# block 1

block_1/clock_map.png
Bar = 50 um.
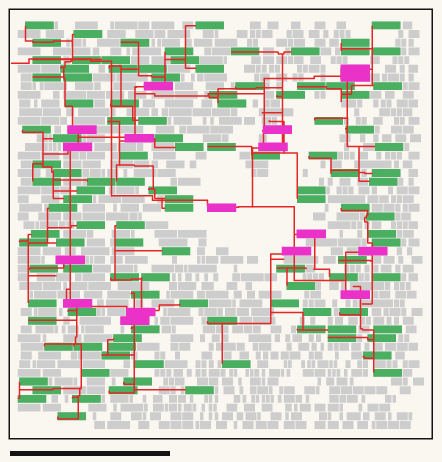
## src/rtl/ram_arb_pkg.sv

```systemverilog
// Shared types and defaults for the core/PIM data-RAM port arbiter.
package ram_arb_pkg;

    localparam int          RAM_ADDR_W      = 10;
    localparam int          RAM_DATA_W      = 32;
    localparam logic [31:0] IO_ADDR_DEFAULT = 32'h0000_0FFC;

    typedef enum logic [1:0] {
        IDLE   = 2'd0,
        ISSUE  = 2'd1,
        RDWAIT = 2'd2
    } arb_state_t;

    typedef enum logic {
        REQ_C = 1'b0,
        REQ_P = 1'b1
    } req_id_t;

    typedef struct packed {
        logic                    we;
        logic [RAM_ADDR_W-1:0]   addr;
        logic [RAM_DATA_W-1:0]   wdata;
        logic [RAM_DATA_W/8-1:0] wmask;
    } ram_req_t;

endpackage

```

## src/rtl/rr_arbiter2.sv

```systemverilog
// Two-way round-robin pick: on a tie the requester that was not served last wins.
module rr_arbiter2
    import ram_arb_pkg::*;
(
    input  logic [1:0] req,
    input  req_id_t    last,
    output logic [1:0] grant
);

    always_comb begin
        grant = 2'b00;
        unique case (req)
            2'b01:   grant = 2'b01;
            2'b10:   grant = 2'b10;
            2'b11:   grant = (last == REQ_C) ? 2'b10 : 2'b01;
            default: grant = 2'b00;
        endcase
    end

endmodule

```

## src/rtl/ram_port_arbiter.sv

```systemverilog
// Shares the single-port data RAM between the core (C) and the PIM engine (P),
// one RAM transaction per accepted request, round-robin on contention.
module ram_port_arbiter
    import ram_arb_pkg::*;
#(
    parameter int          ADDR_W  = RAM_ADDR_W,
    parameter int          DATA_W  = RAM_DATA_W,
    parameter logic [31:0] IO_ADDR = IO_ADDR_DEFAULT
) (
    input  logic                  clk,
    input  logic                  reset_n,

    input  logic                  c_req,
    input  logic                  c_we,
    input  logic [31:0]           c_addr,
    input  logic [DATA_W-1:0]     c_wdata,
    input  logic [DATA_W/8-1:0]   c_wmask,
    output logic                  c_gnt,
    output logic                  c_done,
    output logic [DATA_W-1:0]     c_rdata,
    output logic                  c_busy,

    input  logic                  p_req,
    input  logic                  p_we,
    input  logic [31:0]           p_addr,
    input  logic [DATA_W-1:0]     p_wdata,
    input  logic [DATA_W/8-1:0]   p_wmask,
    output logic                  p_gnt,
    output logic                  p_done,
    output logic [DATA_W-1:0]     p_rdata,
    output logic                  p_busy,

    output logic [ADDR_W-1:0]     ram_addr,
    output logic [DATA_W-1:0]     ram_wdata,
    output logic [DATA_W/8-1:0]   ram_byteena,
    output logic                  ram_wen,
    output logic                  ram_rden,
    input  logic [DATA_W-1:0]     ram_rdata
);

    arb_state_t        state, state_d;
    req_id_t           owner, rr_last;
    ram_req_t          req_q, req_d;
    logic [DATA_W-1:0] c_rdata_q, p_rdata_q;
    logic [1:0]        eligible, grant, gnt;
    logic              in_issue, wr_done, rd_done, any_done;

    // The IO register address is decoded elsewhere and must never reach the RAM.
    assign eligible = {p_req && (p_addr != IO_ADDR), c_req && (c_addr != IO_ADDR)};

    rr_arbiter2 u_rr (
        .req   (eligible),
        .last  (rr_last),
        .grant (grant)
    );

    assign gnt   = (state == IDLE && reset_n) ? grant : 2'b00;
    assign c_gnt = gnt[0];
    assign p_gnt = gnt[1];

    always_comb begin
        req_d = req_q;
        if (gnt[0]) begin
            req_d.we    = c_we;
            req_d.addr  = c_addr[ADDR_W+1:2];
            req_d.wdata = c_wdata;
            req_d.wmask = c_wmask;
        end else if (gnt[1]) begin
            req_d.we    = p_we;
            req_d.addr  = p_addr[ADDR_W+1:2];
            req_d.wdata = p_wdata;
            req_d.wmask = p_wmask;
        end
    end

    always_ff @(posedge clk or negedge reset_n) begin
        if (!reset_n) begin
            state     <= IDLE;
            owner     <= REQ_C;
            rr_last   <= REQ_P;
            req_q     <= '0;
            c_rdata_q <= '0;
            p_rdata_q <= '0;
        end else begin
            state <= state_d;
            req_q <= req_d;
            if (|gnt) begin
                owner   <= gnt[1] ? REQ_P : REQ_C;
                rr_last <= gnt[1] ? REQ_P : REQ_C;
            end
            if (rd_done && owner == REQ_C) c_rdata_q <= ram_rdata;
            if (rd_done && owner == REQ_P) p_rdata_q <= ram_rdata;
        end
    end

    always_comb begin
        state_d     = state;
        in_issue    = 1'b0;
        wr_done     = 1'b0;
        rd_done     = 1'b0;
        ram_wen     = 1'b0;
        ram_rden    = 1'b0;
        ram_byteena = '0;
        unique case (state)
            IDLE: begin
                if (|gnt) state_d = ISSUE;
            end
            ISSUE: begin
                in_issue = 1'b1;
                if (req_q.we) begin
                    // A zero mask still completes, it just never strobes the RAM.
                    wr_done     = 1'b1;
                    ram_wen     = |req_q.wmask;
                    ram_byteena = req_q.wmask;
                    state_d     = IDLE;
                end else begin
                    ram_rden = 1'b1;
                    state_d  = RDWAIT;
                end
            end
            RDWAIT: begin
                rd_done = 1'b1;
                state_d = IDLE;
            end
            default: state_d = IDLE;
        endcase
    end

    assign any_done  = wr_done || rd_done;
    assign ram_addr  = req_q.addr;
    assign ram_wdata = req_q.wdata;

    assign c_done = any_done && (owner == REQ_C);
    assign p_done = any_done && (owner == REQ_P);

    // Read data is forwarded in the done cycle and then held from the port register.
    assign c_rdata = (rd_done && owner == REQ_C) ? ram_rdata : c_rdata_q;
    assign p_rdata = (rd_done && owner == REQ_P) ? ram_rdata : p_rdata_q;

    assign c_busy = gnt[0] || (state != IDLE && owner == REQ_C && (in_issue || rd_done));
    assign p_busy = gnt[1] || (state != IDLE && owner == REQ_P && (in_issue || rd_done));

endmodule

```

## config.mk

```make
export PLATFORM = sky130hd
export DESIGN_NAME = ram_port_arbiter
export DESIGN_NICKNAME = d
export VERILOG_FILES = /design/src/rtl/ram_arb_pkg.sv /design/src/rtl/rr_arbiter2.sv /design/src/rtl/ram_port_arbiter.sv
export SDC_FILE = /design/constraint.sdc
export NUM_CORES = 1
export LEC_CHECK = 0
export ABC_AREA = 1
export CAP_MARGIN = 20
export CORE_AREA = 2 2 130 132
export DETAILED_ROUTE_END_ITERATION = 10
export DIE_AREA = 0 0 132 134
export PLACE_DENSITY_LB_ADDON = 0.2
export SETUP_SLACK_MARGIN = 0.3
export SLEW_MARGIN = 20
export SYNTH_ARGS = -nofsm -noshare
export SYNTH_HDL_FRONTEND = slang
export SYNTH_SLANG_ARGS = --single-unit
```

## constraint.sdc

```tcl
create_clock -name clk -period 1.9 [get_ports clk]
set_input_delay 0.19 -clock clk [delete_from_list [all_inputs] [get_ports clk]]
set_output_delay 0.19 -clock clk [all_outputs]
set_load 0.05 [all_outputs]
```

==> flow_summary.json <==
{
  "drv_slew": 0,
  "placed_area_um2": 10200,
  "leakage_nw": 5.15,
  "intPower_mw": 12.4,
  "antenna_found_initial": 1,
  "cp_max_fo": 10,
  "flop_area_um2": 2880,
  "area_growth_pct": 104,
  "critPathKind": "reg2out",
  "cts_hold_buf": 1,
  "slowest_stage": "dfrtp_1",
  "routedWlPerCell_um": 17.8,
  "end_kind": "output pin",
  "htree_levels": 4,
  "antenna_cells": 0,
  "vias": 5801,
  "ys_cells": 675,
  "coreArea_um2": 16300,
  "n_all_buffers": 343,
  "simple_gate_area_frac": 0.275,
  "ff_count": 115,
  "comb-cell-share": 0.261,
  "max_slew_margin": 0.552,
  "nWellTaps": 220,
  "utilization": 0.701,
  "ys_top_logic_family": "simple AND/OR/NAND/NOR gates",
  "comb_cells": 412,
  "numClockSinks": 115,
  "wl_met1_um": 8130,
  "largestClassByArea": "non-clock buffers",
  "comb_power_mw": 15.5,
  "layout.nonclk_buf_frac": 0.386,
  "dr.first_iter.drc_count": 246,
  "status": "complete, but fails checks",
  "setup_viol": 66,
  "fin_tns_setup_ns": -3.51,
  "first_global_vias": 6251,
  "hpwl_um": 13700,
  "r2r_cells": 8,
  "edf_count": 0,
  "clock_area_frac": 0.0553,
  "post_cts_buffers": 4,
  "tool_warnings": 33,
  "ys_seq_share": 0.514,
  "r2r_start": "state[1]",
  "power_per_cell_area_nw_per_um2": 2030,
  "placed_cells_incl_taps": 1135,
  "worstPathCellList": "inv_2 > ha_4 > nand2_8 > buf_16 > o21ai_4 > buf_12",
  "place_congestion": 0.788,
  "port_buffers": 291,
  "cp_top_family": "buffers and inverters",
  "fillers": 1206,
  "drt_first_pass_iters": 4,
  "grt.total_usage": 0.243,
  "post_drt_via_cell_ratio": 4.90,
  "cp.buffers_inverters": 3,
  "syn_avg_cell_area_um2": 8.31,
  "n_clock_buffer": 21,
  "power.share.sequential": 0.185,
  "setup_ws_ns": -0.0828,
  "violations": "negative setup slack",
  "wl_met2_um": 10300
}
About block_1/clock_map.png:
legend:
  cells driving clock nets:
    colour: magenta
    count: 17
  flip-flops:
    colour: green
    count: 115
  clock wires:
    colour: red
    length: 1,660 um
flops lie: spread over the die
routed clock nets: 18
Worst Clk Skew: 0.00754 ns
Clk pwr share: 0.148
clk pwr: 3.43 mW
worst skew pair latency: 0.41 ns

-- placed cells by master (no fill, tap or decap), types with 2 or more instances in the layout --
| cell type | Yosys | layout |
|---|---|---|
| nor2_1 | 31 | 25 |
| clkinvlp_4 | 0 | 3 |
| buf_12 | 0 | 89 |
| o21ai_4 | 0 | 64 |
| nand2_1 | 105 | 60 |
| dlygate4sd2_1 | 0 | 42 |
| nand4_1 | 2 | 2 |
| buf_6 | 4 | 2 |
| nand3_2 | 2 | 3 |
| clkdlybuf4s50_1 | 0 | 171 |
| ha_4 | 0 | 3 |
| clkbuf_8 | 0 | 4 |
| buf_16 | 0 | 5 |
| inv_2 | 0 | 3 |
| bufinv_16 | 0 | 4 |
| dfrtp_1 | 114 | 113 |
| clkbuf_16 | 0 | 21 |
| inv_1 | 64 | 59 |
| o21ai_2 | 0 | 2 |
| nor2_4 | 0 | 7 |
| buf_4 | 47 | 26 |
| nand2_8 | 0 | 2 |
| nand2_2 | 0 | 38 |
| nand3_1 | 191 | 189 |
| and2_1 | 3 | 3 |
| bufbuf_16 | 0 | 2 |
| nand2_4 | 0 | 5 |

# block 2

block_2/pdn.png
Bar = 10 um. Pins as bars on the die edge. Tap cells in grey.
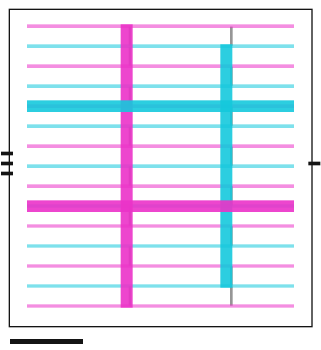
block_2/metal_stack.png
Bar = 10 um. Only two layers are drawn.
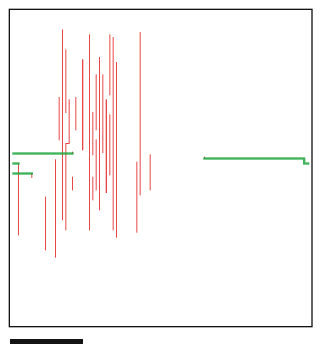
===== src/rtl/debounce_pkg.sv =====
// debounce_pkg
//   Shared defaults and helpers for the panel-input debouncer.
//   DEBOUNCE_SYNC_STAGES_DEF   : default synchroniser depth
//   DEBOUNCE_STABLE_CYCLES_DEF : default number of agreeing samples before q moves
//   cnt_width(n)               : width of a counter that must hold values 0..n
package debounce_pkg;

    localparam int DEBOUNCE_SYNC_STAGES_DEF   = 2;
    localparam int DEBOUNCE_STABLE_CYCLES_DEF = 2;

    function automatic int cnt_width(input int n);
        return $clog2(n + 1);
    endfunction

endpackage


===== src/rtl/debounce_sync.sv =====
// debounce_sync
//   Flop-chain synchroniser for an asynchronous single-bit input.
//   Ports:
//     clk    in  sample clock, rising edge
//     rst_n  in  synchronous active-low reset, clears every stage to 0
//     d      in  asynchronous input
//     d_s    out synchronised copy of d, STAGES edges of latency
module debounce_sync
    import debounce_pkg::*;
#(
    parameter int STAGES = DEBOUNCE_SYNC_STAGES_DEF
) (
    input  logic clk,
    input  logic rst_n,
    input  logic d,
    output logic d_s
);

    logic [STAGES-1:0] sync_q;
    logic [STAGES-1:0] sync_d;

    always_comb begin
        sync_d = {sync_q[STAGES-2:0], d};
    end

    always_ff @(posedge clk) begin
        if (!rst_n) begin
            sync_q <= '0;
        end else begin
            sync_q <= sync_d;
        end
    end

    assign d_s = sync_q[STAGES-1];

endmodule


===== src/rtl/debounce.sv =====
// debounce
//   Single-bit switch/button debouncer for the alarm-clock front panel.
//   q only moves after the synchronised input has disagreed with q for
//   STABLE_CYCLES consecutive samples; any agreeing sample restarts the count.
//   Optional feature macro: DEBOUNCE_EDGE_EN adds registered q_rise / q_fall
//   pulses; q behaves identically with or without it.
//   Ports:
//     clk     in  sample clock (10 ms), rising edge
//     rst_n   in  synchronous active-low reset
//     d       in  raw bouncy input, asynchronous to clk
//     q       out debounced level, registered
//     q_rise  out one-cycle pulse in the cycle q becomes 1 (DEBOUNCE_EDGE_EN only)
//     q_fall  out one-cycle pulse in the cycle q becomes 0 (DEBOUNCE_EDGE_EN only)
module debounce
    import debounce_pkg::*;
#(
    parameter int SYNC_STAGES   = DEBOUNCE_SYNC_STAGES_DEF,
    parameter int STABLE_CYCLES = DEBOUNCE_STABLE_CYCLES_DEF
) (
    input  logic clk,
    input  logic rst_n,
    input  logic d,
    output logic q
`ifdef DEBOUNCE_EDGE_EN
    ,
    output logic q_rise,
    output logic q_fall
`endif
);

    localparam int CNT_W = cnt_width(STABLE_CYCLES);
    localparam logic [CNT_W-1:0] CNT_LAST = CNT_W'(STABLE_CYCLES - 1);

    generate
        if (SYNC_STAGES < 2 || STABLE_CYCLES < 1) begin : g_bad_params
            $error("debounce: SYNC_STAGES must be >= 2 and STABLE_CYCLES >= 1");
        end
    endgenerate

    logic             d_s;
    logic [CNT_W-1:0] cnt_q;
    logic [CNT_W-1:0] cnt_d;
    logic             q_q;
    logic             q_d;

    debounce_sync #(
        .STAGES (SYNC_STAGES)
    ) u_sync (
        .clk   (clk),
        .rst_n (rst_n),
        .d     (d),
        .d_s   (d_s)
    );

    // The counter only ever tracks the current run of samples that disagree
    // with q, so it tops out at STABLE_CYCLES-1 and cannot wrap.
    always_comb begin
        cnt_d = cnt_q;
        q_d   = q_q;
        if (d_s == q_q) begin
            cnt_d = '0;
        end else if (cnt_q == CNT_LAST) begin
            q_d   = d_s;
            cnt_d = '0;
        end else begin
            cnt_d = cnt_q + CNT_W'(1);
        end
    end

    always_ff @(posedge clk) begin
        if (!rst_n) begin
            cnt_q <= '0;
            q_q   <= 1'b0;
        end else begin
            cnt_q <= cnt_d;
            q_q   <= q_d;
        end
    end

    assign q = q_q;

`ifdef DEBOUNCE_EDGE_EN
    logic rise_q;
    logic rise_d;
    logic fall_q;
    logic fall_d;

    // Registered alongside q so each pulse coincides with the cycle q changes.
    always_comb begin
        rise_d = q_d & ~q_q;
        fall_d = ~q_d & q_q;
    end

    always_ff @(posedge clk) begin
        if (!rst_n) begin
            rise_q <= 1'b0;
            fall_q <= 1'b0;
        end else begin
            rise_q <= rise_d;
            fall_q <= fall_d;
        end
    end

    assign q_rise = rise_q;
    assign q_fall = fall_q;
`endif

endmodule


===== config.mk =====
export PLATFORM = sky130hd
export DESIGN_NAME = debounce
export DESIGN_NICKNAME = d
export VERILOG_FILES = /design/src/rtl/debounce_pkg.sv /design/src/rtl/debounce_sync.sv /design/src/rtl/debounce.sv
export SDC_FILE = /design/constraint.sdc
export NUM_CORES = 1
export LEC_CHECK = 0
export CORE_AREA = 2 2 39 41
export DETAILED_ROUTE_END_ITERATION = 10
export DIE_AREA = 0 0 41 43
export SLEW_MARGIN = 30
export SYNTH_ARGS = -nofsm -noshare
export SYNTH_HDL_FRONTEND = slang
export SYNTH_HIERARCHICAL = 1
export SYNTH_SLANG_ARGS = --single-unit

===== constraint.sdc =====
create_clock -name clk -period 0.9 [get_ports clk]
set_input_delay 0.09 -clock clk [delete_from_list [all_inputs] [get_ports clk]]
set_output_delay 0.09 -clock clk [all_outputs]
set_load 0.1 [all_outputs]

==> flow_summary.json <==
{
  "p_clk_frac": 0.479,
  "place_ws_ns": -0.221,
  "post_drt_via_cell_ratio": 3.41,
  "nWellTaps": 16,
  "fin_tns_setup_ns": -0.0348,
  "grt_max_degree": 6,
  "worstMarginPinSlew_ns": 0.215,
  "fp-row-count": 14,
  "clock_area_frac": 0.0805,
  "yosys_warnings": 6,
  "cp.buffers_inverters": 1,
  "min_path_cells": 1,
  "wl_met2_um": 303,
  "flop_area_um2": 108,
  "ys_cells": 14,
  "critPathKind": "reg2reg",
  "violations": "negative setup slack",
  "comb-cell-share": 0.395,
  "post_cts_buffers": 0,
  "max_slew_margin": 0.856,
  "p_sw_mw": 0.111,
  "seq_share": 0.330,
  "setup_ws_ns": -0.0236,
  "clock_skew_ns": 0.00669,
  "antenna_found_initial": 0,
  "cp_top_family": "flip-flops",
  "leakage_nw": 0.107,
  "htree_levels": 1,
  "dr.first_iter.drc_count": 0,
  "drt_first_pass_iters": 1,
  "intPower_mw": 0.421,
  "fin_nets": 26,
  "fillers": 150,
  "drt_wl_total_um": 464,
  "n_all_buffers": 3,
  "grt.overflow.total": 0,
  "rr_endpoint": "cnt_q[1]",
  "timing_hold_violations_final": 0,
  "yosysUniqueCellTypes": 8,
  "status": "complete, but fails checks",
  "port_buffers": 3,
  "grtUsageMet1": 0.0519,
  "common_cells": "5 x dfxtp_1, 2 x and2_1, 2 x nor4b_1",
  "min_to": "u_sync/sync_q[1]",
  "critPathRequiredTime_ns": 1.04,
  "final-comb-area_um2": 129,
  "wl_met3_um": 26,
  "placed_cells_incl_taps": 33,
  "worstPathCellList": "inv_2 > ha_4 > nor4b_4",
  "yosysTopAreaCell": "dfxtp_1",
  "first_global_vias": 166,
  "crit_arrival_ns": 1.06,
  "ff_type": "dfxtp_1",
  "reg2reg_slack_ns": -0.02,
  "r2r_cells": 3,
  "drive_gt1_frac": 0.619,
  "cp_max_fo": 1,
  "cts_tree": "built",
  "cp_num_cells": 3,
  "holdWs_ns": 0.452,
  "grt_pass1_wl_um": 772,
  "combPwrFrac": 0.085,
  "fin_cells": 37,
  "placed_area_um2": 243,
  "hpwl_um": 329,
  "numClockSinks": 5,
  "setup_viol": 3,
  "antenna_cells": 0,
  "top_cell": "dfxtp_1"
}
## Picture notes: block_2/pdn.png
legend:
  VDD:
    colour: cyan
  VSS:
    colour: magenta
met1 rails: 15
met5 straps: 2
tap cells: 16
Die X: 41 um
die height: 43 um
Core ar.: 1380 um^2

## Picture notes: block_2/metal_stack.png
legend:
  met2:
    colour: red
    wire_length: 304 um
  met3:
    colour: green
    wire_length: 26.1 um

registers in the layout, summed over array words and instances, names as in the netlist:
register,flops
q,1
cnt_q,2
u_sync/sync_q,2
power groups by stage:
stage               sequential, mW  combinational, mW  clock (mW)
global route                 0.233             0.0476       0.281
detailed placement           0.233             0.0296           0
floorplan                    0.235             0.0119           0
CTS                          0.232             0.0410       0.270
finish                       0.233             0.0451       0.255
global placement             0.233             0.0256           0
logic make-up (layout without fill, tap and decap cells):
| family | after synthesis | in the layout | synth area share |
|---|---|---|---|
| simple gates | 5 | 5 | 0.212 |
| xor+xnor | 1 | 1 | 0.0511 |
| fa+ha+maj | 1 | 1 | 0.0730 |
| flops | 5 | 5 | 0.584 |
| mux | 1 | 1 | 0.0584 |
| buf+inv | 1 | 8 | 0.0219 |
repair_timing:
item,4_1_cts,5_1_grt
setup endpoints to repair,3,4
resized,9,1
pin swaps,3,0
cell usage in the layout, fill, tap and decap left out:
master / count
and2_1: 2
buf_12: 1
clkbuf_1: 1
clkbuf_4: 3
clkdlybuf4s50_1: 2
dfxtp_1: 1
dfxtp_2: 3
dfxtp_4: 1
ha_4: 1
inv_2: 1
mux2i_1: 1
nor2b_1: 1
nor4b_4: 2
xnor2_4: 1

# block 3

block_3/pdn.png
Bar = 20 um. Pins as bars on the die edge. Tap cells in grey.
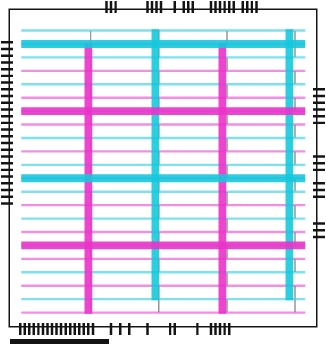
block_3/cell_classes.png
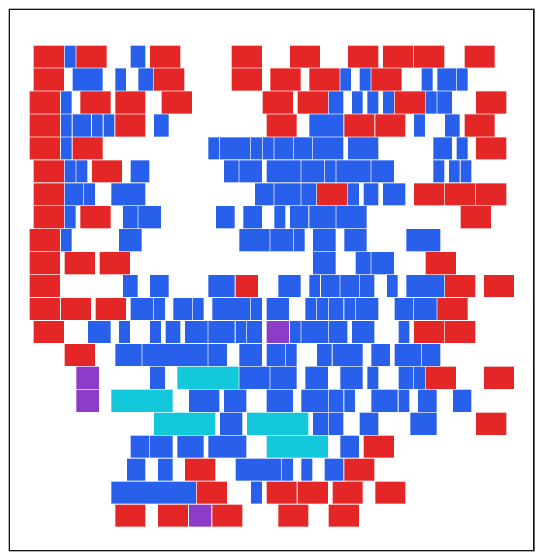
block_3/clock_map.png
Bar = 20 um.
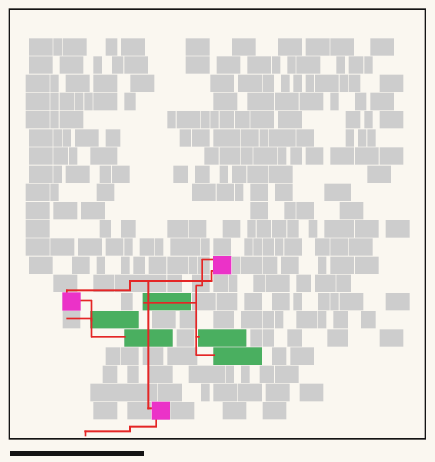
File: src/rtl/cpu_defs_pkg.sv
// -----------------------------------------------------------------------------
// cpu_defs_pkg
// Shared definitions for the hardwired control unit:
//   - opcode constants of the register ALU instruction set
//   - IR field positions (opcode, ra, rb, rc)
//   - sequencer state enum and opcode class enum
//   - classify(): maps an opcode to the execute-phase micro-sequence it needs
// -----------------------------------------------------------------------------
`timescale 1ns/1ps
package cpu_defs_pkg;

   localparam int OPCODE_W = 5;
   localparam int IR_REG_W = 4;

   // IR field positions (LSB of each field)
   localparam int IR_OP_LSB = 27;
   localparam int IR_RA_LSB = 23;
   localparam int IR_RB_LSB = 19;
   localparam int IR_RC_LSB = 15;

   localparam logic [OPCODE_W-1:0] OP_ADD  = 5'b00011;
   localparam logic [OPCODE_W-1:0] OP_SUB  = 5'b00100;
   localparam logic [OPCODE_W-1:0] OP_AND  = 5'b00101;
   localparam logic [OPCODE_W-1:0] OP_OR   = 5'b00110;
   localparam logic [OPCODE_W-1:0] OP_SHR  = 5'b00111;
   localparam logic [OPCODE_W-1:0] OP_SHRA = 5'b01000;
   localparam logic [OPCODE_W-1:0] OP_SHL  = 5'b01001;
   localparam logic [OPCODE_W-1:0] OP_ROR  = 5'b01010;
   localparam logic [OPCODE_W-1:0] OP_ROL  = 5'b01011;
   localparam logic [OPCODE_W-1:0] OP_MUL  = 5'b01111;
   localparam logic [OPCODE_W-1:0] OP_DIV  = 5'b10000;
   localparam logic [OPCODE_W-1:0] OP_NEG  = 5'b10010;
   localparam logic [OPCODE_W-1:0] OP_NOT  = 5'b10011;
   localparam logic [OPCODE_W-1:0] OP_NOP  = 5'b11010;
   localparam logic [OPCODE_W-1:0] OP_HALT = 5'b11011;

   typedef enum logic [3:0] {
      ST_IDLE,
      ST_T0,
      ST_T1,
      ST_T2,
      ST_T3,
      ST_T4,
      ST_T5,
      ST_T6,
      ST_HALT
   } state_t;

   typedef enum logic [2:0] {
      CL_BINARY,   // two register operands, result to ra
      CL_UNARY,    // one register operand (rb), result to ra
      CL_MULDIV,   // ra x rb, 64-bit result to HI/LO
      CL_NOP,
      CL_HALT,
      CL_ILLEGAL
   } op_class_t;

   function automatic op_class_t classify(input logic [OPCODE_W-1:0] op);
      case (op)
         OP_ADD, OP_SUB, OP_AND, OP_OR, OP_SHR,
         OP_SHRA, OP_SHL, OP_ROR, OP_ROL:        return CL_BINARY;
         OP_NEG, OP_NOT:                         return CL_UNARY;
         OP_MUL, OP_DIV:                         return CL_MULDIV;
         OP_NOP:                                 return CL_NOP;
         OP_HALT:                                return CL_HALT;
         default:                                return CL_ILLEGAL;
      endcase
   endfunction

endpackage

File: src/rtl/reg_select_decoder.sv
// -----------------------------------------------------------------------------
// reg_select_decoder
// Binary-to-one-hot register select with enable; all zeros when disabled.
// Ports:
//   i_sel    [SEL_W-1:0]  register index
//   i_en                  enable
//   o_onehot [N-1:0]      one-hot select (bit i_sel set when enabled)
// -----------------------------------------------------------------------------
`timescale 1ns/1ps
module reg_select_decoder #(
   parameter int SEL_W = 4,
   parameter int N     = 16
) (
   input  logic [SEL_W-1:0] i_sel,
   input  logic             i_en,
   output logic [N-1:0]     o_onehot
);

   always_comb begin
      // NOTE: default-assign every always_comb output first so no path leaves it unassigned (no latch).
      o_onehot = '0;
      if (i_en) begin
         o_onehot[i_sel] = 1'b1;
      end
   end

endmodule

File: src/rtl/control_sequencer.sv
// -----------------------------------------------------------------------------
// control_sequencer
// Hardwired Moore control unit for the DataPath block. Fetch runs T0..T2,
// execute runs T3..T6 for register ALU instructions. Strobes are a pure decode
// of the registered state and the IR read back from the datapath; the datapath
// captures on the posedge that ends each state.
//
// Ports:
//   clock, clear            clock; synchronous active-high reset
//   start                   leave IDLE and begin fetching
//   stop                    halt at the next instruction boundary (sticky)
//   mem_rdy                 memory data valid (ends the T1 wait)
//   ir [31:0]               IR contents from the datapath
//   pc_out .. lo_in         datapath strobes
//   alu_op [OPW-1:0]        ALU opcode in T4, else 0
//   reg_in/reg_out [NREGS]  one-hot register load / bus-drive enables
//   running                 high outside IDLE and HALT
//   illegal_op              one-cycle pulse on an undefined opcode
//   instr_count [31:0]      completed instructions (only with SEQ_INSTR_COUNT_EN)
//
// Build option: define SEQ_INSTR_COUNT_EN to add the instr_count port/counter.
// -----------------------------------------------------------------------------
`timescale 1ns/1ps
module control_sequencer
   import cpu_defs_pkg::*;
#(
   parameter int NREGS = 16,
   parameter int OPW   = 5
) (
   input  logic             clock,
   input  logic             clear,
   input  logic             start,
   input  logic             stop,
   input  logic             mem_rdy,
   input  logic [31:0]      ir,
   output logic             pc_out,
   output logic             mar_in,
   output logic             inc_pc,
   output logic             pc_in,
   output logic             read,
   output logic             mdr_in,
   output logic             mdr_out,
   output logic             ir_in,
   output logic             y_in,
   output logic             z_in,
   output logic             zlow_out,
   output logic             zhigh_out,
   output logic             hi_in,
   output logic             lo_in,
   output logic [OPW-1:0]   alu_op,
   output logic [NREGS-1:0] reg_in,
   output logic [NREGS-1:0] reg_out,
   output logic             running,
   output logic             illegal_op
`ifdef SEQ_INSTR_COUNT_EN
   ,
   output logic [31:0]      instr_count
`endif
);

   state_t               r_state;
   logic                 r_stop_pend;

   logic [OPCODE_W-1:0]  w_opcode;
   logic [IR_REG_W-1:0]  w_ra;
   logic [IR_REG_W-1:0]  w_rb;
   logic [IR_REG_W-1:0]  w_rc;
   op_class_t            w_class;
   logic                 w_stop_pend;
   logic                 w_instr_end;
   state_t               w_end_state;
   logic                 w_rin_en;
   logic                 w_rout_en;
   logic [IR_REG_W-1:0]  w_rout_sel;
   logic                 w_ir_unused;

   assign w_opcode    = ir[IR_OP_LSB +: OPCODE_W];
   assign w_ra        = ir[IR_RA_LSB +: IR_REG_W];
   assign w_rb        = ir[IR_RB_LSB +: IR_REG_W];
   assign w_rc        = ir[IR_RC_LSB +: IR_REG_W];
   assign w_ir_unused = ^ir[IR_RC_LSB-1:0];
   assign w_class     = classify(w_opcode);

   // A stop raised in the boundary cycle itself is honoured at that boundary.
   assign w_stop_pend = r_stop_pend | stop;
   assign w_end_state = w_stop_pend ? ST_HALT : ST_T0;

   // Instruction boundaries; HALT opcode is not a completed instruction.
   assign w_instr_end = ((r_state == ST_T3) && ((w_class == CL_NOP) || (w_class == CL_ILLEGAL)))
                     || ((r_state == ST_T5) && (w_class != CL_MULDIV))
                     ||  (r_state == ST_T6);

   assign running = (r_state != ST_IDLE) && (r_state != ST_HALT);

   // ---------------------------------------------------------------------------
   // State register and sticky stop request
   // ---------------------------------------------------------------------------
   always_ff @(posedge clock) begin
      // NOTE: clear is sampled on the clock edge (synchronous reset); all state uses <= so every flop sees pre-edge values.
      if (clear) begin
         r_state     <= ST_IDLE;
         r_stop_pend <= 1'b0;
      end else begin
         if (w_instr_end) begin
            r_stop_pend <= 1'b0;
         end else if (stop) begin
            r_stop_pend <= 1'b1;
         end

         case (r_state)
            ST_IDLE: if (start) r_state <= ST_T0;
            ST_T0:   r_state <= ST_T1;
            ST_T1:   if (mem_rdy) r_state <= ST_T2;
            ST_T2:   r_state <= ST_T3;
            ST_T3: begin
               case (w_class)
                  CL_HALT:                       r_state <= ST_HALT;
                  CL_BINARY, CL_UNARY, CL_MULDIV: r_state <= ST_T4;
                  default:                       r_state <= w_end_state;
               endcase
            end
            ST_T4:   r_state <= ST_T5;
            ST_T5:   r_state <= (w_class == CL_MULDIV) ? ST_T6 : w_end_state;
            ST_T6:   r_state <= w_end_state;
            ST_HALT: r_state <= ST_HALT;
            default: r_state <= ST_IDLE;
         endcase
      end
   end

   // ---------------------------------------------------------------------------
   // Strobe decode
   // ---------------------------------------------------------------------------
   always_comb begin
      pc_out     = 1'b0;
      mar_in     = 1'b0;
      inc_pc     = 1'b0;
      pc_in      = 1'b0;
      read       = 1'b0;
      mdr_in     = 1'b0;
      mdr_out    = 1'b0;
      ir_in      = 1'b0;
      y_in       = 1'b0;
      z_in       = 1'b0;
      zlow_out   = 1'b0;
      zhigh_out  = 1'b0;
      hi_in      = 1'b0;
      lo_in      = 1'b0;
      alu_op     = '0;
      illegal_op = 1'b0;
      w_rin_en   = 1'b0;
      w_rout_en  = 1'b0;
      w_rout_sel = w_rb;

      case (r_state)
         ST_T0: begin
            pc_out = 1'b1;
            mar_in = 1'b1;
            inc_pc = 1'b1;
            z_in   = 1'b1;
         end
         ST_T1: begin
            // Held through memory wait; PC reloads the same Z value each cycle.
            zlow_out = 1'b1;
            pc_in    = 1'b1;
            read     = 1'b1;
            mdr_in   = 1'b1;
         end
         ST_T2: begin
            mdr_out = 1'b1;
            ir_in   = 1'b1;
         end
         ST_T3: begin
            case (w_class)
               CL_BINARY, CL_UNARY: begin
                  w_rout_en = 1'b1;
                  y_in      = 1'b1;
               end
               CL_MULDIV: begin
                  w_rout_en  = 1'b1;
                  w_rout_sel = w_ra;
                  y_in       = 1'b1;
               end
               CL_ILLEGAL: illegal_op = 1'b1;
               default: ;
            endcase
         end
         ST_T4: begin
            case (w_class)
               CL_BINARY: begin
                  w_rout_en  = 1'b1;
                  w_rout_sel = w_rc;
                  alu_op     = OPW'(w_opcode);
                  z_in       = 1'b1;
               end
               CL_UNARY: begin
                  alu_op = OPW'(w_opcode);
                  z_in   = 1'b1;
               end
               CL_MULDIV: begin
                  w_rout_en = 1'b1;
                  alu_op    = OPW'(w_opcode);
                  z_in      = 1'b1;
               end
               default: ;
            endcase
         end
         ST_T5: begin
            case (w_class)
               CL_BINARY, CL_UNARY: begin
                  zlow_out = 1'b1;
                  w_rin_en = 1'b1;
               end
               CL_MULDIV: begin
                  zlow_out = 1'b1;
                  lo_in    = 1'b1;
               end
               default: ;
            endcase
         end
         ST_T6: begin
            zhigh_out = 1'b1;
            hi_in     = (w_class == CL_MULDIV);
         end
         default: ;
      endcase
   end

   reg_select_decoder #(.SEL_W(IR_REG_W), .N(NREGS)) u_reg_in_dec (
      .i_sel    (w_ra),
      .i_en     (w_rin_en),
      .o_onehot (reg_in)
   );

   reg_select_decoder #(.SEL_W(IR_REG_W), .N(NREGS)) u_reg_out_dec (
      .i_sel    (w_rout_sel),
      .i_en     (w_rout_en),
      .o_onehot (reg_out)
   );

`ifdef SEQ_INSTR_COUNT_EN
   logic [31:0] r_instr_count;

   always_ff @(posedge clock) begin
      if (clear) begin
         r_instr_count <= '0;
      end else if (w_instr_end) begin
         r_instr_count <= r_instr_count + 32'd1;
      end
   end

   assign instr_count = r_instr_count;
`endif

endmodule

File: config.mk
export PLATFORM = sky130hd
export DESIGN_NAME = control_sequencer
export DESIGN_NICKNAME = d
export VERILOG_FILES = /design/src/rtl/cpu_defs_pkg.sv /design/src/rtl/reg_select_decoder.sv /design/src/rtl/control_sequencer.sv
export SDC_FILE = /design/constraint.sdc
export NUM_CORES = 1
export LEC_CHECK = 0
export CAP_MARGIN = 20
export CORE_AREA = 2 2 60 62
export CTS_BUF_LIST = sky130_fd_sc_hd__clkbuf_2 sky130_fd_sc_hd__clkbuf_4 sky130_fd_sc_hd__clkbuf_8
export DETAILED_ROUTE_END_ITERATION = 8
export DIE_AREA = 0 0 62 64
export PLACE_DENSITY = 0.87
export SYNTH_ARGS = -nofsm -noshare
export SYNTH_HDL_FRONTEND = slang
export SYNTH_HIERARCHICAL = 1
export SYNTH_SLANG_ARGS = --single-unit
export TNS_END_PERCENT = 10
File: constraint.sdc
create_clock -name clock -period 7.8 [get_ports clock]
set_input_delay 1.95 -clock clock [delete_from_list [all_inputs] [get_ports clock]]
set_output_delay 1.95 -clock clock [all_outputs]
set_load 0.02 [all_outputs]
==> flow_summary.json <==
{
  "post_drt_via_cell_ratio": 5.41,
  "vias": 1579,
  "yosys_area_um2": 1270,
  "power.share.sequential": 0.223,
  "combPwrFrac": 0.551,
  "fin_cells": 292,
  "io-pin-count": 90,
  "ys_cells": 184,
  "maxUsedRoutingLayer": "met4",
  "drt_wl_total_um": 3830,
  "cpPeakStageDelay_ns": 0.75,
  "holdWs_ns": 0.672,
  "grt.overflow.total": 0,
  "antenna_left": 0,
  "grtUsageMet1": 0.276,
  "reg2reg_slack_ns": 5.94,
  "async_flop_share": 0,
  "critPathKind": "in2out",
  "wl_met1_um": 1760,
  "common_cells": "36 x nor2_1, 11 x nor3_1, 10 x nand2_1",
  "synth_flops": 5,
  "timing_hold_violations_final": 0,
  "drv_cap": 0,
  "cts_tree": "built",
  "max_slew_margin": 0.514,
  "crit_arrival_ns": 5.04,
  "cp_num_cells": 8,
  "cts_made_buffers": 3,
  "first_global_vias": 1345,
  "drv_slew": 0,
  "layout_top_cells": "74 x clkdlybuf4s50_1, 36 x nor2_1, 11 x nor3_1",
  "intPower_mw": 0.0920,
  "rr_endpoint": "r_stop_pend",
  "drive_gt1_frac": 0.118,
  "wl_met2_um": 1780,
  "fin_nets": 284,
  "max_freq_mhz": 143,
  "area_growth_pct": 55.9,
  "antenna_found_initial": 0,
  "synth_area_um2": 1270,
  "yosysTopAreaCell": "nor2_1",
  "utilization": 0.601,
  "post_cts_buffers": 0,
  "grt_pass1_wl_um": 6080,
  "ys_seq_share": 0.0791,
  "use_met2": 0.289,
  "critPathRequiredTime_ns": 5.85,
  "peakVddDrop_mv": 0.0721,
  "grt_util_met3": 0.0445,
  "fin_area_um2": 1970,
  "syn_avg_cell_area_um2": 6.88,
  "r2r_cells": 4,
  "coreArea_um2": 3280,
  "crit_path_start_kind": "input pin",
  "cp.buffers_inverters": 2,
  "rsz0062_at_grt": "no",
  "r2r_start": "r_state[0]",
  "status": "finished, final reports clean",
  "floorplan.nets": 221,
  "grt_busiest_layer": "met2",
  "mostFrequentLayoutCell": "clkdlybuf4s50_1",
  "post-route-min-period_ns": 6.99,
  "yosysUniqueCellTypes": 54
}
## Picture notes: block_3/pdn.png
legend:
  VSS:
    colour: magenta
  VDD:
    colour: cyan
met4 straps: 4
met5 straps: 4
tap cells: 46
signal pins: 90

## Picture notes: block_3/cell_classes.png
legend:
  all other logic:
    colour: blue
    cells: 162
  flops:
    colour: cyan
    cells: 5
  clock drivers and dummy loads:
    colour: purple
    cells: 4
  other buffers and delay cells:
    colour: red
    cells: 75

## Picture notes: block_3/clock_map.png
legend:
  cells driving clock nets:
    colour: magenta
    count: 3
  flip-flops:
    colour: green
    count: 5
  clock wires:
    colour: red
    length: 109 um
routed clock nets: 4
Clk pwr share: 0.226
worst skew pair latency: 0.26 ns
Worst Clk Skew: 0.00668 ns

power by group through the flow:
stage / logic, mW / registers (mW) / clock network, mW
floorplan: 0.0652 / 0.0296 / 0
global placement: 0.0854 / 0.0356 / 0
detailed placement: 0.0866 / 0.0356 / 0
CTS: 0.0871 / 0.0351 / 0.0366
global route: 0.0940 / 0.0361 / 0.0375
finish: 0.0872 / 0.0353 / 0.0358
kinds of logic (layout without fill, tap and decap cells):
family,count (synthesis),after routing,share of synthesized area
multiplexers,4,4,0.0316
AND/OR/NAND/NOR,105,105,0.456
XOR/XNOR,1,1,0.00692
flip-flops,5,5,0.0791
AND-OR/OR-AND,45,45,0.305
buffers and inverters,24,86,0.122
area by class of cell:
| cell class | count | area [um^2] |
|---|---|---|
| Sequential cell | 5 | 100 |
| Clock buffer | 4 | 30.0 |
| Inverter | 7 | 26.3 |
| Tap cell | 46 | 57.6 |
| Timing Repair Buffer | 75 | 748 |
| Fill cell | 302 | 1310 |
| Multi-Input combinational cell | 155 | 1010 |
flip-flops by register name, indices dropped and copies added, names as in the netlist:
register and flops:
r_state 4, r_stop_pend 1

# block 4

block_4/pdn.png
Bar = 20 um. Pins as bars on the die edge. Tap cells in grey.
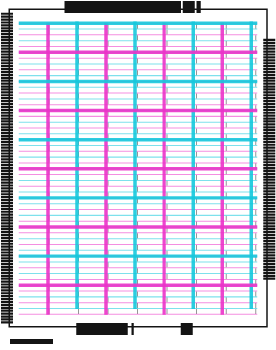
block_4/cell_classes.png
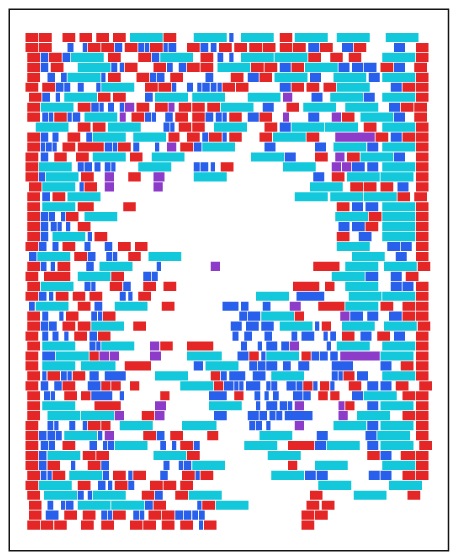
block_4/clock_map.png
Bar = 20 um.
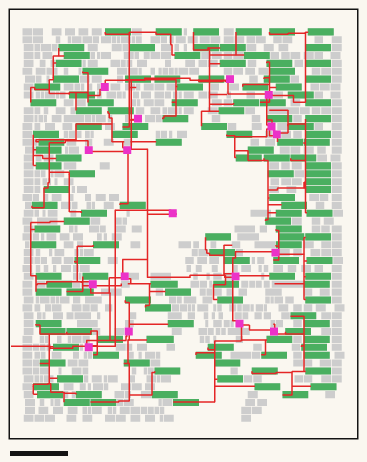
==> config.mk <==
export PLATFORM = sky130hd
export DESIGN_NAME = sdram_port_arbiter
export DESIGN_NICKNAME = d
export VERILOG_FILES = /design/src/rtl/sdram_port_arbiter.sv
export SDC_FILE = /design/constraint.sdc
export NUM_CORES = 1
export LEC_CHECK = 0
export CORE_ASPECT_RATIO = 1.25
export CORE_MARGIN = 4
export CORE_UTILIZATION = 37
export CTS_BUF_LIST = sky130_fd_sc_hd__clkbuf_4
export DETAILED_ROUTE_END_ITERATION = 7
export PLACE_DENSITY = 0.84
export SETUP_SLACK_MARGIN = 0.02
export SLEW_MARGIN = 20
export SYNTH_ARGS = -nofsm -noshare
export SYNTH_HDL_FRONTEND = slang
export SYNTH_SLANG_ARGS = --single-unit
export TNS_END_PERCENT = 30
==> constraint.sdc <==
create_clock -name clk_48mhz -period 2.25 [get_ports clk_48mhz]
set_clock_uncertainty 0.2 [all_clocks]
set_input_delay 0.45 -clock clk_48mhz [delete_from_list [all_inputs] [get_ports clk_48mhz]]
set_output_delay 0.45 -clock clk_48mhz [all_outputs]
set_load 0.005 [all_outputs]
==> src/rtl/sdram_port_arbiter.sv <==
// Two-master arbiter in front of the single-port SDRAM controller: registers the
// winning request, holds it toward the controller, and returns data plus a ready pulse.
module sdram_port_arbiter #(
  parameter int ADDR_W     = 24,
  parameter int FIXED_PRIO = 0,
  parameter int MAX_WAIT   = 4,
  parameter int TIMEOUT    = 1023
) (
  input  logic              clk_48mhz,
  input  logic              reset_n,
  input  logic              m0_req,
  input  logic              m0_we,
  input  logic [ADDR_W-1:0] m0_addr,
  input  logic [31:0]       m0_wdata,
  input  logic [3:0]        m0_wmask,
  output logic [31:0]       m0_rdata,
  output logic              m0_ready,
  output logic              m0_err,
  input  logic              m1_req,
  input  logic              m1_we,
  input  logic [ADDR_W-1:0] m1_addr,
  input  logic [31:0]       m1_wdata,
  input  logic [3:0]        m1_wmask,
  output logic [31:0]       m1_rdata,
  output logic              m1_ready,
  output logic              m1_err,
  output logic              ctl_req,
  output logic              ctl_we,
  output logic [ADDR_W-1:0] ctl_addr,
  output logic [31:0]       ctl_wdata,
  output logic [3:0]        ctl_wmask,
  input  logic [31:0]       ctl_rdata,
  input  logic              ctl_ready,
  output logic              grant
);

  localparam int TMO_W  = (TIMEOUT  < 2) ? 1 : $clog2(TIMEOUT + 1);
  localparam int WAIT_W = (MAX_WAIT < 1) ? 1 : $clog2(MAX_WAIT + 1);

  typedef enum logic [1:0] {IDLE, ISSUE, DONE} state_t;

  typedef struct packed {
    logic              we;
    logic [ADDR_W-1:0] addr;
    logic [31:0]       wdata;
    logic [3:0]        wmask;
  } mreq_t;

  state_t              state, state_nxt;
  logic                last_grant;
  logic [WAIT_W-1:0]   wait_cnt;
  logic [TMO_W-1:0]    tmo_cnt;
  logic                take, win, finish, tmo_hit;
  mreq_t               req0, req1, sel;
  logic [31:0]         rd_nxt;

  assign req0    = '{we: m0_we, addr: m0_addr, wdata: m0_wdata, wmask: m0_wmask};
  assign req1    = '{we: m1_we, addr: m1_addr, wdata: m1_wdata, wmask: m1_wmask};
  assign sel     = win ? req1 : req0;
  assign rd_nxt  = tmo_hit ? 32'hDEADBEEF : ctl_rdata;
  // Decoded from state so that an async reset drops the controller request at once.
  assign ctl_req = (state == ISSUE);

  always_ff @(posedge clk_48mhz or negedge reset_n) begin
    if (!reset_n) state <= IDLE;
    else          state <= state_nxt;
  end

  always_comb begin
    state_nxt = state;
    take      = 1'b0;
    win       = 1'b0;
    finish    = 1'b0;
    tmo_hit   = 1'b0;
    case (state)
      IDLE: begin
        if (m0_req || m1_req) begin
          take      = 1'b1;
          state_nxt = ISSUE;
          if (m0_req && m1_req)
            win = (FIXED_PRIO != 0) ? (wait_cnt == WAIT_W'(MAX_WAIT)) : ~last_grant;
          else
            win = m1_req;
        end
      end
      ISSUE: begin
        if (ctl_ready) begin
          finish    = 1'b1;
          state_nxt = DONE;
        end else if (tmo_cnt == TMO_W'(TIMEOUT - 1)) begin
          finish    = 1'b1;
          tmo_hit   = 1'b1;
          state_nxt = DONE;
        end
      end
      DONE:    state_nxt = IDLE;
      default: state_nxt = IDLE;
    endcase
  end

  always_ff @(posedge clk_48mhz or negedge reset_n) begin
    if (!reset_n) begin
      ctl_we     <= 1'b0;
      ctl_addr   <= '0;
      ctl_wdata  <= '0;
      ctl_wmask  <= '0;
      grant      <= 1'b0;
      last_grant <= 1'b1;
      wait_cnt   <= '0;
      tmo_cnt    <= '0;
      m0_rdata   <= '0;
      m1_rdata   <= '0;
      m0_ready   <= 1'b0;
      m1_ready   <= 1'b0;
      m0_err     <= 1'b0;
      m1_err     <= 1'b0;
    end else begin
      m0_ready <= 1'b0;
      m1_ready <= 1'b0;
      m0_err   <= 1'b0;
      m1_err   <= 1'b0;
      if (take) begin
        ctl_we     <= sel.we;
        ctl_addr   <= sel.addr;
        ctl_wdata  <= sel.wdata;
        ctl_wmask  <= sel.wmask;
        grant      <= win;
        last_grant <= win;
        tmo_cnt    <= '0;
        // Starvation guard only counts two-way losses by master 1.
        if (FIXED_PRIO != 0) begin
          if (win)
            wait_cnt <= '0;
          else if (m1_req && wait_cnt != WAIT_W'(MAX_WAIT))
            wait_cnt <= wait_cnt + 1'b1;
        end
      end
      if (state == ISSUE && !finish)
        tmo_cnt <= tmo_cnt + 1'b1;
      if (finish) begin
        if (grant) begin
          m1_rdata <= rd_nxt;
          m1_ready <= 1'b1;
          m1_err   <= tmo_hit;
        end else begin
          m0_rdata <= rd_nxt;
          m0_ready <= 1'b1;
          m0_err   <= tmo_hit;
        end
      end
    end
  end

endmodule
==> flow_summary.json <==
{
  "status": "finished, final reports clean",
  "ff_type": "dfrtp_1",
  "dieArea_um2": 17700,
  "syn_avg_cell_area_um2": 11.5,
  "crit_path_start": "m0_rdata[23]",
  "power_per_cell_area_nw_per_um2": 1200,
  "drv_slew": 0,
  "ys_cells": 501,
  "clk-insertion-delay-late_ns": 0.53,
  "flop_area_um2": 3580,
  "synth_area_um2": 5770,
  "endpoint": "m0_rdata[23]",
  "synthCells": 501,
  "yosysTopAreaCell": "dfrtp_1",
  "slowest_stage": "clkdlybuf4s50_1",
  "drt_wl_total_um": 18700,
  "rsz0062_at_grt": "no",
  "fin_nets": 963,
  "edf_count": 0,
  "fin_tns_setup_ns": 0,
  "first_global_vias": 5408,
  "clk_pin_slew_ns": 0.12,
  "r2r_cells": 6,
  "leakage_nw": 3.86,
  "cp_max_fo": 2,
  "timing_hold_violations_final": 0,
  "rr_endpoint": "tmo_cnt[7]",
  "comb_power_mw": 5.27,
  "tool_warnings": 27,
  "reg.largest.list": "ctl_wdata (32), m0_rdata (32), m1_rdata (32)",
  "combPwrFrac": 0.468,
  "io-pin-count": 290,
  "intPower_mw": 7.60,
  "place_congestion": 0.875,
  "drc_errors": 0,
  "p_total_mw": 11.3,
  "yosys_area_um2": 5770,
  "placed_cells_incl_taps": 988,
  "cpPeakStageDelay_ns": 0.53,
  "numClockSinks": 143,
  "cp_num_cells": 1,
  "place_ws_ns": -0.0517,
  "drt_first_pass_iters": 6,
  "floorplan.nets": 662,
  "utilization": 0.620,
  "synth_flops": 143,
  "grt_max_degree": 59,
  "grt.overflow.total": 0,
  "p_seq_mw": 4.35,
  "grt.total_usage": 0.211,
  "fp_util": 0.381,
  "hpwl_um": 14100,
  "grt_pass1_wl_um": 28900,
  "yosysUniqueCellTypes": 44,
  "fp-row-count": 50
}
## Picture notes: block_4/pdn.png
legend:
  VSS:
    colour: magenta
  VDD:
    colour: cyan
met4 straps: 8
rows: 50
die height: 148 um
Core ar.: 15,100 um^2
maximum vdd drop: 0.627 mV
Die X: 120 um

## Picture notes: block_4/cell_classes.png
legend:
  flops:
    colour: cyan
    cells: 143
  other buffers and delay cells:
    colour: red
    cells: 320
  clock drivers and dummy loads:
    colour: purple
    cells: 32
  all other logic:
    colour: blue
    cells: 320

## Picture notes: block_4/clock_map.png
legend:
  flip-flops:
    colour: green
    count: 143
  clock wires:
    colour: red
    length: 1,740 um
  cells driving clock nets:
    colour: magenta
    count: 17
flops lie: spread over the die

-- layout make-up --
cell class / count / share of cell area
Clock buffer: 19 / 0.0152
Clock inverter: 13 / 0.0147
Inverter: 9 / 0.00493
Multi-Input combinational cell: 311 / 0.211
Sequential cell: 143 / 0.381
Tap cell: 208 / 0.0277
Timing Repair Buffer: 320 / 0.345
-- metal layers --
layer / up-vias / wire [um] / share of wire / global-route usage
met5: - / 34 / 0.0018 / 0
met4: 4 / 304 / 0.016 / 0.0567
met3: 28 / 1890 / 0.10 / 0.0987
met2: 240 / 9160 / 0.49 / 0.354
met1: 2503 / 7270 / 0.39 / 0.243
li1: 2488 / - / - / -
-- cells by family after synthesis --
family / share of synthesized area
flip-flops: 0.620
AND/OR/NAND/NOR: 0.0826
multiplexers: 0.00521
AND-OR/OR-AND: 0.247
adder cells (fa/ha/maj): 0.00434
buffers and inverters: 0.0401
-- worst reg2reg max path, cell delays in order, from the launching register on --
cell      delay (ns)
dfrtp_1         0.51
nand4_4         0.18
o31a_1          0.32
buf_4           0.16
a21boi_2        0.26
inv_1           0.15
o221ai_1        0.21

# block 5

block_5/pdn.png
Bar = 20 um. Pins as bars on the die edge. Tap cells in grey.
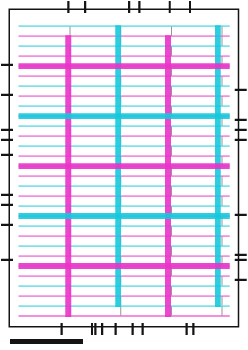
block_5/cell_classes.png
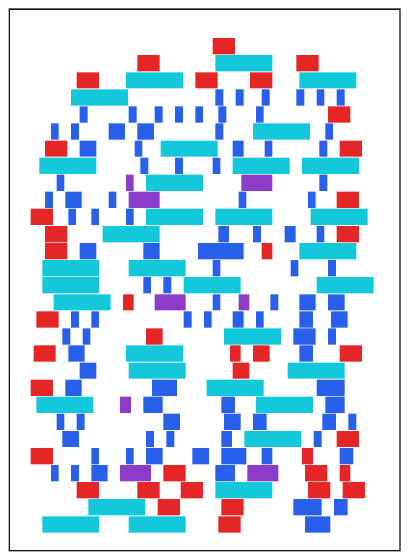
block_5/clock_map.png
Bar = 20 um.
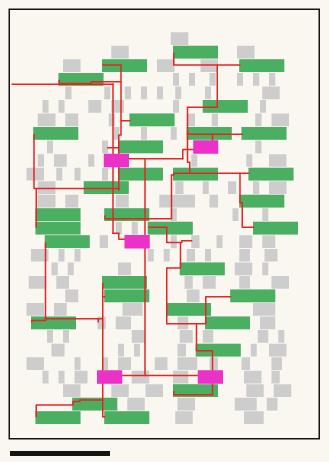
## config.mk

```make
export PLATFORM = sky130hd
export DESIGN_NAME = serial_subtractor
export DESIGN_NICKNAME = d
export VERILOG_FILES = /design/src/rtl/serial_subtractor.sv
export SDC_FILE = /design/constraint.sdc
export NUM_CORES = 1
export LEC_CHECK = 0
export CELL_PAD_IN_SITES_DETAIL_PLACEMENT = 2
export CELL_PAD_IN_SITES_GLOBAL_PLACEMENT = 2
export CORE_AREA = 2 2 60 84
export CTS_CLUSTER_DIAMETER = 200
export DETAILED_ROUTE_END_ITERATION = 12
export DIE_AREA = 0 0 62 86
export GPL_TIMING_DRIVEN = 0
export HOLD_SLACK_MARGIN = 0.02
export PLACE_DENSITY_LB_ADDON = 0.1
export SYNTH_ARGS = -nofsm -noshare
export SYNTH_HDL_FRONTEND = slang
export SYNTH_SLANG_ARGS = --single-unit
```

## constraint.sdc

```tcl
create_clock -name clk -period 3.4 [get_ports clk]
set_clock_uncertainty 0.2 [all_clocks]
set_input_delay 1.02 -clock clk [delete_from_list [all_inputs] [get_ports clk]]
set_output_delay 1.02 -clock clk [all_outputs]
set_load 0.01 [all_outputs]
```

## src/rtl/serial_subtractor.sv

```systemverilog
// Bit-serial handshaked subtractor: computes in_a - in_b one bit per clock, LSB first,
// returning the difference with unsigned borrow and two's-complement overflow flags.
module serial_subtractor #(
  parameter int WIDTH = 8
) (
  input  logic             clk,
  input  logic             rst_n,
  input  logic             in_valid,
  output logic             in_ready,
  input  logic [WIDTH-1:0] in_a,
  input  logic [WIDTH-1:0] in_b,
  output logic             out_valid,
  input  logic             out_ready,
  output logic [WIDTH-1:0] out_diff,
  output logic             out_borrow,
  output logic             out_ovf
);

  localparam int CW = $clog2(WIDTH + 1);

  typedef enum logic [1:0] {IDLE, RUN, DONE} state_t;

  state_t           state, state_nxt;
  logic [WIDTH-1:0] a_sh, b_sh, res;
  logic [CW-1:0]    cnt;
  logic             br, a_msb, b_msb;
  logic             a0, b0, d_bit, br_nxt, accept, last_bit;

  // Signed overflow only when operand signs differ and the result sign leaves the minuend's.
  function automatic logic ovf_f(input logic am, input logic bm, input logic dm);
    return (am != bm) && (dm != am);
  endfunction

  assign a0       = a_sh[0];
  assign b0       = b_sh[0];
  assign d_bit    = a0 ^ b0 ^ br;
  assign br_nxt   = (~a0 & b0) | (~(a0 ^ b0) & br);
  assign accept   = in_valid && in_ready;
  assign last_bit = (cnt == CW'(WIDTH - 1));

  always_ff @(posedge clk or negedge rst_n) begin
    if (!rst_n) state <= IDLE;
    else        state <= state_nxt;
  end

  always_comb begin
    state_nxt = state;
    in_ready  = 1'b0;
    out_valid = 1'b0;
    case (state)
      IDLE: begin
        in_ready = 1'b1;
        if (in_valid) state_nxt = RUN;
      end
      RUN: begin
        if (last_bit) state_nxt = DONE;
      end
      DONE: begin
        out_valid = 1'b1;
        if (out_ready) state_nxt = IDLE;
      end
      default: state_nxt = IDLE;
    endcase
  end

  always_ff @(posedge clk or negedge rst_n) begin
    if (!rst_n) begin
      a_sh  <= '0;
      b_sh  <= '0;
      res   <= '0;
      cnt   <= '0;
      br    <= 1'b0;
      a_msb <= 1'b0;
      b_msb <= 1'b0;
    end else if (accept) begin
      a_sh  <= in_a;
      b_sh  <= in_b;
      a_msb <= in_a[WIDTH-1];
      b_msb <= in_b[WIDTH-1];
      br    <= 1'b0;
      cnt   <= '0;
    end else if (state == RUN) begin
      // Result fills from the top so the LSB lands at bit 0 after WIDTH shifts.
      a_sh <= {1'b0, a_sh[WIDTH-1:1]};
      b_sh <= {1'b0, b_sh[WIDTH-1:1]};
      res  <= {d_bit, res[WIDTH-1:1]};
      br   <= br_nxt;
      cnt  <= cnt + CW'(1);
    end
  end

  assign out_diff   = res;
  assign out_borrow = br;
  assign out_ovf    = ovf_f(a_msb, b_msb, res[WIDTH-1]);

endmodule
```

==> flow_summary.json <==
{
  "leakage_nw": 0.903,
  "setup_ws_ns": 0.550,
  "area_growth_pct": 32.9,
  "cts.repair.resized": 0,
  "slowest_stage": "clkdlybuf4s50_1",
  "worstPathCellList": "nand2b_1 > o21ai_0 > clkdlybuf4s50_1",
  "antenna_left": 0,
  "routedWlPerCell_um": 14.5,
  "cp_num_cells": 3,
  "largestClassByArea": "sequential cells",
  "p_clk_frac": 0.178,
  "intPower_mw": 1.01,
  "drive_gt1_frac": 0.106,
  "crit_path_start_kind": "register",
  "syn_avg_cell_area_um2": 10.1,
  "dr.first_iter.drc_count": 36,
  "cts_hold_buf": 0,
  "synthCells": 140,
  "area_leaders": "dfrtp_1 58%, nand2_1 15%, a22oi_1 7.4%",
  "timing_hold_violations_final": 0,
  "holdWs_ns": 0.279,
  "io-pin-count": 32,
  "fin_crit_sh": 0.838,
  "first_global_vias": 1245,
  "power.share.sequential": 0.427,
  "post-route-min-period_ns": 2.85,
  "status": "finished, final reports clean",
  "clk_pin_slew_ns": 0.07
}
Notes on block_5/pdn.png above:
legend:
  VDD:
    colour: cyan
  VSS:
    colour: magenta
tap cells: 62
met4 straps: 4
met1 rails: 30
rows: 29
Core ar.: 4540 um^2
die height: 86 um

Notes on block_5/cell_classes.png above:
legend:
  flops:
    colour: cyan
    cells: 33
  all other logic:
    colour: blue
    cells: 100
  clock drivers and dummy loads:
    colour: purple
    cells: 8
  other buffers and delay cells:
    colour: red
    cells: 38
post-layout util: 0.414
# rows: 29
Final Cell Area: 1880 um^2

Notes on block_5/clock_map.png above:
legend:
  clock wires:
    colour: red
    length: 487 um
  cells driving clock nets:
    colour: magenta
    count: 5
  flip-flops:
    colour: green
    count: 33
routed clock nets: 6
flops lie: spread over the die

-- synthesized netlist by cell type (all sizes together) --
| cell type | instances |
|---|---|
| nand2 | 56 |
| dfrtp | 33 |
| a22oi | 14 |
| buf | 7 |
| o21ai | 6 |
| nand2b | 5 |
| a22o | 2 |
| inv | 2 |
| mux2 | 2 |
| nor3b | 2 |
| o21bai | 2 |
| a21o | 1 |
| fa | 1 |
| ha | 1 |
| mux2i | 1 |
| nand3b | 1 |
| nand4 | 1 |
| nor2 | 1 |
| nor2b | 1 |
| o32ai | 1 |
-- routing by layer --
layer  up-vias  part of all wire  track usage
li1        539                 -            -
met1       569              0.41        0.202
met2        22              0.53        0.259
met3         5             0.038       0.0407
met4         0             0.021       0.0696
met5         -                 0            0
-- cell families (layout without fill, tap and decap cells) --
| kind of cell | count (synthesis) | in the layout | synth area share |
|---|---|---|---|
| buffers and inverters | 9 | 48 | 0.0354 |
| AND-OR/OR-AND | 26 | 26 | 0.133 |
| adder cells (fa/ha/maj) | 2 | 2 | 0.0230 |
| AND/OR/NAND/NOR | 67 | 67 | 0.202 |
| multiplexers | 3 | 3 | 0.0230 |
| flip-flops | 33 | 33 | 0.584 |

# block 6

block_6/pdn.png
Bar = 20 um. Pins as bars on the die edge. Tap cells in grey.
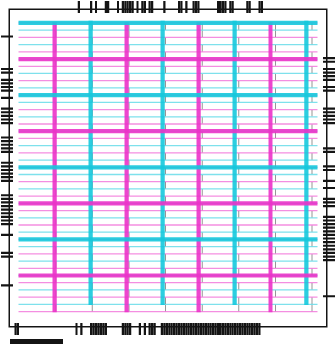
block_6/cell_classes.png
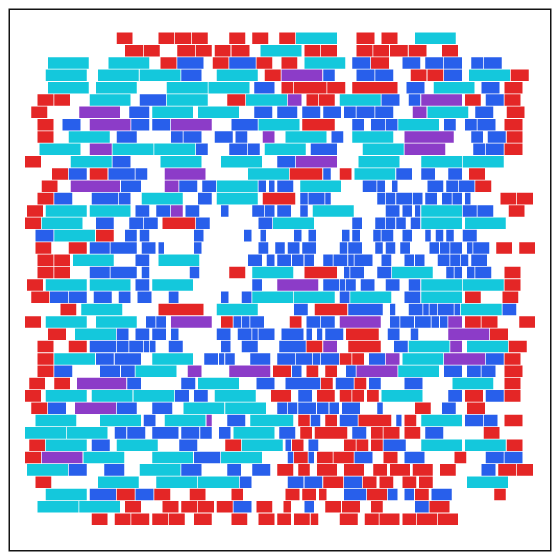
**config.mk**
```make
export PLATFORM = sky130hd
export DESIGN_NAME = mmio_periph_bus
export DESIGN_NICKNAME = d
export VERILOG_FILES = /design/src/rtl/mmio_pkg.sv /design/src/rtl/mmio_cycle_counter.sv /design/src/rtl/mmio_periph_bus.sv
export SDC_FILE = /design/constraint.sdc
export NUM_CORES = 1
export LEC_CHECK = 0
export CAP_MARGIN = 20
export CORE_MARGIN = 3
export CORE_UTILIZATION = 43
export CTS_CLUSTER_DIAMETER = 50
export DETAILED_ROUTE_END_ITERATION = 16
export PLACE_DENSITY_LB_ADDON = 0.12
export SYNTH_ARGS = -nofsm -noshare
export SYNTH_HDL_FRONTEND = slang
export SYNTH_SLANG_ARGS = --single-unit
export TNS_END_PERCENT = 5
```
**constraint.sdc**
```tcl
create_clock -name clk -period 3.71 [get_ports clk]
set_input_delay 1.113 -clock clk [delete_from_list [all_inputs] [get_ports clk]]
set_output_delay 1.113 -clock clk [all_outputs]
set_load 0.02 [all_outputs]
```
**src/rtl/mmio_pkg.sv**
```systemverilog
// Shared constants for the memory-mapped peripheral block: word offsets, CTRL bits, default window.
package mmio_pkg;

  localparam logic [31:0] DEFAULT_BASE_ADDR = 32'h0000_7F00;

  // Word offset inside the 256-byte window (addr[7:2])
  localparam int unsigned OFF_W = 6;
  typedef logic [OFF_W-1:0] off_t;

  localparam off_t OFF_LED      = 6'h00;  // byte 0x00
  localparam off_t OFF_SW       = 6'h01;  // byte 0x04
  localparam off_t OFF_IN_DATA  = 6'h02;  // byte 0x08
  localparam off_t OFF_IN_VALID = 6'h03;  // byte 0x0C
  localparam off_t OFF_COUNT    = 6'h08;  // byte 0x20
  localparam off_t OFF_CTRL     = 6'h09;  // byte 0x24

  localparam int unsigned CTRL_EN_BIT  = 0;
  localparam int unsigned CTRL_CLR_BIT = 1;

  // Word offset of a full address
  function automatic off_t word_off(input logic [31:0] a);
    return a[7:2];
  endfunction

endpackage

```
**src/rtl/mmio_cycle_counter.sv**
```systemverilog
// Free-running cycle counter with clear, software load and enable (clear > load > increment).
module mmio_cycle_counter #(
  parameter int unsigned CNT_W = 32
) (
  input  logic             clk,
  input  logic             rstn,
  input  logic             i_en,
  input  logic             i_clr,
  input  logic             i_load,
  input  logic [CNT_W-1:0] i_load_val,
  output logic [CNT_W-1:0] o_count
);

  logic [CNT_W-1:0] r_count;

  // Count register; wraps naturally from all-ones to zero
  always_ff @(posedge clk or negedge rstn) begin
    if (!rstn) begin
      r_count <= '0;
    end else if (i_clr) begin
      r_count <= '0;
    end else if (i_load) begin
      r_count <= i_load_val;
    end else if (i_en) begin
      r_count <= r_count + CNT_W'(1);
    end
  end

  assign o_count = r_count;

endmodule

```
**src/rtl/mmio_periph_bus.sv**
```systemverilog
// Memory-mapped peripheral window on the CPU data port: decode, LED/SW/mailbox/counter registers, read mux.
module mmio_periph_bus
  import mmio_pkg::*;
#(
  parameter logic [31:0] BASE_ADDR = DEFAULT_BASE_ADDR,
  parameter int unsigned LED_W     = 16,
  parameter int unsigned SW_W      = 16,
  parameter int unsigned CNT_W     = 32
) (
  input  logic             clk,
  input  logic             rstn,
  input  logic [31:0]      addr,
  input  logic [31:0]      wdata,
  input  logic             mem_read,
  input  logic             mem_write,
  output logic             mem_write_out,
  output logic             is_mmio,
  output logic [31:0]      rdata_mmio,
  output logic [LED_W-1:0] led,
  input  logic [SW_W-1:0]  sw,
  input  logic [31:0]      in_data,
  input  logic             in_valid
);

  logic             w_hit;
  off_t             w_off;
  logic             w_wr;
  logic             w_rd;
  logic             w_cnt_load;
  logic             w_cnt_clr;
  logic [CNT_W-1:0] w_count;
  logic [31:0]      w_rdata;
  logic             w_unused_bits;

  logic [LED_W-1:0] r_led;
  logic [SW_W-1:0]  r_sw_s1;
  logic [SW_W-1:0]  r_sw_s2;
  logic [31:0]      r_in_data;
  logic             r_in_valid;
  logic             r_enable;

  // Window decode; byte lane bits are ignored
  assign w_hit = (addr[31:8] == BASE_ADDR[31:8]);
  assign w_off = word_off(addr);
  assign w_wr  = w_hit & mem_write;
  assign w_rd  = w_hit & mem_read;

  assign is_mmio       = w_hit;
  assign mem_write_out = mem_write & ~w_hit;

  assign w_cnt_load = w_wr & (w_off == OFF_COUNT);
  assign w_cnt_clr  = w_wr & (w_off == OFF_CTRL) & wdata[CTRL_CLR_BIT];

  assign w_unused_bits = &{1'b0, addr[1:0], wdata};

  // LED register and CTRL.enable, software writable
  always_ff @(posedge clk or negedge rstn) begin
    if (!rstn) begin
      r_led    <= '0;
      r_enable <= 1'b1;
    end else begin
      if (w_wr && (w_off == OFF_LED)) begin
        r_led <= wdata[LED_W-1:0];
      end
      if (w_wr && (w_off == OFF_CTRL)) begin
        r_enable <= wdata[CTRL_EN_BIT];
      end
    end
  end

  // Two-flop synchroniser for the asynchronous board switches
  always_ff @(posedge clk or negedge rstn) begin
    if (!rstn) begin
      r_sw_s1 <= '0;
      r_sw_s2 <= '0;
    end else begin
      r_sw_s1 <= sw;
      r_sw_s2 <= r_sw_s1;
    end
  end

  // Mailbox: a new strobe wins over the clear-on-read of IN_DATA
  always_ff @(posedge clk or negedge rstn) begin
    if (!rstn) begin
      r_in_data  <= '0;
      r_in_valid <= 1'b0;
    end else if (in_valid) begin
      r_in_data  <= in_data;
      r_in_valid <= 1'b1;
    end else if (w_rd && (w_off == OFF_IN_DATA)) begin
      r_in_valid <= 1'b0;
    end
  end

  mmio_cycle_counter #(
    .CNT_W(CNT_W)
  ) u_counter (
    .clk       (clk),
    .rstn      (rstn),
    .i_en      (r_enable),
    .i_clr     (w_cnt_clr),
    .i_load    (w_cnt_load),
    .i_load_val(wdata[CNT_W-1:0]),
    .o_count   (w_count)
  );

  // Combinational read mux; zero outside a window load
  always_comb begin
    w_rdata = '0;
    if (w_rd) begin
      case (w_off)
        OFF_LED:      w_rdata = 32'(r_led);
        OFF_SW:       w_rdata = 32'(r_sw_s2);
        OFF_IN_DATA:  w_rdata = r_in_data;
        OFF_IN_VALID: w_rdata = 32'(r_in_valid);
        OFF_COUNT:    w_rdata = 32'(w_count);
        OFF_CTRL:     w_rdata = 32'(r_enable);
        default:      w_rdata = '0;
      endcase
    end
  end

  assign rdata_mmio = w_rdata;
  assign led        = r_led;

endmodule

```
==> flow_summary.json <==
{
  "max_freq_mhz": 256,
  "drv_slew": 0,
  "yosysTopAreaCell": "dfrtp_1",
  "power.share.sequential": 0.408,
  "r2r_cells": 5,
  "yosys_area_um2": 5500,
  "setup_ws_ns": -0.190,
  "cp_top_family": "buffers and inverters",
  "ff_count": 114,
  "mostFrequentLayoutCell": "dfrtp_1",
  "reg2reg_slack_ns": 1.41,
  "r2r_start": "u_counter.o_count[4]",
  "violations": "negative setup slack",
  "comb_cells": 323,
  "htree_levels": 4,
  "numClockSinks": 114,
  "powerClk_mw": 1.69,
  "rr_endpoint": "u_counter.o_count[28]",
  "setup_viol": 32,
  "synth_area_um2": 5500,
  "yosysUniqueCellTypes": 53,
  "drc_errors": 0,
  "synthCells": 474,
  "antenna_found_initial": 1,
  "dieArea_um2": 14200,
  "combPwrFrac": 0.072,
  "status": "complete, but fails checks",
  "min_to": "r_sw_s2[8]",
  "cts_made_buffers": 17,
  "timing_hold_violations_final": 0,
  "adder_share": 0.00227,
  "seq_share": 0.328,
  "layout.nonclk_buf_frac": 0.248,
  "p_sw_mw": 0.717,
  "dr.first_iter.drc_count": 408,
  "hold_start": "r_sw_s1[8]"
}
Notes on block_6/pdn.png above:
legend:
  VDD:
    colour: cyan
  VSS:
    colour: magenta
tap cells: 168
met5 straps: 8
rows: 40
met1 rails: 41
maximum vdd drop: 0.422 mV
die height: 119 um
Core ar.: 12,300 um^2

Notes on block_6/cell_classes.png above:
legend:
  all other logic:
    colour: blue
    cells: 329
  other buffers and delay cells:
    colour: red
    cells: 204
  flops:
    colour: cyan
    cells: 114
  clock drivers and dummy loads:
    colour: purple
    cells: 32

-- routing by layer --
layer / vias to the layer above / global-route usage / part of all wire / wire, um
li1: 2203 / - / - / -
met1: 2379 / 0.299 / 0.42 / 6950
met2: 160 / 0.412 / 0.51 / 8510
met3: 27 / 0.0660 / 0.052 / 868
met4: 2 / 0.0666 / 0.013 / 209
met5: - / 0 / 0.00054 / 9
-- synth_stat cells (all sizes together) (2+ instances only) --
cell	n
dfrtp	113
mux2	50
a22oi	39
a22o	21
clkbuf	20
nor2	19
mux2i	18
nand3	17
nor4	17
nand4	16
a21oi	15
nand2	15
o21ai	15
nor3	12
and3	11
buf	11
xnor2	8
o211ai	7
inv	6
xor2	6
and4	5
o2bb2ai	4
or3	3
or4	3
nand2b	2
nand3b	2
nand4b	2
nor2b	2
or2	2
-- state kept, by name (all words and copies together) (netlist names) --
signal,count
u_counter.o_count,32
r_sw_s2,16
r_in_valid,1
led,16
r_sw_s1,16
r_in_data,32
r_enable,1
-- worst reg2reg max path, delay by kind of cell, from the launching register on --
family | cells | cell delay, ns
compound gates | 2 | 0.39
flops | 1 | 0.46
simple gates | 3 | 1.33

# block 7

===== src/rtl/iter_divider.sv =====
// Iterative radix-2 restoring divider: one quotient bit per cycle, signed or unsigned, valid/ready on both sides.
// Optional macro ITER_DIVIDER_ZERO_SHORTCUT_EN: a zero divisor skips the iterations and goes straight to DONE.
module iter_divider #(
   parameter int WIDTH = 32
) (
   input  logic             clk,
   input  logic             reset,
   input  logic [WIDTH-1:0] src1,
   input  logic [WIDTH-1:0] src2,
   input  logic             div_signed,
   input  logic             in_valid,
   output logic             in_ready,
   output logic             out_valid,
   input  logic             out_ready,
   output logic [WIDTH-1:0] quotient,
   output logic [WIDTH-1:0] remainder,
   output logic             div_by_zero,
   output logic [1:0]       state_dbg
);

   // Handshake: a transfer happens on a rising edge where valid && ready are both 1.
   // in_ready is 1 only in IDLE and out_valid only in DONE, so they are never high together.
   localparam int CW = (WIDTH > 1) ? $clog2(WIDTH) : 1;

   typedef enum logic [1:0] {
      IDLE = 2'd0,
      BUSY = 2'd1,
      DONE = 2'd2
   } state_t;

   state_t           state;
   logic [CW-1:0]    count;
   logic [WIDTH:0]   rem;
   logic [WIDTH-1:0] dvd;
   logic [WIDTH-1:0] dvsr;
   logic             neg_q;
   logic             neg_r;
   logic             zero;

   logic             accept;
   logic             src1_neg;
   logic             src2_neg;
   logic [WIDTH-1:0] src1_mag;
   logic [WIDTH-1:0] src2_mag;
   logic [WIDTH+1:0] shifted;
   logic [WIDTH+1:0] diff;

   assign accept   = in_valid && in_ready;
   assign src1_neg = div_signed && src1[WIDTH-1];
   assign src2_neg = div_signed && src2[WIDTH-1];
   assign src1_mag = src1_neg ? (~src1 + WIDTH'(1)) : src1;
   assign src2_mag = src2_neg ? (~src2 + WIDTH'(1)) : src2;

   // The partial remainder stays below the divisor, so the top bit of shifted is always 0
   // and diff's MSB is a true borrow flag.
   assign shifted = {rem, dvd[WIDTH-1]};
   assign diff    = shifted - {2'b00, dvsr};

   always_ff @(posedge clk) begin
      if (reset) begin
         state     <= IDLE;
         in_ready  <= 1'b1;
         out_valid <= 1'b0;
         count     <= '0;
         rem       <= '0;
         dvd       <= '0;
         dvsr      <= '0;
         neg_q     <= 1'b0;
         neg_r     <= 1'b0;
         zero      <= 1'b0;
      end else begin
         case (state)
            IDLE: begin
               if (accept) begin
                  dvd      <= src1_mag;
                  dvsr     <= src2_mag;
                  neg_q    <= src1_neg ^ src2_neg;
                  neg_r    <= src1_neg;
                  zero     <= (src2 == '0);
                  rem      <= '0;
                  count    <= '0;
                  in_ready <= 1'b0;
`ifdef ITER_DIVIDER_ZERO_SHORTCUT_EN
                  if (src2 == '0) begin
                     // Leave the remainder where a full zero-divisor run would have left it: |src1|.
                     rem       <= {1'b0, src1_mag};
                     out_valid <= 1'b1;
                     state     <= DONE;
                  end else begin
                     state <= BUSY;
                  end
`else
                  state <= BUSY;
`endif
               end
            end
            BUSY: begin
               if (!diff[WIDTH+1]) begin
                  rem <= diff[WIDTH:0];
                  dvd <= {dvd[WIDTH-2:0], 1'b1};
               end else begin
                  rem <= shifted[WIDTH:0];
                  dvd <= {dvd[WIDTH-2:0], 1'b0};
               end
               count <= count + CW'(1);
               if (count == CW'(WIDTH - 1)) begin
                  out_valid <= 1'b1;
                  state     <= DONE;
               end
            end
            DONE: begin
               if (out_ready) begin
                  out_valid <= 1'b0;
                  in_ready  <= 1'b1;
                  state     <= IDLE;
               end
            end
            default: begin
               state     <= IDLE;
               in_ready  <= 1'b1;
               out_valid <= 1'b0;
            end
         endcase
      end
   end

   // With a zero divisor rem holds |src1|, so the dividend-sign fixup restores the original src1.
   assign quotient    = zero ? '1 : (neg_q ? (~dvd + WIDTH'(1)) : dvd);
   assign remainder   = neg_r ? (~rem[WIDTH-1:0] + WIDTH'(1)) : rem[WIDTH-1:0];
   assign div_by_zero = zero && out_valid;
   assign state_dbg   = state;

endmodule


===== config.mk =====
export PLATFORM = sky130hd
export DESIGN_NAME = iter_divider
export DESIGN_NICKNAME = d
export VERILOG_FILES = /design/src/rtl/iter_divider.sv
export SDC_FILE = /design/constraint.sdc
export NUM_CORES = 1
export LEC_CHECK = 0
export ABC_AREA = 1
export CELL_PAD_IN_SITES_DETAIL_PLACEMENT = 1
export CELL_PAD_IN_SITES_GLOBAL_PLACEMENT = 2
export CORE_AREA = 2 2 194 196
export CTS_CLUSTER_DIAMETER = 60
export DETAILED_ROUTE_END_ITERATION = 8
export DIE_AREA = 0 0 196 198
export PLACE_DENSITY_LB_ADDON = 0.1
export SYNTH_ARGS = -nofsm -noshare
export SYNTH_HDL_FRONTEND = slang
export SYNTH_SLANG_ARGS = --single-unit
export TNS_END_PERCENT = 30

===== constraint.sdc =====
create_clock -name clk -period 2.7 [get_ports clk]
set_input_delay 0.54 -clock clk [delete_from_list [all_inputs] [get_ports clk]]
set_output_delay 0.54 -clock clk [all_outputs]
set_load 0.02 [all_outputs]

==> flow_summary.json <==
{
  "grt_pass1_wl_um": 73200,
  "ff_type": "dfxtp_1",
  "setup_ws_ns": -0.132,
  "place_congestion": 0.871,
  "drv_slew": 0,
  "dieArea_um2": 38800,
  "fin_nets": 2248,
  "grtUsageMet1": 0.312,
  "mux_share": 0,
  "fin_cells": 2619,
  "cts_buffer_depth": 2,
  "critPathKind": "reg2out",
  "violations": "negative setup slack",
  "setup_viol": 14,
  "crit_arrival_ns": 2.29,
  "status": "complete, but fails checks",
  "use_met2": 0.426,
  "clock_skew_ns": 0.00738
}
==> where the power goes <==
part	internal (mW)	total, mW	leakage, nW	switching [mW]
Sequential	1.78	1.94	0.895	0.159
Combinational	3.01	7.52	6.39	4.51
Clock	0.682	1.45	0.150	0.766
Total	5.48	10.9	7.43	5.44
==> area by class of cell <==
class | count | area, um^2 | area share
repair buffers | 335 | 2940 | 0.196
inverters | 327 | 1240 | 0.0829
multi-input cells | 1358 | 7710 | 0.515
clock buffers | 10 | 239 | 0.0160
clock inverters | 6 | 65.1 | 0.00434
well taps | 474 | 593 | 0.0396
flip-flops and latches | 109 | 2200 | 0.147
==> synth_stat cells, types with 20 or more instances <==
master / n / area [um^2]
a21oi_1: 129 / 646
a31oi_1: 26 / 163
clkbuf_1: 42 / 158
dfxtp_1: 109 / 2180
ha_1: 38 / 475
inv_1: 320 / 1200
nand2_1: 468 / 1760
nand3_1: 159 / 796
nand3_2: 51 / 510
nand3b_1: 20 / 150
nor2_1: 160 / 601
nor3_1: 25 / 125
o21ai_0: 96 / 480
xor2_1: 49 / 429
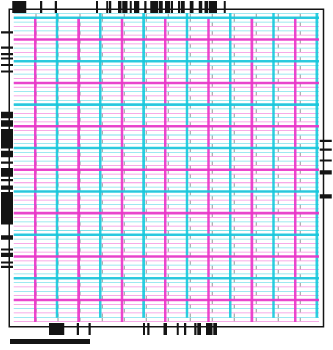
block_7/pdn.png
Bar = 50 um. Pins as bars on the die edge. Tap cells in grey.
legend:
  VSS:
    colour: magenta
  VDD:
    colour: cyan
tap cells: 474
met4 straps: 14
met5 straps: 14
Core ar.: 37,000 um^2
maximum vdd drop: 0.384 mV
die height: 198 um
Die X: 196 um


# block 8

block_8/pdn.png
Bar = 100 um. Pins as bars on the die edge. Tap cells in grey.
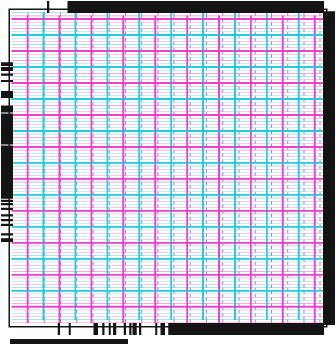
block_8/cell_classes.png
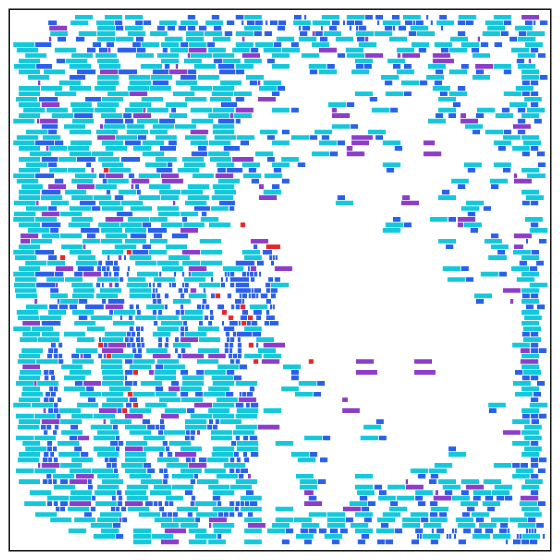
block_8/clock_map.png
Bar = 100 um.
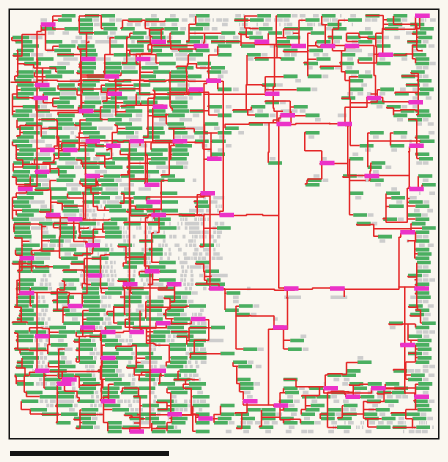
File: src/rtl/systolic_4x4_sequencer.sv
// Job controller for a 4x4 systolic array: holds operands A/B, clears the array,
// streams skewed west/north wavefronts, waits for drain and latches the result rows.
module systolic_4x4_sequencer #(
    parameter int unsigned BIT_WIDTH    = 16,
    parameter int unsigned FRAC_WIDTH   = 8,
    parameter int unsigned DRAIN_CYCLES = 4
) (
    input  logic                   clk,
    input  logic                   rst_n,
    input  logic                   ld_valid,
    output logic                   ld_ready,
    input  logic                   ld_sel,
    input  logic [3:0]             ld_addr,
    input  logic [BIT_WIDTH-1:0]   ld_data,
    input  logic                   start,
    output logic                   busy,
    output logic                   done,
    output logic                   arr_rst_n,
    output logic [BIT_WIDTH-1:0]   west_in0,
    output logic [BIT_WIDTH-1:0]   west_in1,
    output logic [BIT_WIDTH-1:0]   west_in2,
    output logic [BIT_WIDTH-1:0]   west_in3,
    output logic [BIT_WIDTH-1:0]   north_in0,
    output logic [BIT_WIDTH-1:0]   north_in1,
    output logic [BIT_WIDTH-1:0]   north_in2,
    output logic [BIT_WIDTH-1:0]   north_in3,
    input  logic [4*BIT_WIDTH-1:0] arr_row0,
    input  logic [4*BIT_WIDTH-1:0] arr_row1,
    input  logic [4*BIT_WIDTH-1:0] arr_row2,
    input  logic [4*BIT_WIDTH-1:0] arr_row3,
    output logic [4*BIT_WIDTH-1:0] res_row0,
    output logic [4*BIT_WIDTH-1:0] res_row1,
    output logic [4*BIT_WIDTH-1:0] res_row2,
    output logic [4*BIT_WIDTH-1:0] res_row3
);

    localparam int unsigned N           = 4;
    localparam int unsigned ROW_W       = N * BIT_WIDTH;
    localparam int unsigned FEED_CYCLES = 2 * N - 1;
    localparam int unsigned CNT_MAX     = (DRAIN_CYCLES > FEED_CYCLES) ? DRAIN_CYCLES : FEED_CYCLES;
    localparam int unsigned CNT_W       = $clog2(CNT_MAX + 1);

    // Q-format split and drain length must describe a meaningful array.
    if (FRAC_WIDTH >= BIT_WIDTH || DRAIN_CYCLES < 1) begin : g_param_check
        $error("systolic_4x4_sequencer: invalid FRAC_WIDTH or DRAIN_CYCLES");
    end

    typedef enum logic [2:0] {
        S_IDLE,
        S_CLEAR,
        S_FEED,
        S_DRAIN,
        S_CAPTURE
    } state_t;

    state_t               state_q, state_d;
    logic [CNT_W-1:0]     cnt_q, cnt_d;
    logic                 ld_ready_q, busy_q, done_q, arr_rst_n_q;
    logic [BIT_WIDTH-1:0] west_q  [N];
    logic [BIT_WIDTH-1:0] north_q [N];
    logic [BIT_WIDTH-1:0] west_d  [N];
    logic [BIT_WIDTH-1:0] north_d [N];
    logic [ROW_W-1:0]     res_q   [N];
    logic [ROW_W-1:0]     arr_rows[N];
    logic [BIT_WIDTH-1:0] a_mem   [N][N];
    logic [BIT_WIDTH-1:0] b_mem   [N][N];

    assign arr_rows[0] = arr_row0;
    assign arr_rows[1] = arr_row1;
    assign arr_rows[2] = arr_row2;
    assign arr_rows[3] = arr_row3;

    // Operand storage; writes only land while idle and are not reset.
    always_ff @(posedge clk) begin
        if (state_q == S_IDLE && ld_valid) begin
            if (ld_sel) begin
                b_mem[ld_addr[3:2]][ld_addr[1:0]] <= ld_data;
            end else begin
                a_mem[ld_addr[3:2]][ld_addr[1:0]] <= ld_data;
            end
        end
    end

    always_comb begin
        state_d = state_q;
        cnt_d   = '0;
        for (int i = 0; i < N; i++) begin
            west_d[i]  = '0;
            north_d[i] = '0;
        end
        case (state_q)
            S_IDLE:    if (start) state_d = S_CLEAR;
            S_CLEAR:   state_d = S_FEED;
            S_FEED: begin
                if (cnt_q == CNT_W'(FEED_CYCLES - 1)) state_d = S_DRAIN;
                else                                  cnt_d   = cnt_q + CNT_W'(1);
            end
            S_DRAIN: begin
                if (cnt_q == CNT_W'(DRAIN_CYCLES - 1)) state_d = S_CAPTURE;
                else                                   cnt_d   = cnt_q + CNT_W'(1);
            end
            S_CAPTURE: state_d = S_IDLE;
            default:   state_d = S_IDLE;
        endcase
        // Edge values for the upcoming feed step: lane i is skewed by i cycles.
        if (state_d == S_FEED) begin
            for (int i = 0; i < N; i++) begin
                if (cnt_d >= CNT_W'(i) && cnt_d <= CNT_W'(i + N - 1)) begin
                    west_d[i]  = a_mem[2'(i)][2'(cnt_d - CNT_W'(i))];
                    north_d[i] = b_mem[2'(cnt_d - CNT_W'(i))][2'(i)];
                end
            end
        end
    end

    always_ff @(posedge clk or negedge rst_n) begin
        if (!rst_n) begin
            state_q     <= S_IDLE;
            cnt_q       <= '0;
            ld_ready_q  <= 1'b1;
            busy_q      <= 1'b0;
            done_q      <= 1'b0;
            arr_rst_n_q <= 1'b1;
            for (int i = 0; i < N; i++) begin
                west_q[i]  <= '0;
                north_q[i] <= '0;
                res_q[i]   <= '0;
            end
        end else begin
            state_q     <= state_d;
            cnt_q       <= cnt_d;
            ld_ready_q  <= (state_d == S_IDLE);
            busy_q      <= (state_d != S_IDLE);
            done_q      <= (state_q == S_CAPTURE);
            arr_rst_n_q <= (state_d != S_CLEAR);
            for (int i = 0; i < N; i++) begin
                west_q[i]  <= west_d[i];
                north_q[i] <= north_d[i];
                if (state_q == S_CAPTURE) res_q[i] <= arr_rows[i];
            end
        end
    end

    assign ld_ready  = ld_ready_q;
    assign busy      = busy_q;
    assign done      = done_q;
    assign arr_rst_n = arr_rst_n_q;
    assign west_in0  = west_q[0];
    assign west_in1  = west_q[1];
    assign west_in2  = west_q[2];
    assign west_in3  = west_q[3];
    assign north_in0 = north_q[0];
    assign north_in1 = north_q[1];
    assign north_in2 = north_q[2];
    assign north_in3 = north_q[3];
    assign res_row0  = res_q[0];
    assign res_row1  = res_q[1];
    assign res_row2  = res_q[2];
    assign res_row3  = res_q[3];

endmodule

File: config.mk
export PLATFORM = sky130hd
export DESIGN_NAME = systolic_4x4_sequencer
export DESIGN_NICKNAME = d
export VERILOG_FILES = /design/src/rtl/systolic_4x4_sequencer.sv
export SDC_FILE = /design/constraint.sdc
export NUM_CORES = 1
export LEC_CHECK = 0
export CORE_UTILIZATION = 40
export CTS_CLUSTER_DIAMETER = 60
export DETAILED_ROUTE_END_ITERATION = 10
export DONT_BUFFER_PORTS = 1
export PLACE_DENSITY = 0.64
export SLEW_MARGIN = 5
export SYNTH_ARGS = -nofsm -noshare
export SYNTH_HDL_FRONTEND = slang
export SYNTH_SLANG_ARGS = --single-unit
File: constraint.sdc
create_clock -name clk -period 9.6 [get_ports clk]
set_input_delay 1.92 -clock clk [delete_from_list [all_inputs] [get_ports clk]]
set_output_delay 1.92 -clock clk [all_outputs]
set_load 0.005 [all_outputs]
==> flow_summary.json <==
{
  "grt_pass1_wl_um": 113000,
  "ys_sh_aoi": 0.0342,
  "setup_viol": 0,
  "n_clock_buffer": 101,
  "antenna_found_initial": 66,
  "port_buffers": 0,
  "critPathRequiredTime_ns": 9.86,
  "combPwrFrac": 0.254,
  "yosysTopAreaCell": "edfxtp_1",
  "grtUsageMet1": 0.254,
  "htree_levels": 3,
  "fp_util": 0.405,
  "worstMarginPinSlew_ns": 1.85,
  "largestClassByArea": "sequential cells",
  "common_cells": "384 x edfxtp_1, 360 x dfrtp_1, 304 x mux2_2",
  "wl_met2_um": 40300,
  "cts_root_buf": "clkbuf_16",
  "fin_tns_setup_ns": 0,
  "status": "complete, but fails checks",
  "ff_count": 746,
  "inverters_excl_clock": 10,
  "ff_type": "edfxtp_1",
  "fin_crit_sh": 0.422,
  "swShare": 0.320,
  "syn_avg_cell_area_um2": 17.9,
  "min_path_cells": 1,
  "violations": "max-slew violations",
  "post-route-min-period_ns": 4.05,
  "wl_met3_um": 11500,
  "power_leader": "sequential cells",
  "synthCells": 1595,
  "dieArea_um2": 72300,
  "cts.repair.resized": 0,
  "hold_path_class": "reg2reg",
  "comb_cells": 742,
  "comb-cell-share": 0.229,
  "ys_top_logic_family": "multiplexers",
  "use_met2": 0.360,
  "p_sw_mw": 3.22,
  "drv_slew": 131
}
## Picture notes: block_8/pdn.png
legend:
  VDD:
    colour: cyan
  VSS:
    colour: magenta
met4 straps: 19
tap cells: 940
Core ar.: 70,300 um^2
Die X: 269 um
maximum vdd drop: 0.286 mV
die height: 269 um

## Picture notes: block_8/cell_classes.png
legend:
  flops:
    colour: cyan
    cells: 746
  clock drivers and dummy loads:
    colour: purple
    cells: 151
  all other logic:
    colour: blue
    cells: 752
  other buffers and delay cells:
    colour: red
    cells: 20
Final Cell Area: 32,100 um^2
flop share of the area: 0.641
# rows: 97
post-layout util: 0.457

## Picture notes: block_8/clock_map.png
legend:
  flip-flops:
    colour: green
    count: 746
  cells driving clock nets:
    colour: magenta
    count: 82
  clock wires:
    colour: red
    length: 9,020 um
routed clock nets: 83
clk pwr: 3.21 mW
Clk pwr share: 0.319
Worst Clk Skew: 0.0562 ns

[layout by cell type (no fill, tap or decap), types with 29 or more instances in the layout]
cell type	synthesis	layout
o22ai_1	48	48
dfrtp_1	360	359
mux2_2	304	304
nor2_1	43	30
clkbuf_16	0	82
nor3b_2	40	39
conb_1	1	32
nand2b_1	50	50
a211oi_1	33	33
o31ai_1	31	31
edfxtp_1	384	384
mux4_2	29	29
[registers in the layout (all words and copies together) (netlist names)]
signal,flops
a_mem,256
arr_rst_n,1
b_mem,128
busy,1
cnt_q,3
done,1
ld_ready,1
north_in0,16
north_in1,16
res_row0,64
res_row1,64
res_row2,64
res_row3,64
state_q,3
west_in0,16
west_in1,16
west_in2,16
west_in3,16
[per-stage QoR]
step                      hold slack [ns]  std cells  utilization
after floorplan                     0.505       1626            -
after global placement              0.518       2458        0.417
after detailed placement            0.525       2458        0.417
after CTS                           0.538       2609        0.457
after global routing                0.554       2611        0.457
final                               0.533       2616        0.457
[worst max-delay path, cell delays in order]
cell,delay [ns]
or4b_4,0.50
nor4_1,0.98
nor2b_2,0.91

# block 9

<file path="config.mk">
export PLATFORM = sky130hd
export DESIGN_NAME = nibble_serial_adder
export DESIGN_NICKNAME = d
export VERILOG_FILES = /design/src/rtl/nibble_serial_adder.sv
export SDC_FILE = /design/constraint.sdc
export NUM_CORES = 1
export LEC_CHECK = 0
export ABC_CLOCK_PERIOD_IN_PS = 2150
export CAP_MARGIN = 5
export CORE_MARGIN = 2
export CORE_UTILIZATION = 35
export CTS_CLUSTER_SIZE = 20
export DETAILED_ROUTE_END_ITERATION = 7
export GPL_ROUTABILITY_DRIVEN = 1
export PLACE_DENSITY = 0.57
export SYNTH_ARGS = -nofsm -noshare
export SYNTH_HDL_FRONTEND = slang
export SYNTH_HIERARCHICAL = 1
export SYNTH_SLANG_ARGS = --single-unit
</file>
<file path="constraint.sdc">
create_clock -name clk -period 2.15 [get_ports clk]
set_input_delay 0.43 -clock clk [delete_from_list [all_inputs] [get_ports clk]]
set_output_delay 0.43 -clock clk [all_outputs]
set_load 0.05 [all_outputs]
</file>
<file path="src/rtl/nibble_serial_adder.sv">
// Multi-cycle W-bit adder: one 4-bit carry-chain slice reused across the operand
// one nibble per clock, with valid/ready handshakes on both sides.

module cc4 (
  input  logic       ci,
  input  logic [3:0] di,
  input  logic [3:0] s,
  output logic [3:0] co
);
  logic c;

  // Carry mux chain: propagate passes the incoming carry, otherwise generate from di.
  always_comb begin
    co = '0;
    c  = ci;
    for (int unsigned i = 0; i < 4; i++) begin
      c     = s[i] ? c : di[i];
      co[i] = c;
    end
  end
endmodule

module adder4 (
  input  logic [3:0] a,
  input  logic [3:0] b,
  input  logic       c0,
  output logic [3:0] s,
  output logic       c4
);
  logic [3:0] prop;
  logic [3:0] co;

  assign prop = a ^ b;

  cc4 u_cc4 (
    .ci (c0),
    .di (a),
    .s  (prop),
    .co (co)
  );

  assign s  = prop ^ {co[2:0], c0};
  assign c4 = co[3];
endmodule

module nibble_serial_adder #(
  parameter int NIBBLES = 8
) (
  input  logic                 clk,
  input  logic                 rst_n,
  input  logic                 in_valid,
  output logic                 in_ready,
  input  logic [4*NIBBLES-1:0] a,
  input  logic [4*NIBBLES-1:0] b,
  input  logic                 cin,
  output logic                 out_valid,
  input  logic                 out_ready,
  output logic [4*NIBBLES-1:0] sum,
  output logic                 cout
);
  localparam int W  = 4 * NIBBLES;
  localparam int CW = (NIBBLES > 1) ? $clog2(NIBBLES) : 1;
  localparam logic [CW-1:0] LAST = CW'(NIBBLES - 1);

  typedef enum logic [1:0] {
    IDLE,
    RUN,
    DONE
  } state_e;

  state_e        state_q, state_d;
  logic [W-1:0]  a_sh_q, a_sh_d;
  logic [W-1:0]  b_sh_q, b_sh_d;
  logic [W-1:0]  sum_sh_q, sum_sh_d;
  logic          carry_q, carry_d;
  logic [CW-1:0] cnt_q, cnt_d;

  logic [3:0]    s_nib;
  logic          c4;
  logic [W-1:0]  sum_shift;

  adder4 u_adder4 (
    .a  (a_sh_q[3:0]),
    .b  (b_sh_q[3:0]),
    .c0 (carry_q),
    .s  (s_nib),
    .c4 (c4)
  );

  // New nibbles enter at the top so nibble 0 ends up in bits [3:0] after the last RUN edge.
  if (NIBBLES == 1) begin : g_single
    assign sum_shift = s_nib;
  end else begin : g_multi
    assign sum_shift = {s_nib, sum_sh_q[W-1:4]};
  end

  always_comb begin
    state_d  = state_q;
    a_sh_d   = a_sh_q;
    b_sh_d   = b_sh_q;
    sum_sh_d = sum_sh_q;
    carry_d  = carry_q;
    cnt_d    = cnt_q;
    unique case (state_q)
      IDLE: begin
        if (in_valid) begin
          a_sh_d  = a;
          b_sh_d  = b;
          carry_d = cin;
          cnt_d   = '0;
          state_d = RUN;
        end
      end
      RUN: begin
        sum_sh_d = sum_shift;
        carry_d  = c4;
        a_sh_d   = a_sh_q >> 4;
        b_sh_d   = b_sh_q >> 4;
        cnt_d    = cnt_q + CW'(1);
        if (cnt_q == LAST) begin
          state_d = DONE;
        end
      end
      DONE: begin
        if (out_ready) begin
          state_d = IDLE;
        end
      end
      default: state_d = IDLE;
    endcase
  end

  always_ff @(posedge clk or negedge rst_n) begin
    if (!rst_n) begin
      state_q  <= IDLE;
      a_sh_q   <= '0;
      b_sh_q   <= '0;
      sum_sh_q <= '0;
      carry_q  <= 1'b0;
      cnt_q    <= '0;
    end else begin
      state_q  <= state_d;
      a_sh_q   <= a_sh_d;
      b_sh_q   <= b_sh_d;
      sum_sh_q <= sum_sh_d;
      carry_q  <= carry_d;
      cnt_q    <= cnt_d;
    end
  end

  assign in_ready  = (state_q == IDLE);
  assign out_valid = (state_q == DONE);
  assign sum       = sum_sh_q;
  assign cout      = carry_q;
endmodule

</file>
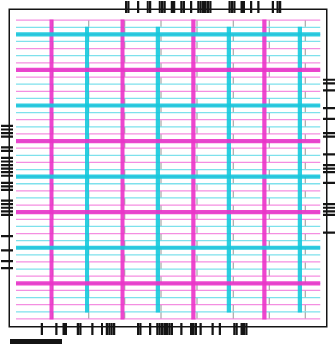
block_9/pdn.png
Bar = 20 um. Pins as bars on the die edge. Tap cells in grey.
legend:
  VDD:
    colour: cyan
  VSS:
    colour: magenta
met4 straps: 8
met1 rails: 43
met5 straps: 8
Core ar.: 13,300 um^2
Die X: 121 um

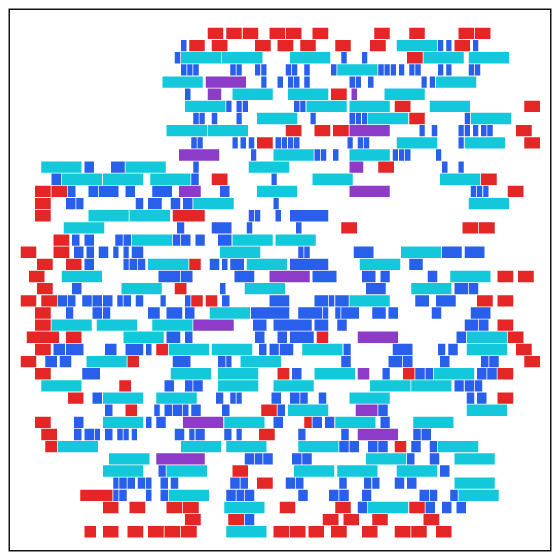
block_9/cell_classes.png
legend:
  clock drivers and dummy loads:
    colour: purple
    cells: 16
  flops:
    colour: cyan
    cells: 102
  other buffers and delay cells:
    colour: red
    cells: 116
  all other logic:
    colour: blue
    cells: 325

==> flow_summary.json <==
{
  "status": "finished, final reports clean",
  "cp_max_fo": 3,
  "synth_area_um2": 4780,
  "ys_cells": 469,
  "antenna_cells": 0,
  "leakage_nw": 2.60,
  "hpwl_um": 8110,
  "fin_tns_setup_ns": 0,
  "floorplan.nets": 540,
  "edf_count": 0,
  "worstMarginPinSlew_ns": 0.590,
  "power_leader": "combinational cells",
  "synth_flops": 102,
  "fp-row-count": 42,
  "largestClassByArea": "sequential cells",
  "rsz0062_at_grt": "no",
  "vias": 3905,
  "yosysTopAreaCell": "dfrtp_1",
  "nWellTaps": 176,
  "drv_cap": 0,
  "swShare": 0.430,
  "antenna_left": 0,
  "yosysUniqueCellTypes": 31,
  "cts_hold_buf": 0,
  "seq_share": 0.416,
  "routedWlPerCell_um": 16.9,
  "cts_root_buf": "clkbuf_16",
  "combPwrFrac": 0.478,
  "ff_type": "dfrtp_1",
  "place_congestion": 0.815,
  "grt_max_degree": 103,
  "drc_errors": 0,
  "hold_path_class": "in2async",
  "drt_wl_total_um": 12400,
  "clk_pin_slew_ns": 0.07,
  "drt_first_pass_iters": 5,
  "first_global_vias": 3790,
  "io-pin-count": 104,
  "comb_power_mw": 4.84,
  "critPathRequiredTime_ns": 1.72,
  "ys_seq_share": 0.534,
  "fin_crit_sh": 0.934,
  "yosys_area_um2": 4780,
  "worstPathCellList": "clkdlybuf4s50_1",
  "slowest_stage": "clkdlybuf4s50_1",
  "setup_viol": 0,
  "max_slew_margin": 0.607
}
[how the worst max path moves through the flow]
stage / from / to / cells past startpoint
after floorplan: state_q[1] / out_valid / 4
after global placement: a_sh_q[0] / sum[31] / 7
after detailed placement: a_sh_q[0] / sum[31] / 7
after CTS: sum[31] / sum[31] / 1
after global routing: sum[30] / sum[30] / 1
final: sum[31] / sum[31] / 1
[routing by layer]
layer,track usage,wire length [um],up-vias
met4,0.0632,155,0
met1,0.247,5760,1928
met5,0,0,-
li1,-,-,1867
met2,0.270,5990,99
met3,0.0255,490,11
[kinds of logic after synthesis]
logic type | after synthesis | synth area share
buffers and inverters | 44 | 0.0691
adder cells (fa/ha/maj) | 2 | 0.00524
AND-OR/OR-AND | 177 | 0.241
XOR/XNOR | 8 | 0.0272
AND/OR/NAND/NOR | 133 | 0.113
flip-flops | 102 | 0.534
multiplexers | 3 | 0.00943
[per-stage QoR]
step	util	cell area (um^2)	hold WS (ns)	total power [mW]	std cells
after floorplan	-	4780	0.134	7.17	469
after global placement	0.438	5830	0.457	8.37	719
after detailed placement	0.438	5830	0.462	8.50	719
after CTS	0.462	6140	0.175	10.2	735
after global routing	0.462	6140	0.181	10.8	735
final	0.462	6140	0.131	10.1	735

# block 10

$ cat src/rtl/pc_conf_pkg.sv
// Shared types and default sizing for the PC config-word assembler.
package pc_conf_pkg;

  localparam int DEF_NCONF   = 16;
  localparam int DEF_NCHAN   = 2;
  localparam int DEF_NWORDS  = 3;
  localparam int DEF_TIMEOUT = 256;

  typedef logic [DEF_NCONF-1:0] conf_word_t;
  typedef logic [$clog2(DEF_NCHAN+1)-1:0] lane_count_t;

  typedef enum logic [0:0] {
    FILL = 1'b0,
    LAST = 1'b1
  } lane_state_e;

  // Count at which one more accepted word moves a lane into LAST.
  function automatic int last_fill_count(input int nwords);
    return nwords - 2;
  endfunction

endpackage

$ cat src/rtl/pc_conf_assembler_lane.sv
// One assembler lane: packs NWORDS config words into a double-buffered program word.
// PC_CONF_ASSEMBLER_TIMEOUT_EN adds an idle timeout that discards partial assemblies.
module pc_conf_assembler_lane
  import pc_conf_pkg::*;
#(
  parameter int NCONF   = DEF_NCONF,
  parameter int NWORDS  = DEF_NWORDS,
  parameter int TIMEOUT = DEF_TIMEOUT
) (
  input  logic                      clk,
  input  logic                      reset,
  input  logic [NCONF-1:0]          conf_in_d,
  input  logic                      conf_in_v,
  output logic                      conf_in_a,
  output logic [NCONF*NWORDS-1:0]   prog_out_d,
  output logic                      prog_out_v,
  input  logic                      prog_out_a,
  output logic [$clog2(NWORDS)-1:0] words_pending,
  input  logic                      flush,
  output logic                      err_timeout
);

  localparam int CW = $clog2(NWORDS);
  localparam int HW = NCONF * (NWORDS - 1);
  localparam int PW = NCONF * NWORDS;

  lane_state_e     state_r, state_s;
  logic [CW-1:0]   cnt_r, cnt_s;
  logic [HW-1:0]   hold_r, hold_s;
  logic [PW-1:0]   out_d_r, out_d_s;
  logic            out_v_r, out_v_s;
  logic            err_r, err_s;
  logic            stall_s;
  logic            hs_s;
  logic            timeout_s;

  // The final word is refused only when the completed packet has nowhere to go.
  assign stall_s   = (state_r == LAST) && out_v_r && !prog_out_a;
  assign conf_in_a = conf_in_v && !flush && !stall_s;
  assign hs_s      = conf_in_a;

  assign prog_out_d    = out_d_r;
  assign prog_out_v    = out_v_r;
  assign words_pending = cnt_r;
  assign err_timeout   = err_r;

`ifdef PC_CONF_ASSEMBLER_TIMEOUT_EN
  localparam int IW = $clog2(TIMEOUT + 1);

  logic [IW-1:0] idle_r, idle_s;

  // Idle counter: runs only while partial data is held and no word arrives.
  always_comb begin
    idle_s    = idle_r;
    timeout_s = 1'b0;
    if (flush || hs_s || (cnt_r == {CW{1'b0}})) begin
      idle_s = {IW{1'b0}};
    end else if (idle_r == IW'(TIMEOUT - 1)) begin
      idle_s    = {IW{1'b0}};
      timeout_s = 1'b1;
    end else begin
      idle_s = idle_r + IW'(1);
    end
  end

  // Idle counter register.
  always_ff @(posedge clk or negedge reset) begin
    if (!reset) begin
      idle_r <= {IW{1'b0}};
    end else begin
      idle_r <= idle_s;
    end
  end
`else
  assign timeout_s = 1'b0;
`endif

  // Lane next-state: flush beats a handshake, a handshake beats timeout.
  always_comb begin
    state_s = state_r;
    cnt_s   = cnt_r;
    hold_s  = hold_r;
    out_d_s = out_d_r;
    err_s   = err_r;
    if (out_v_r && prog_out_a) begin
      out_v_s = 1'b0;
    end else begin
      out_v_s = out_v_r;
    end
    if (flush) begin
      state_s = FILL;
      cnt_s   = {CW{1'b0}};
    end else if (hs_s) begin
      case (state_r)
        LAST: begin
          state_s = FILL;
          cnt_s   = {CW{1'b0}};
          out_d_s = {hold_r, conf_in_d};
          out_v_s = 1'b1;
        end
        FILL: begin
          hold_s  = HW'({hold_r, conf_in_d});
          cnt_s   = cnt_r + CW'(1);
          state_s = (cnt_r == CW'(last_fill_count(NWORDS))) ? LAST : FILL;
        end
        default: begin
          state_s = FILL;
          cnt_s   = {CW{1'b0}};
        end
      endcase
    end else if (timeout_s) begin
      state_s = FILL;
      cnt_s   = {CW{1'b0}};
      err_s   = 1'b1;
    end else begin
      state_s = state_r;
    end
  end

  // Lane state, assembly and output buffer registers.
  always_ff @(posedge clk or negedge reset) begin
    if (!reset) begin
      state_r <= FILL;
      cnt_r   <= {CW{1'b0}};
      hold_r  <= {HW{1'b0}};
      out_d_r <= {PW{1'b0}};
      out_v_r <= 1'b0;
      err_r   <= 1'b0;
    end else begin
      state_r <= state_s;
      cnt_r   <= cnt_s;
      hold_r  <= hold_s;
      out_d_r <= out_d_s;
      out_v_r <= out_v_s;
      err_r   <= err_s;
    end
  end

endmodule

$ cat src/rtl/pc_conf_assembler.sv
// NCHAN independent config-word assembler lanes with per-lane port slicing.
// PC_CONF_ASSEMBLER_TIMEOUT_EN enables the per-lane partial-assembly timeout.
module pc_conf_assembler
  import pc_conf_pkg::*;
#(
  parameter int NCONF   = DEF_NCONF,
  parameter int NCHAN   = DEF_NCHAN,
  parameter int NWORDS  = DEF_NWORDS,
  parameter int TIMEOUT = DEF_TIMEOUT
) (
  input  logic                              clk,
  input  logic                              reset,
  input  logic [NCHAN*NCONF-1:0]            conf_in_d,
  input  logic [NCHAN-1:0]                  conf_in_v,
  output logic [NCHAN-1:0]                  conf_in_a,
  output logic [NCHAN*NCONF*NWORDS-1:0]     prog_out_d,
  output logic [NCHAN-1:0]                  prog_out_v,
  input  logic [NCHAN-1:0]                  prog_out_a,
  output logic [NCHAN*$clog2(NWORDS)-1:0]   words_pending,
  input  logic [NCHAN-1:0]                  flush,
  output logic [NCHAN-1:0]                  err_timeout
);

  localparam int CW = $clog2(NWORDS);
  localparam int PW = NCONF * NWORDS;

  for (genvar i = 0; i < NCHAN; i++) begin : g_lane
    pc_conf_assembler_lane #(
      .NCONF   (NCONF),
      .NWORDS  (NWORDS),
      .TIMEOUT (TIMEOUT)
    ) u_lane (
      .clk           (clk),
      .reset         (reset),
      .conf_in_d     (conf_in_d[i*NCONF +: NCONF]),
      .conf_in_v     (conf_in_v[i]),
      .conf_in_a     (conf_in_a[i]),
      .prog_out_d    (prog_out_d[i*PW +: PW]),
      .prog_out_v    (prog_out_v[i]),
      .prog_out_a    (prog_out_a[i]),
      .words_pending (words_pending[i*CW +: CW]),
      .flush         (flush[i]),
      .err_timeout   (err_timeout[i])
    );
  end

endmodule
$ cat config.mk
export PLATFORM = sky130hd
export DESIGN_NAME = pc_conf_assembler
export DESIGN_NICKNAME = d
export VERILOG_FILES = /design/src/rtl/pc_conf_pkg.sv /design/src/rtl/pc_conf_assembler_lane.sv /design/src/rtl/pc_conf_assembler.sv
export SDC_FILE = /design/constraint.sdc
export NUM_CORES = 1
export LEC_CHECK = 0
export CORE_AREA = 2 2 113 137
export DETAILED_ROUTE_END_ITERATION = 10
export DIE_AREA = 0 0 115 139
export PLACE_DENSITY = 0.74
export SKIP_CTS_REPAIR_TIMING = 1
export SLEW_MARGIN = 20
export SYNTH_ARGS = -nofsm -noshare
export SYNTH_HDL_FRONTEND = slang
export SYNTH_SLANG_ARGS = --single-unit
export TNS_END_PERCENT = 30
$ cat constraint.sdc
create_clock -name clk -period 1.5 [get_ports clk]
set_input_delay 0.45 -clock clk [delete_from_list [all_inputs] [get_ports clk]]
set_output_delay 0.45 -clock clk [all_outputs]
set_load 0.01 [all_outputs]
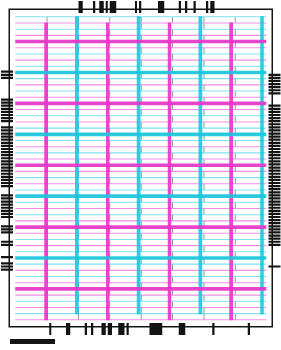
block_10/pdn.png
Bar = 20 um. Pins as bars on the die edge. Tap cells in grey.
legend:
  VDD:
    colour: cyan
  VSS:
    colour: magenta
met4 straps: 8
signal pins: 146
met5 straps: 9
met1 rails: 50
rows: 49

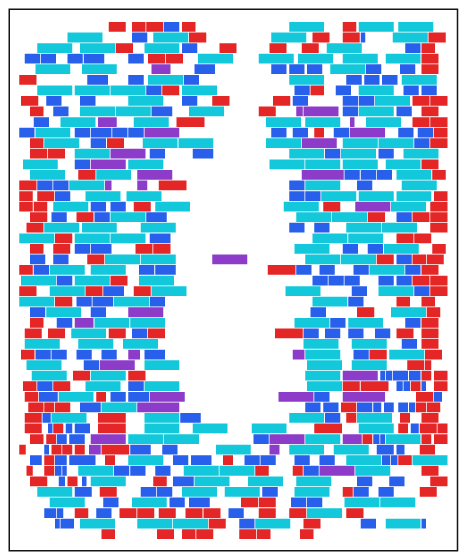
block_10/cell_classes.png
legend:
  flops:
    colour: cyan
    cells: 168
  other buffers and delay cells:
    colour: red
    cells: 179
  all other logic:
    colour: blue
    cells: 201
  clock drivers and dummy loads:
    colour: purple
    cells: 32

==> flow_summary.json <==
{
  "mostFrequentLayoutCell": "dfrtp_1",
  "yosys_area_um2": 6440,
  "slowest_stage": "dfrtp_1",
  "fin_cells": 758,
  "dieArea_um2": 16000,
  "placed_cells_incl_taps": 723,
  "top_cell_area_share": 0.653,
  "holdWs_ns": 0.412,
  "grt_pass1_wl_um": 21700,
  "cts_buffer_depth": 2,
  "coreArea_um2": 14700,
  "critPathKind": "reg2out",
  "cts_made_buffers": 17,
  "fin_area_um2": 9280,
  "power_per_cell_area_nw_per_um2": 1650,
  "yosysTopAreaCell": "dfrtp_1",
  "clock_skew_ns": 0.0101,
  "hold_path_class": "in2reg",
  "numClockSinks": 168,
  "hpwl_um": 9150,
  "setup_viol": 159,
  "cts_root_buf": "clkbuf_16",
  "ys_cells": 392,
  "leakage_nw": 5.35,
  "max_freq_mhz": 575,
  "fp_util": 0.437,
  "end_kind": "output pin",
  "p_sw_mw": 3.99,
  "yosysUniqueCellTypes": 23,
  "setup_ws_ns": -0.240,
  "status": "complete, but fails checks",
  "yosys_warnings": 0,
  "cts_tree": "built",
  "synthCells": 392,
  "vias": 3824,
  "drv_cap": 0,
  "endpoint": "conf_in_a[0]",
  "grt_max_degree": 41,
  "power_leader": "sequential cells",
  "dieWidth_um": 115,
  "cpPeakStageDelay_ns": 0.37,
  "violations": "negative setup slack",
  "antenna_found_initial": 0,
  "min_path_cells": 3,
  "min_to": "g_lane[0].u_lane.prog_out_v",
  "drt_wl_total_um": 13200,
  "rr_endpoint": "g_lane[0].u_lane.prog_out_d[14]",
  "combPwrFrac": 0.271
}
## final cells by class
| cell class | count | area (um^2) |
|---|---|---|
| clock inverters | 10 | 141 |
| clock buffers | 22 | 484 |
| inverters | 4 | 15.0 |
| well taps | 178 | 223 |
| multi-input cells | 197 | 2150 |
| fillers | 1058 | 5430 |
| repair buffers | 179 | 2070 |
| flip-flops and latches | 168 | 4200 |
## kinds of logic (layout without fill, tap and decap cells)
group,count (synthesis),after routing,synth area share
buffers and inverters,28,215,0.0305
and+or+nand+nor,21,21,0.0206
muxes,161,161,0.281
AOI/OAI and AO/OA,11,11,0.00972
adders and majority gates,2,2,0.00389
DFF,168,168,0.653
other,1,2,0.000583
## metal layers
metal / up-vias / share of wire / track usage / wire length (um)
met1: 1960 / 0.40 / 0.211 / 5330
met3: 14 / 0.075 / 0.0660 / 987
met4: 0 / 0.014 / 0.0564 / 187
met2: 124 / 0.51 / 0.281 / 6680
li1: 1726 / - / - / -
met5: - / 0 / 0 / 0
## worst max-delay path, delay by kind of cell, from the launching register on
family / cells / cell delay, ns
buffers and inverters: 1 / 0.13
flip-flops: 1 / 0.37
AND/OR/NAND/NOR: 3 / 0.38

# block 11

### config.mk
export PLATFORM = sky130hd
export DESIGN_NAME = vga_sync_decoder
export DESIGN_NICKNAME = d
export VERILOG_FILES = /design/src/rtl/vga_sync_decoder.sv
export SDC_FILE = /design/constraint.sdc
export NUM_CORES = 1
export LEC_CHECK = 0
export ABC_AREA = 1
export CAP_MARGIN = 20
export CORE_MARGIN = 2
export CORE_UTILIZATION = 54
export CTS_CLUSTER_DIAMETER = 150
export DETAILED_ROUTE_END_ITERATION = 16
export PLACE_DENSITY = 0.85
export SLEW_MARGIN = 20
export SYNTH_ARGS = -nofsm -noshare
export SYNTH_HDL_FRONTEND = slang
export SYNTH_SLANG_ARGS = --single-unit
### constraint.sdc
create_clock -name pclk -period 2.5 [get_ports pclk]
set_input_delay 0.625 -clock pclk [delete_from_list [all_inputs] [get_ports pclk]]
set_output_delay 0.625 -clock pclk [all_outputs]
set_load 0.02 [all_outputs]
### src/rtl/vga_sync_decoder.sv
// vga_sync_decoder: recovers pixel position from VGA sync/blank inputs,
// measures line and frame periods and reports lock to the nominal timing.
module vga_sync_decoder #(
   parameter int unsigned H_TOTAL      = 1056,
   parameter int unsigned V_TOTAL      = 628,
   parameter int unsigned H_ACTIVE     = 800,
   parameter int unsigned V_ACTIVE     = 600,
   parameter int unsigned H_SYNC_START = 840,
   parameter int unsigned V_SYNC_START = 601,
   parameter int unsigned LOCK_FRAMES  = 2
) (
   input  logic        pclk,
   input  logic        rst,
   input  logic        hsync,
   input  logic        vsync,
   input  logic        hblnk,
   input  logic        vblnk,
   output logic [10:0] hcount_rx,
   output logic [10:0] vcount_rx,
   output logic [10:0] h_meas,
   output logic [10:0] v_meas,
   output logic        locked,
   output logic        frame_start,
   output logic [7:0]  err_cnt
);

   localparam int unsigned CW = 11;
   localparam int unsigned GW = 4;
   localparam int unsigned EW = 8;

   localparam logic [CW-1:0] CNT_MAX   = {CW{1'b1}};
   localparam logic [CW-1:0] H_LAST    = CW'(H_TOTAL - 1);
   localparam logic [CW-1:0] V_LAST    = CW'(V_TOTAL - 1);
   localparam logic [CW-1:0] H_TOT_W   = CW'(H_TOTAL);
   localparam logic [CW-1:0] V_TOT_W   = CW'(V_TOTAL);
   localparam logic [CW-1:0] H_ACT_W   = CW'(H_ACTIVE);
   localparam logic [CW-1:0] V_ACT_W   = CW'(V_ACTIVE);
   localparam logic [CW-1:0] H_LOAD    = CW'((H_SYNC_START + 1) % H_TOTAL);
   localparam logic [CW-1:0] V_LOAD    = CW'(V_SYNC_START);
   localparam logic [GW-1:0] GOOD_NEED = GW'(LOCK_FRAMES);
   localparam logic [EW-1:0] ERR_MAX   = {EW{1'b1}};

   typedef enum logic [1:0] {
      SEARCH  = 2'd0,
      ACQUIRE = 2'd1,
      LOCKED  = 2'd2
   } state_t;

   state_t          state;
   state_t          state_next;
   logic [GW-1:0]   good;
   logic [GW-1:0]   good_next;
   logic [GW-1:0]   good_inc;
   logic            frame_err;
   logic            frame_err_next;
   logic [EW-1:0]   err_cnt_next;

   logic            hs_d;
   logic            vs_d;
   logic            hrise;
   logic            vrise;
   logic            h_wrap;
   logic            h_valid;
   logic [CW-1:0]   per_cnt;
   logic [CW-1:0]   per_plus1;
   logic [CW-1:0]   line_cnt;
   logic            h_err;
   logic            v_err;
   logic            b_err;
   logic            any_err;

   // Sync edge detection on the raw inputs against last cycle's level
   assign hrise  = hsync & ~hs_d;
   assign vrise  = vsync & ~vs_d;
   assign h_wrap = (hcount_rx == H_LAST);

   // Saturating line period including the current clock
   assign per_plus1 = (per_cnt == CNT_MAX) ? CNT_MAX : per_cnt + CW'(1);

   // Timing checks; only acted on outside SEARCH
   assign h_err   = hrise & h_valid & (per_plus1 != H_TOT_W);
   assign v_err   = vrise & (line_cnt != V_TOT_W);
   assign b_err   = (hblnk != (hcount_rx >= H_ACT_W)) |
                    (vblnk != (vcount_rx >= V_ACT_W));
   assign any_err = h_err | v_err | b_err;

   assign good_inc    = good + GW'(1);
   assign frame_start = locked && (hcount_rx == '0) && (vcount_rx == '0);

   // Previous-cycle sync levels for edge detection
   always_ff @(posedge pclk) begin
      if (rst) begin
         hs_d <= 1'b0;
         vs_d <= 1'b0;
      end else begin
         hs_d <= hsync;
         vs_d <= vsync;
      end
   end

   // Horizontal position: free-running, realigned on every hsync rise
   always_ff @(posedge pclk) begin
      if (rst) begin
         hcount_rx <= '0;
      end else if (hrise) begin
         hcount_rx <= H_LOAD;
      end else if (h_wrap) begin
         hcount_rx <= '0;
      end else begin
         hcount_rx <= hcount_rx + CW'(1);
      end
   end

   // Vertical position: steps at line wrap, realigned on vsync rise
   always_ff @(posedge pclk) begin
      if (rst) begin
         vcount_rx <= '0;
      end else if (vrise) begin
         vcount_rx <= V_LOAD;
      end else if (h_wrap) begin
         if (vcount_rx == V_LAST) begin
            vcount_rx <= '0;
         end else begin
            vcount_rx <= vcount_rx + CW'(1);
         end
      end
   end

   // Line period measurement between hsync rises
   always_ff @(posedge pclk) begin
      if (rst) begin
         per_cnt <= '0;
         h_meas  <= '0;
         h_valid <= 1'b0;
      end else if (hrise) begin
         per_cnt <= '0;
         h_meas  <= per_plus1;
         h_valid <= 1'b1;
      end else if (per_cnt != CNT_MAX) begin
         per_cnt <= per_cnt + CW'(1);
      end
   end

   // Lines per frame; an hrise coincident with vrise opens the new frame
   always_ff @(posedge pclk) begin
      if (rst) begin
         line_cnt <= '0;
         v_meas   <= '0;
      end else if (vrise) begin
         line_cnt <= hrise ? CW'(1) : CW'(0);
         v_meas   <= line_cnt;
      end else if (hrise && (line_cnt != CNT_MAX)) begin
         line_cnt <= line_cnt + CW'(1);
      end
   end

   // Lock FSM state and registered status outputs
   always_ff @(posedge pclk) begin
      if (rst) begin
         state     <= SEARCH;
         good      <= '0;
         frame_err <= 1'b0;
         err_cnt   <= '0;
         locked    <= 1'b0;
      end else begin
         state     <= state_next;
         good      <= good_next;
         frame_err <= frame_err_next;
         err_cnt   <= err_cnt_next;
         locked    <= (state_next == LOCKED);
      end
   end

   // Lock FSM next state: count clean frames, drop lock on any error
   always_comb begin
      state_next     = state;
      good_next      = good;
      frame_err_next = frame_err;
      err_cnt_next   = err_cnt;
      case (state)
         SEARCH: begin
            if (vrise) begin
               state_next     = ACQUIRE;
               good_next      = '0;
               frame_err_next = 1'b0;
            end
         end
         ACQUIRE: begin
            if (any_err) begin
               frame_err_next = 1'b1;
            end
            if (vrise) begin
               frame_err_next = 1'b0;
               if (frame_err || any_err) begin
                  good_next = '0;
               end else begin
                  good_next = good_inc;
                  if (good_inc >= GOOD_NEED) begin
                     state_next = LOCKED;
                  end
               end
            end
         end
         LOCKED: begin
            if (any_err) begin
               state_next     = ACQUIRE;
               good_next      = '0;
               frame_err_next = 1'b0;
               if (err_cnt != ERR_MAX) begin
                  err_cnt_next = err_cnt + EW'(1);
               end
            end
         end
         default: begin
            state_next     = SEARCH;
            good_next      = '0;
            frame_err_next = 1'b0;
         end
      endcase
   end

endmodule

==> flow_summary.json <==
{
  "n_clock_buffer": 10,
  "holdWs_ns": 0.464,
  "cp_num_cells": 7,
  "syn_avg_cell_area_um2": 7.24,
  "worstMarginPinSlew_ns": 0.645,
  "r2r_start": "per_cnt[1]",
  "fin_tns_setup_ns": 0,
  "clk-insertion-delay-late_ns": 0.36,
  "reg2reg_slack_ns": 0.43,
  "fp_util": 0.550,
  "rsz0062_at_grt": "no",
  "crit_arrival_ns": 1.72,
  "comb_cells": 404,
  "mostFrequentLayoutCell": "nand2_1",
  "min_to": "h_meas[1]",
  "fp-row-count": 32,
  "setup_ws_ns": 0.160,
  "status": "finished, final reports clean",
  "cts_tree": "built",
  "placed_area_um2": 4930,
  "r2r_cells": 12,
  "adder_share": 0.0299,
  "xor_share": 0.0314,
  "nWellTaps": 102,
  "cts_buffer_depth": 2,
  "crit_top_cell": "nand3_1",
  "io-pin-count": 60
}
-- power breakdown --
| group | switching (mW) | internal (mW) | total, mW |
|---|---|---|---|
| registers | 0.0428 | 1.40 | 1.44 |
| clock network | 0.530 | 0.469 | 1.00 |
| logic | 0.197 | 0.129 | 0.326 |
-- tightest hold or removal path: cells and delay by family, from the launching register on --
kind,cells,cell delay (ns)
flops,1,0.32
simple gates,2,0.11
-- registers in the layout, summed over array words and instances, names as in the netlist --
name       cells
h_meas        11
hcount_rx     11
line_cnt      11
per_cnt       11
v_meas        11
vcount_rx     11
err_cnt        8
good           4
state          2
frame_err      1
h_valid        1
hs_d           1
locked         1
vs_d           1
-- cells in the mapped netlist (all sizes together) --
library cell,number
inv,76
nand3,41
ha,10
xor2,9
or2,1
buf,5
nor4,7
nor2,83
nand2,121
clkinv,3
o31ai,3
o21bai,1
dfxtp,85
o21ai,29
a31oi,4
nand3b,3
nor3b,6
nor3,13
a22o,2
clkbuf,5
xnor2,6
nand4,17
a21oi,47
a221oi,1
-- metal layers --
metal / GRT usage / vias to the layer above
met5: 0 / -
met4: 0.0896 / 0
met3: 0.0444 / 30
met2: 0.455 / 155
met1: 0.300 / 1901
li1: - / 2030
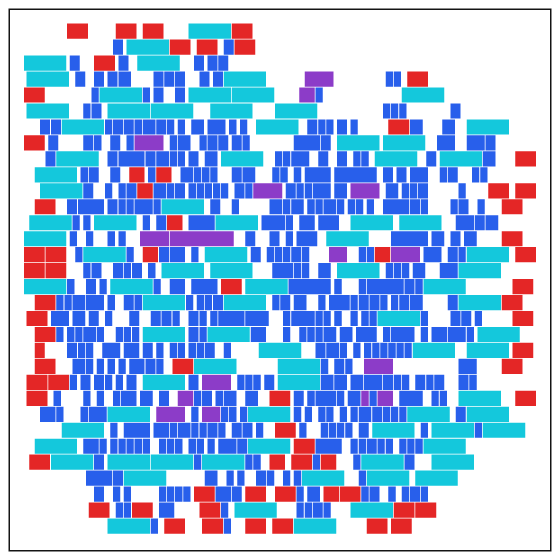
block_11/cell_classes.png
legend:
  flops:
    colour: cyan
    cells: 85
  all other logic:
    colour: blue
    cells: 483
  clock drivers and dummy loads:
    colour: purple
    cells: 16
  other buffers and delay cells:
    colour: red
    cells: 68



==> screenshots <==
Clock network drawn from the DEF.
image #1
Bar = 20 um.
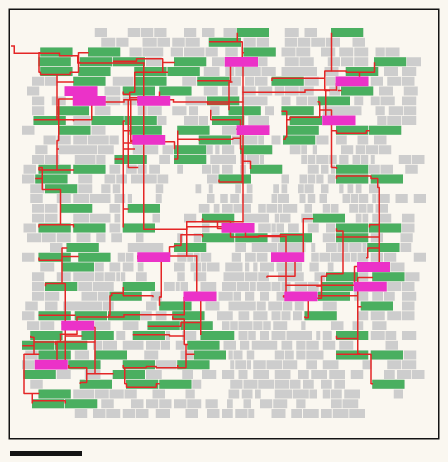
image #2
Bar = 20 um.
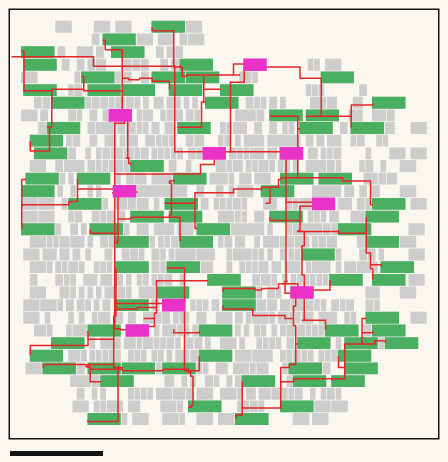
image #3
Bar = 50 um.
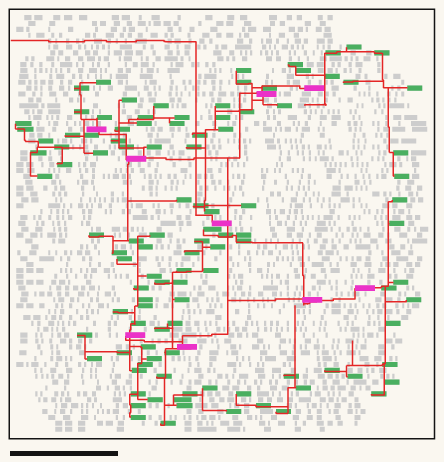
image #4
Bar = 10 um.
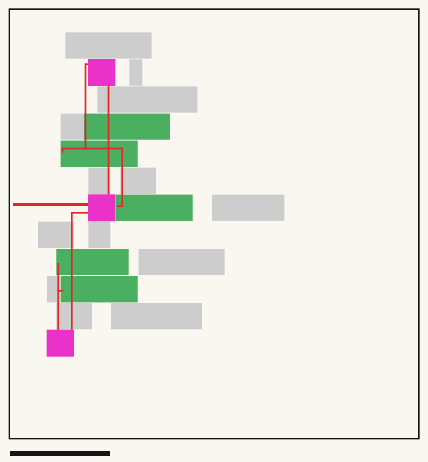
image #5
Bar = 20 um.
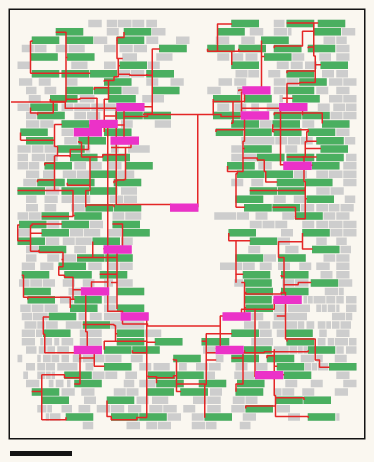
image #6
Bar = 20 um.
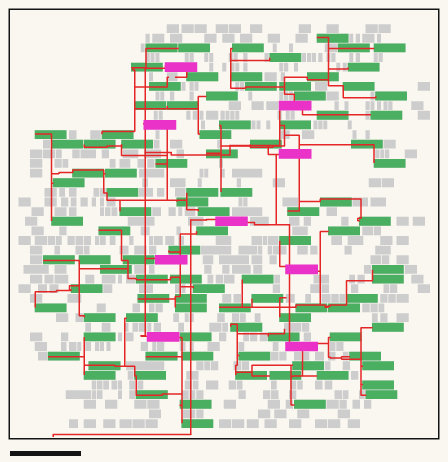
Image #1 comes from block 6.
Image #4 comes from block 2.
Image #2 comes from block 11.
Image #3 comes from block 7.
Image #5 comes from block 10.
Image #6 comes from block 9.

Key to image #5:
legend:
  flip-flops:
    colour: green
    count: 168
  clock wires:
    colour: red
    length: 1,840 um
  cells driving clock nets:
    colour: magenta
    count: 17
routed clock nets: 18
flops lie: spread over the die


==> screenshots <==
The clock network.
Plate I
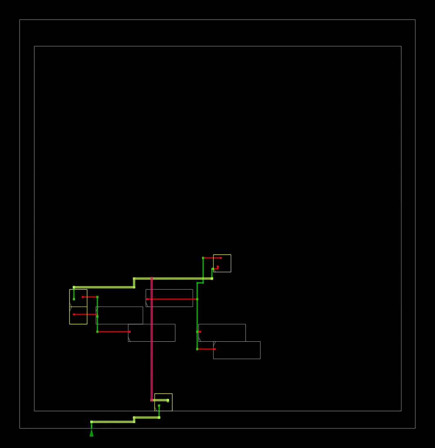
Plate II
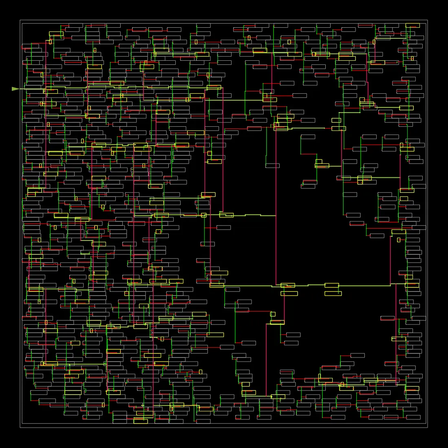
Plate III
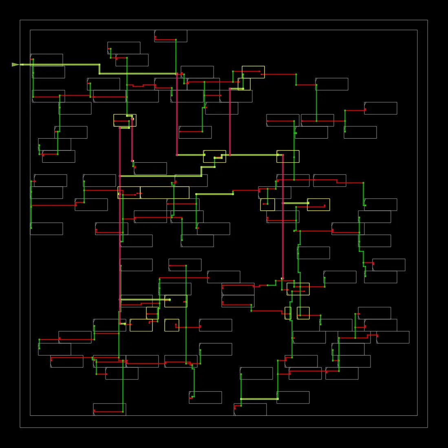
Plate IV
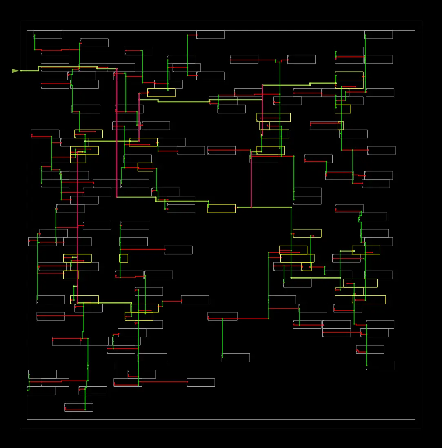
Plate V
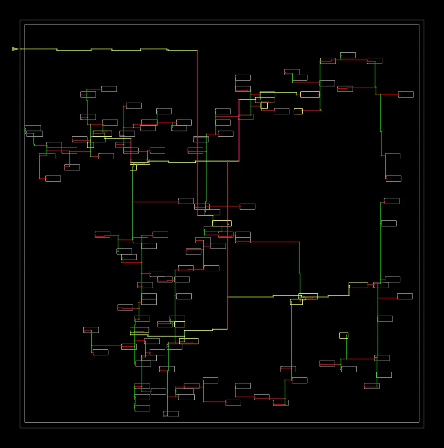
Plate VI
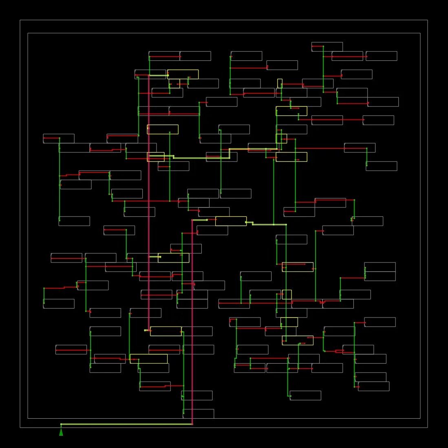
Of these, most clock buffers: Plate II
Of these, fewest sequential cells: Plate I
| from | picture |
|---|---|
| block 8 | Plate II |
| block 3 | Plate I |
| block 7 | Plate V |
| block 1 | Plate IV |
| block 11 | Plate III |
| block 9 | Plate VI |

Power figures rest on the tool's default switching activity, not on a simulated workload.
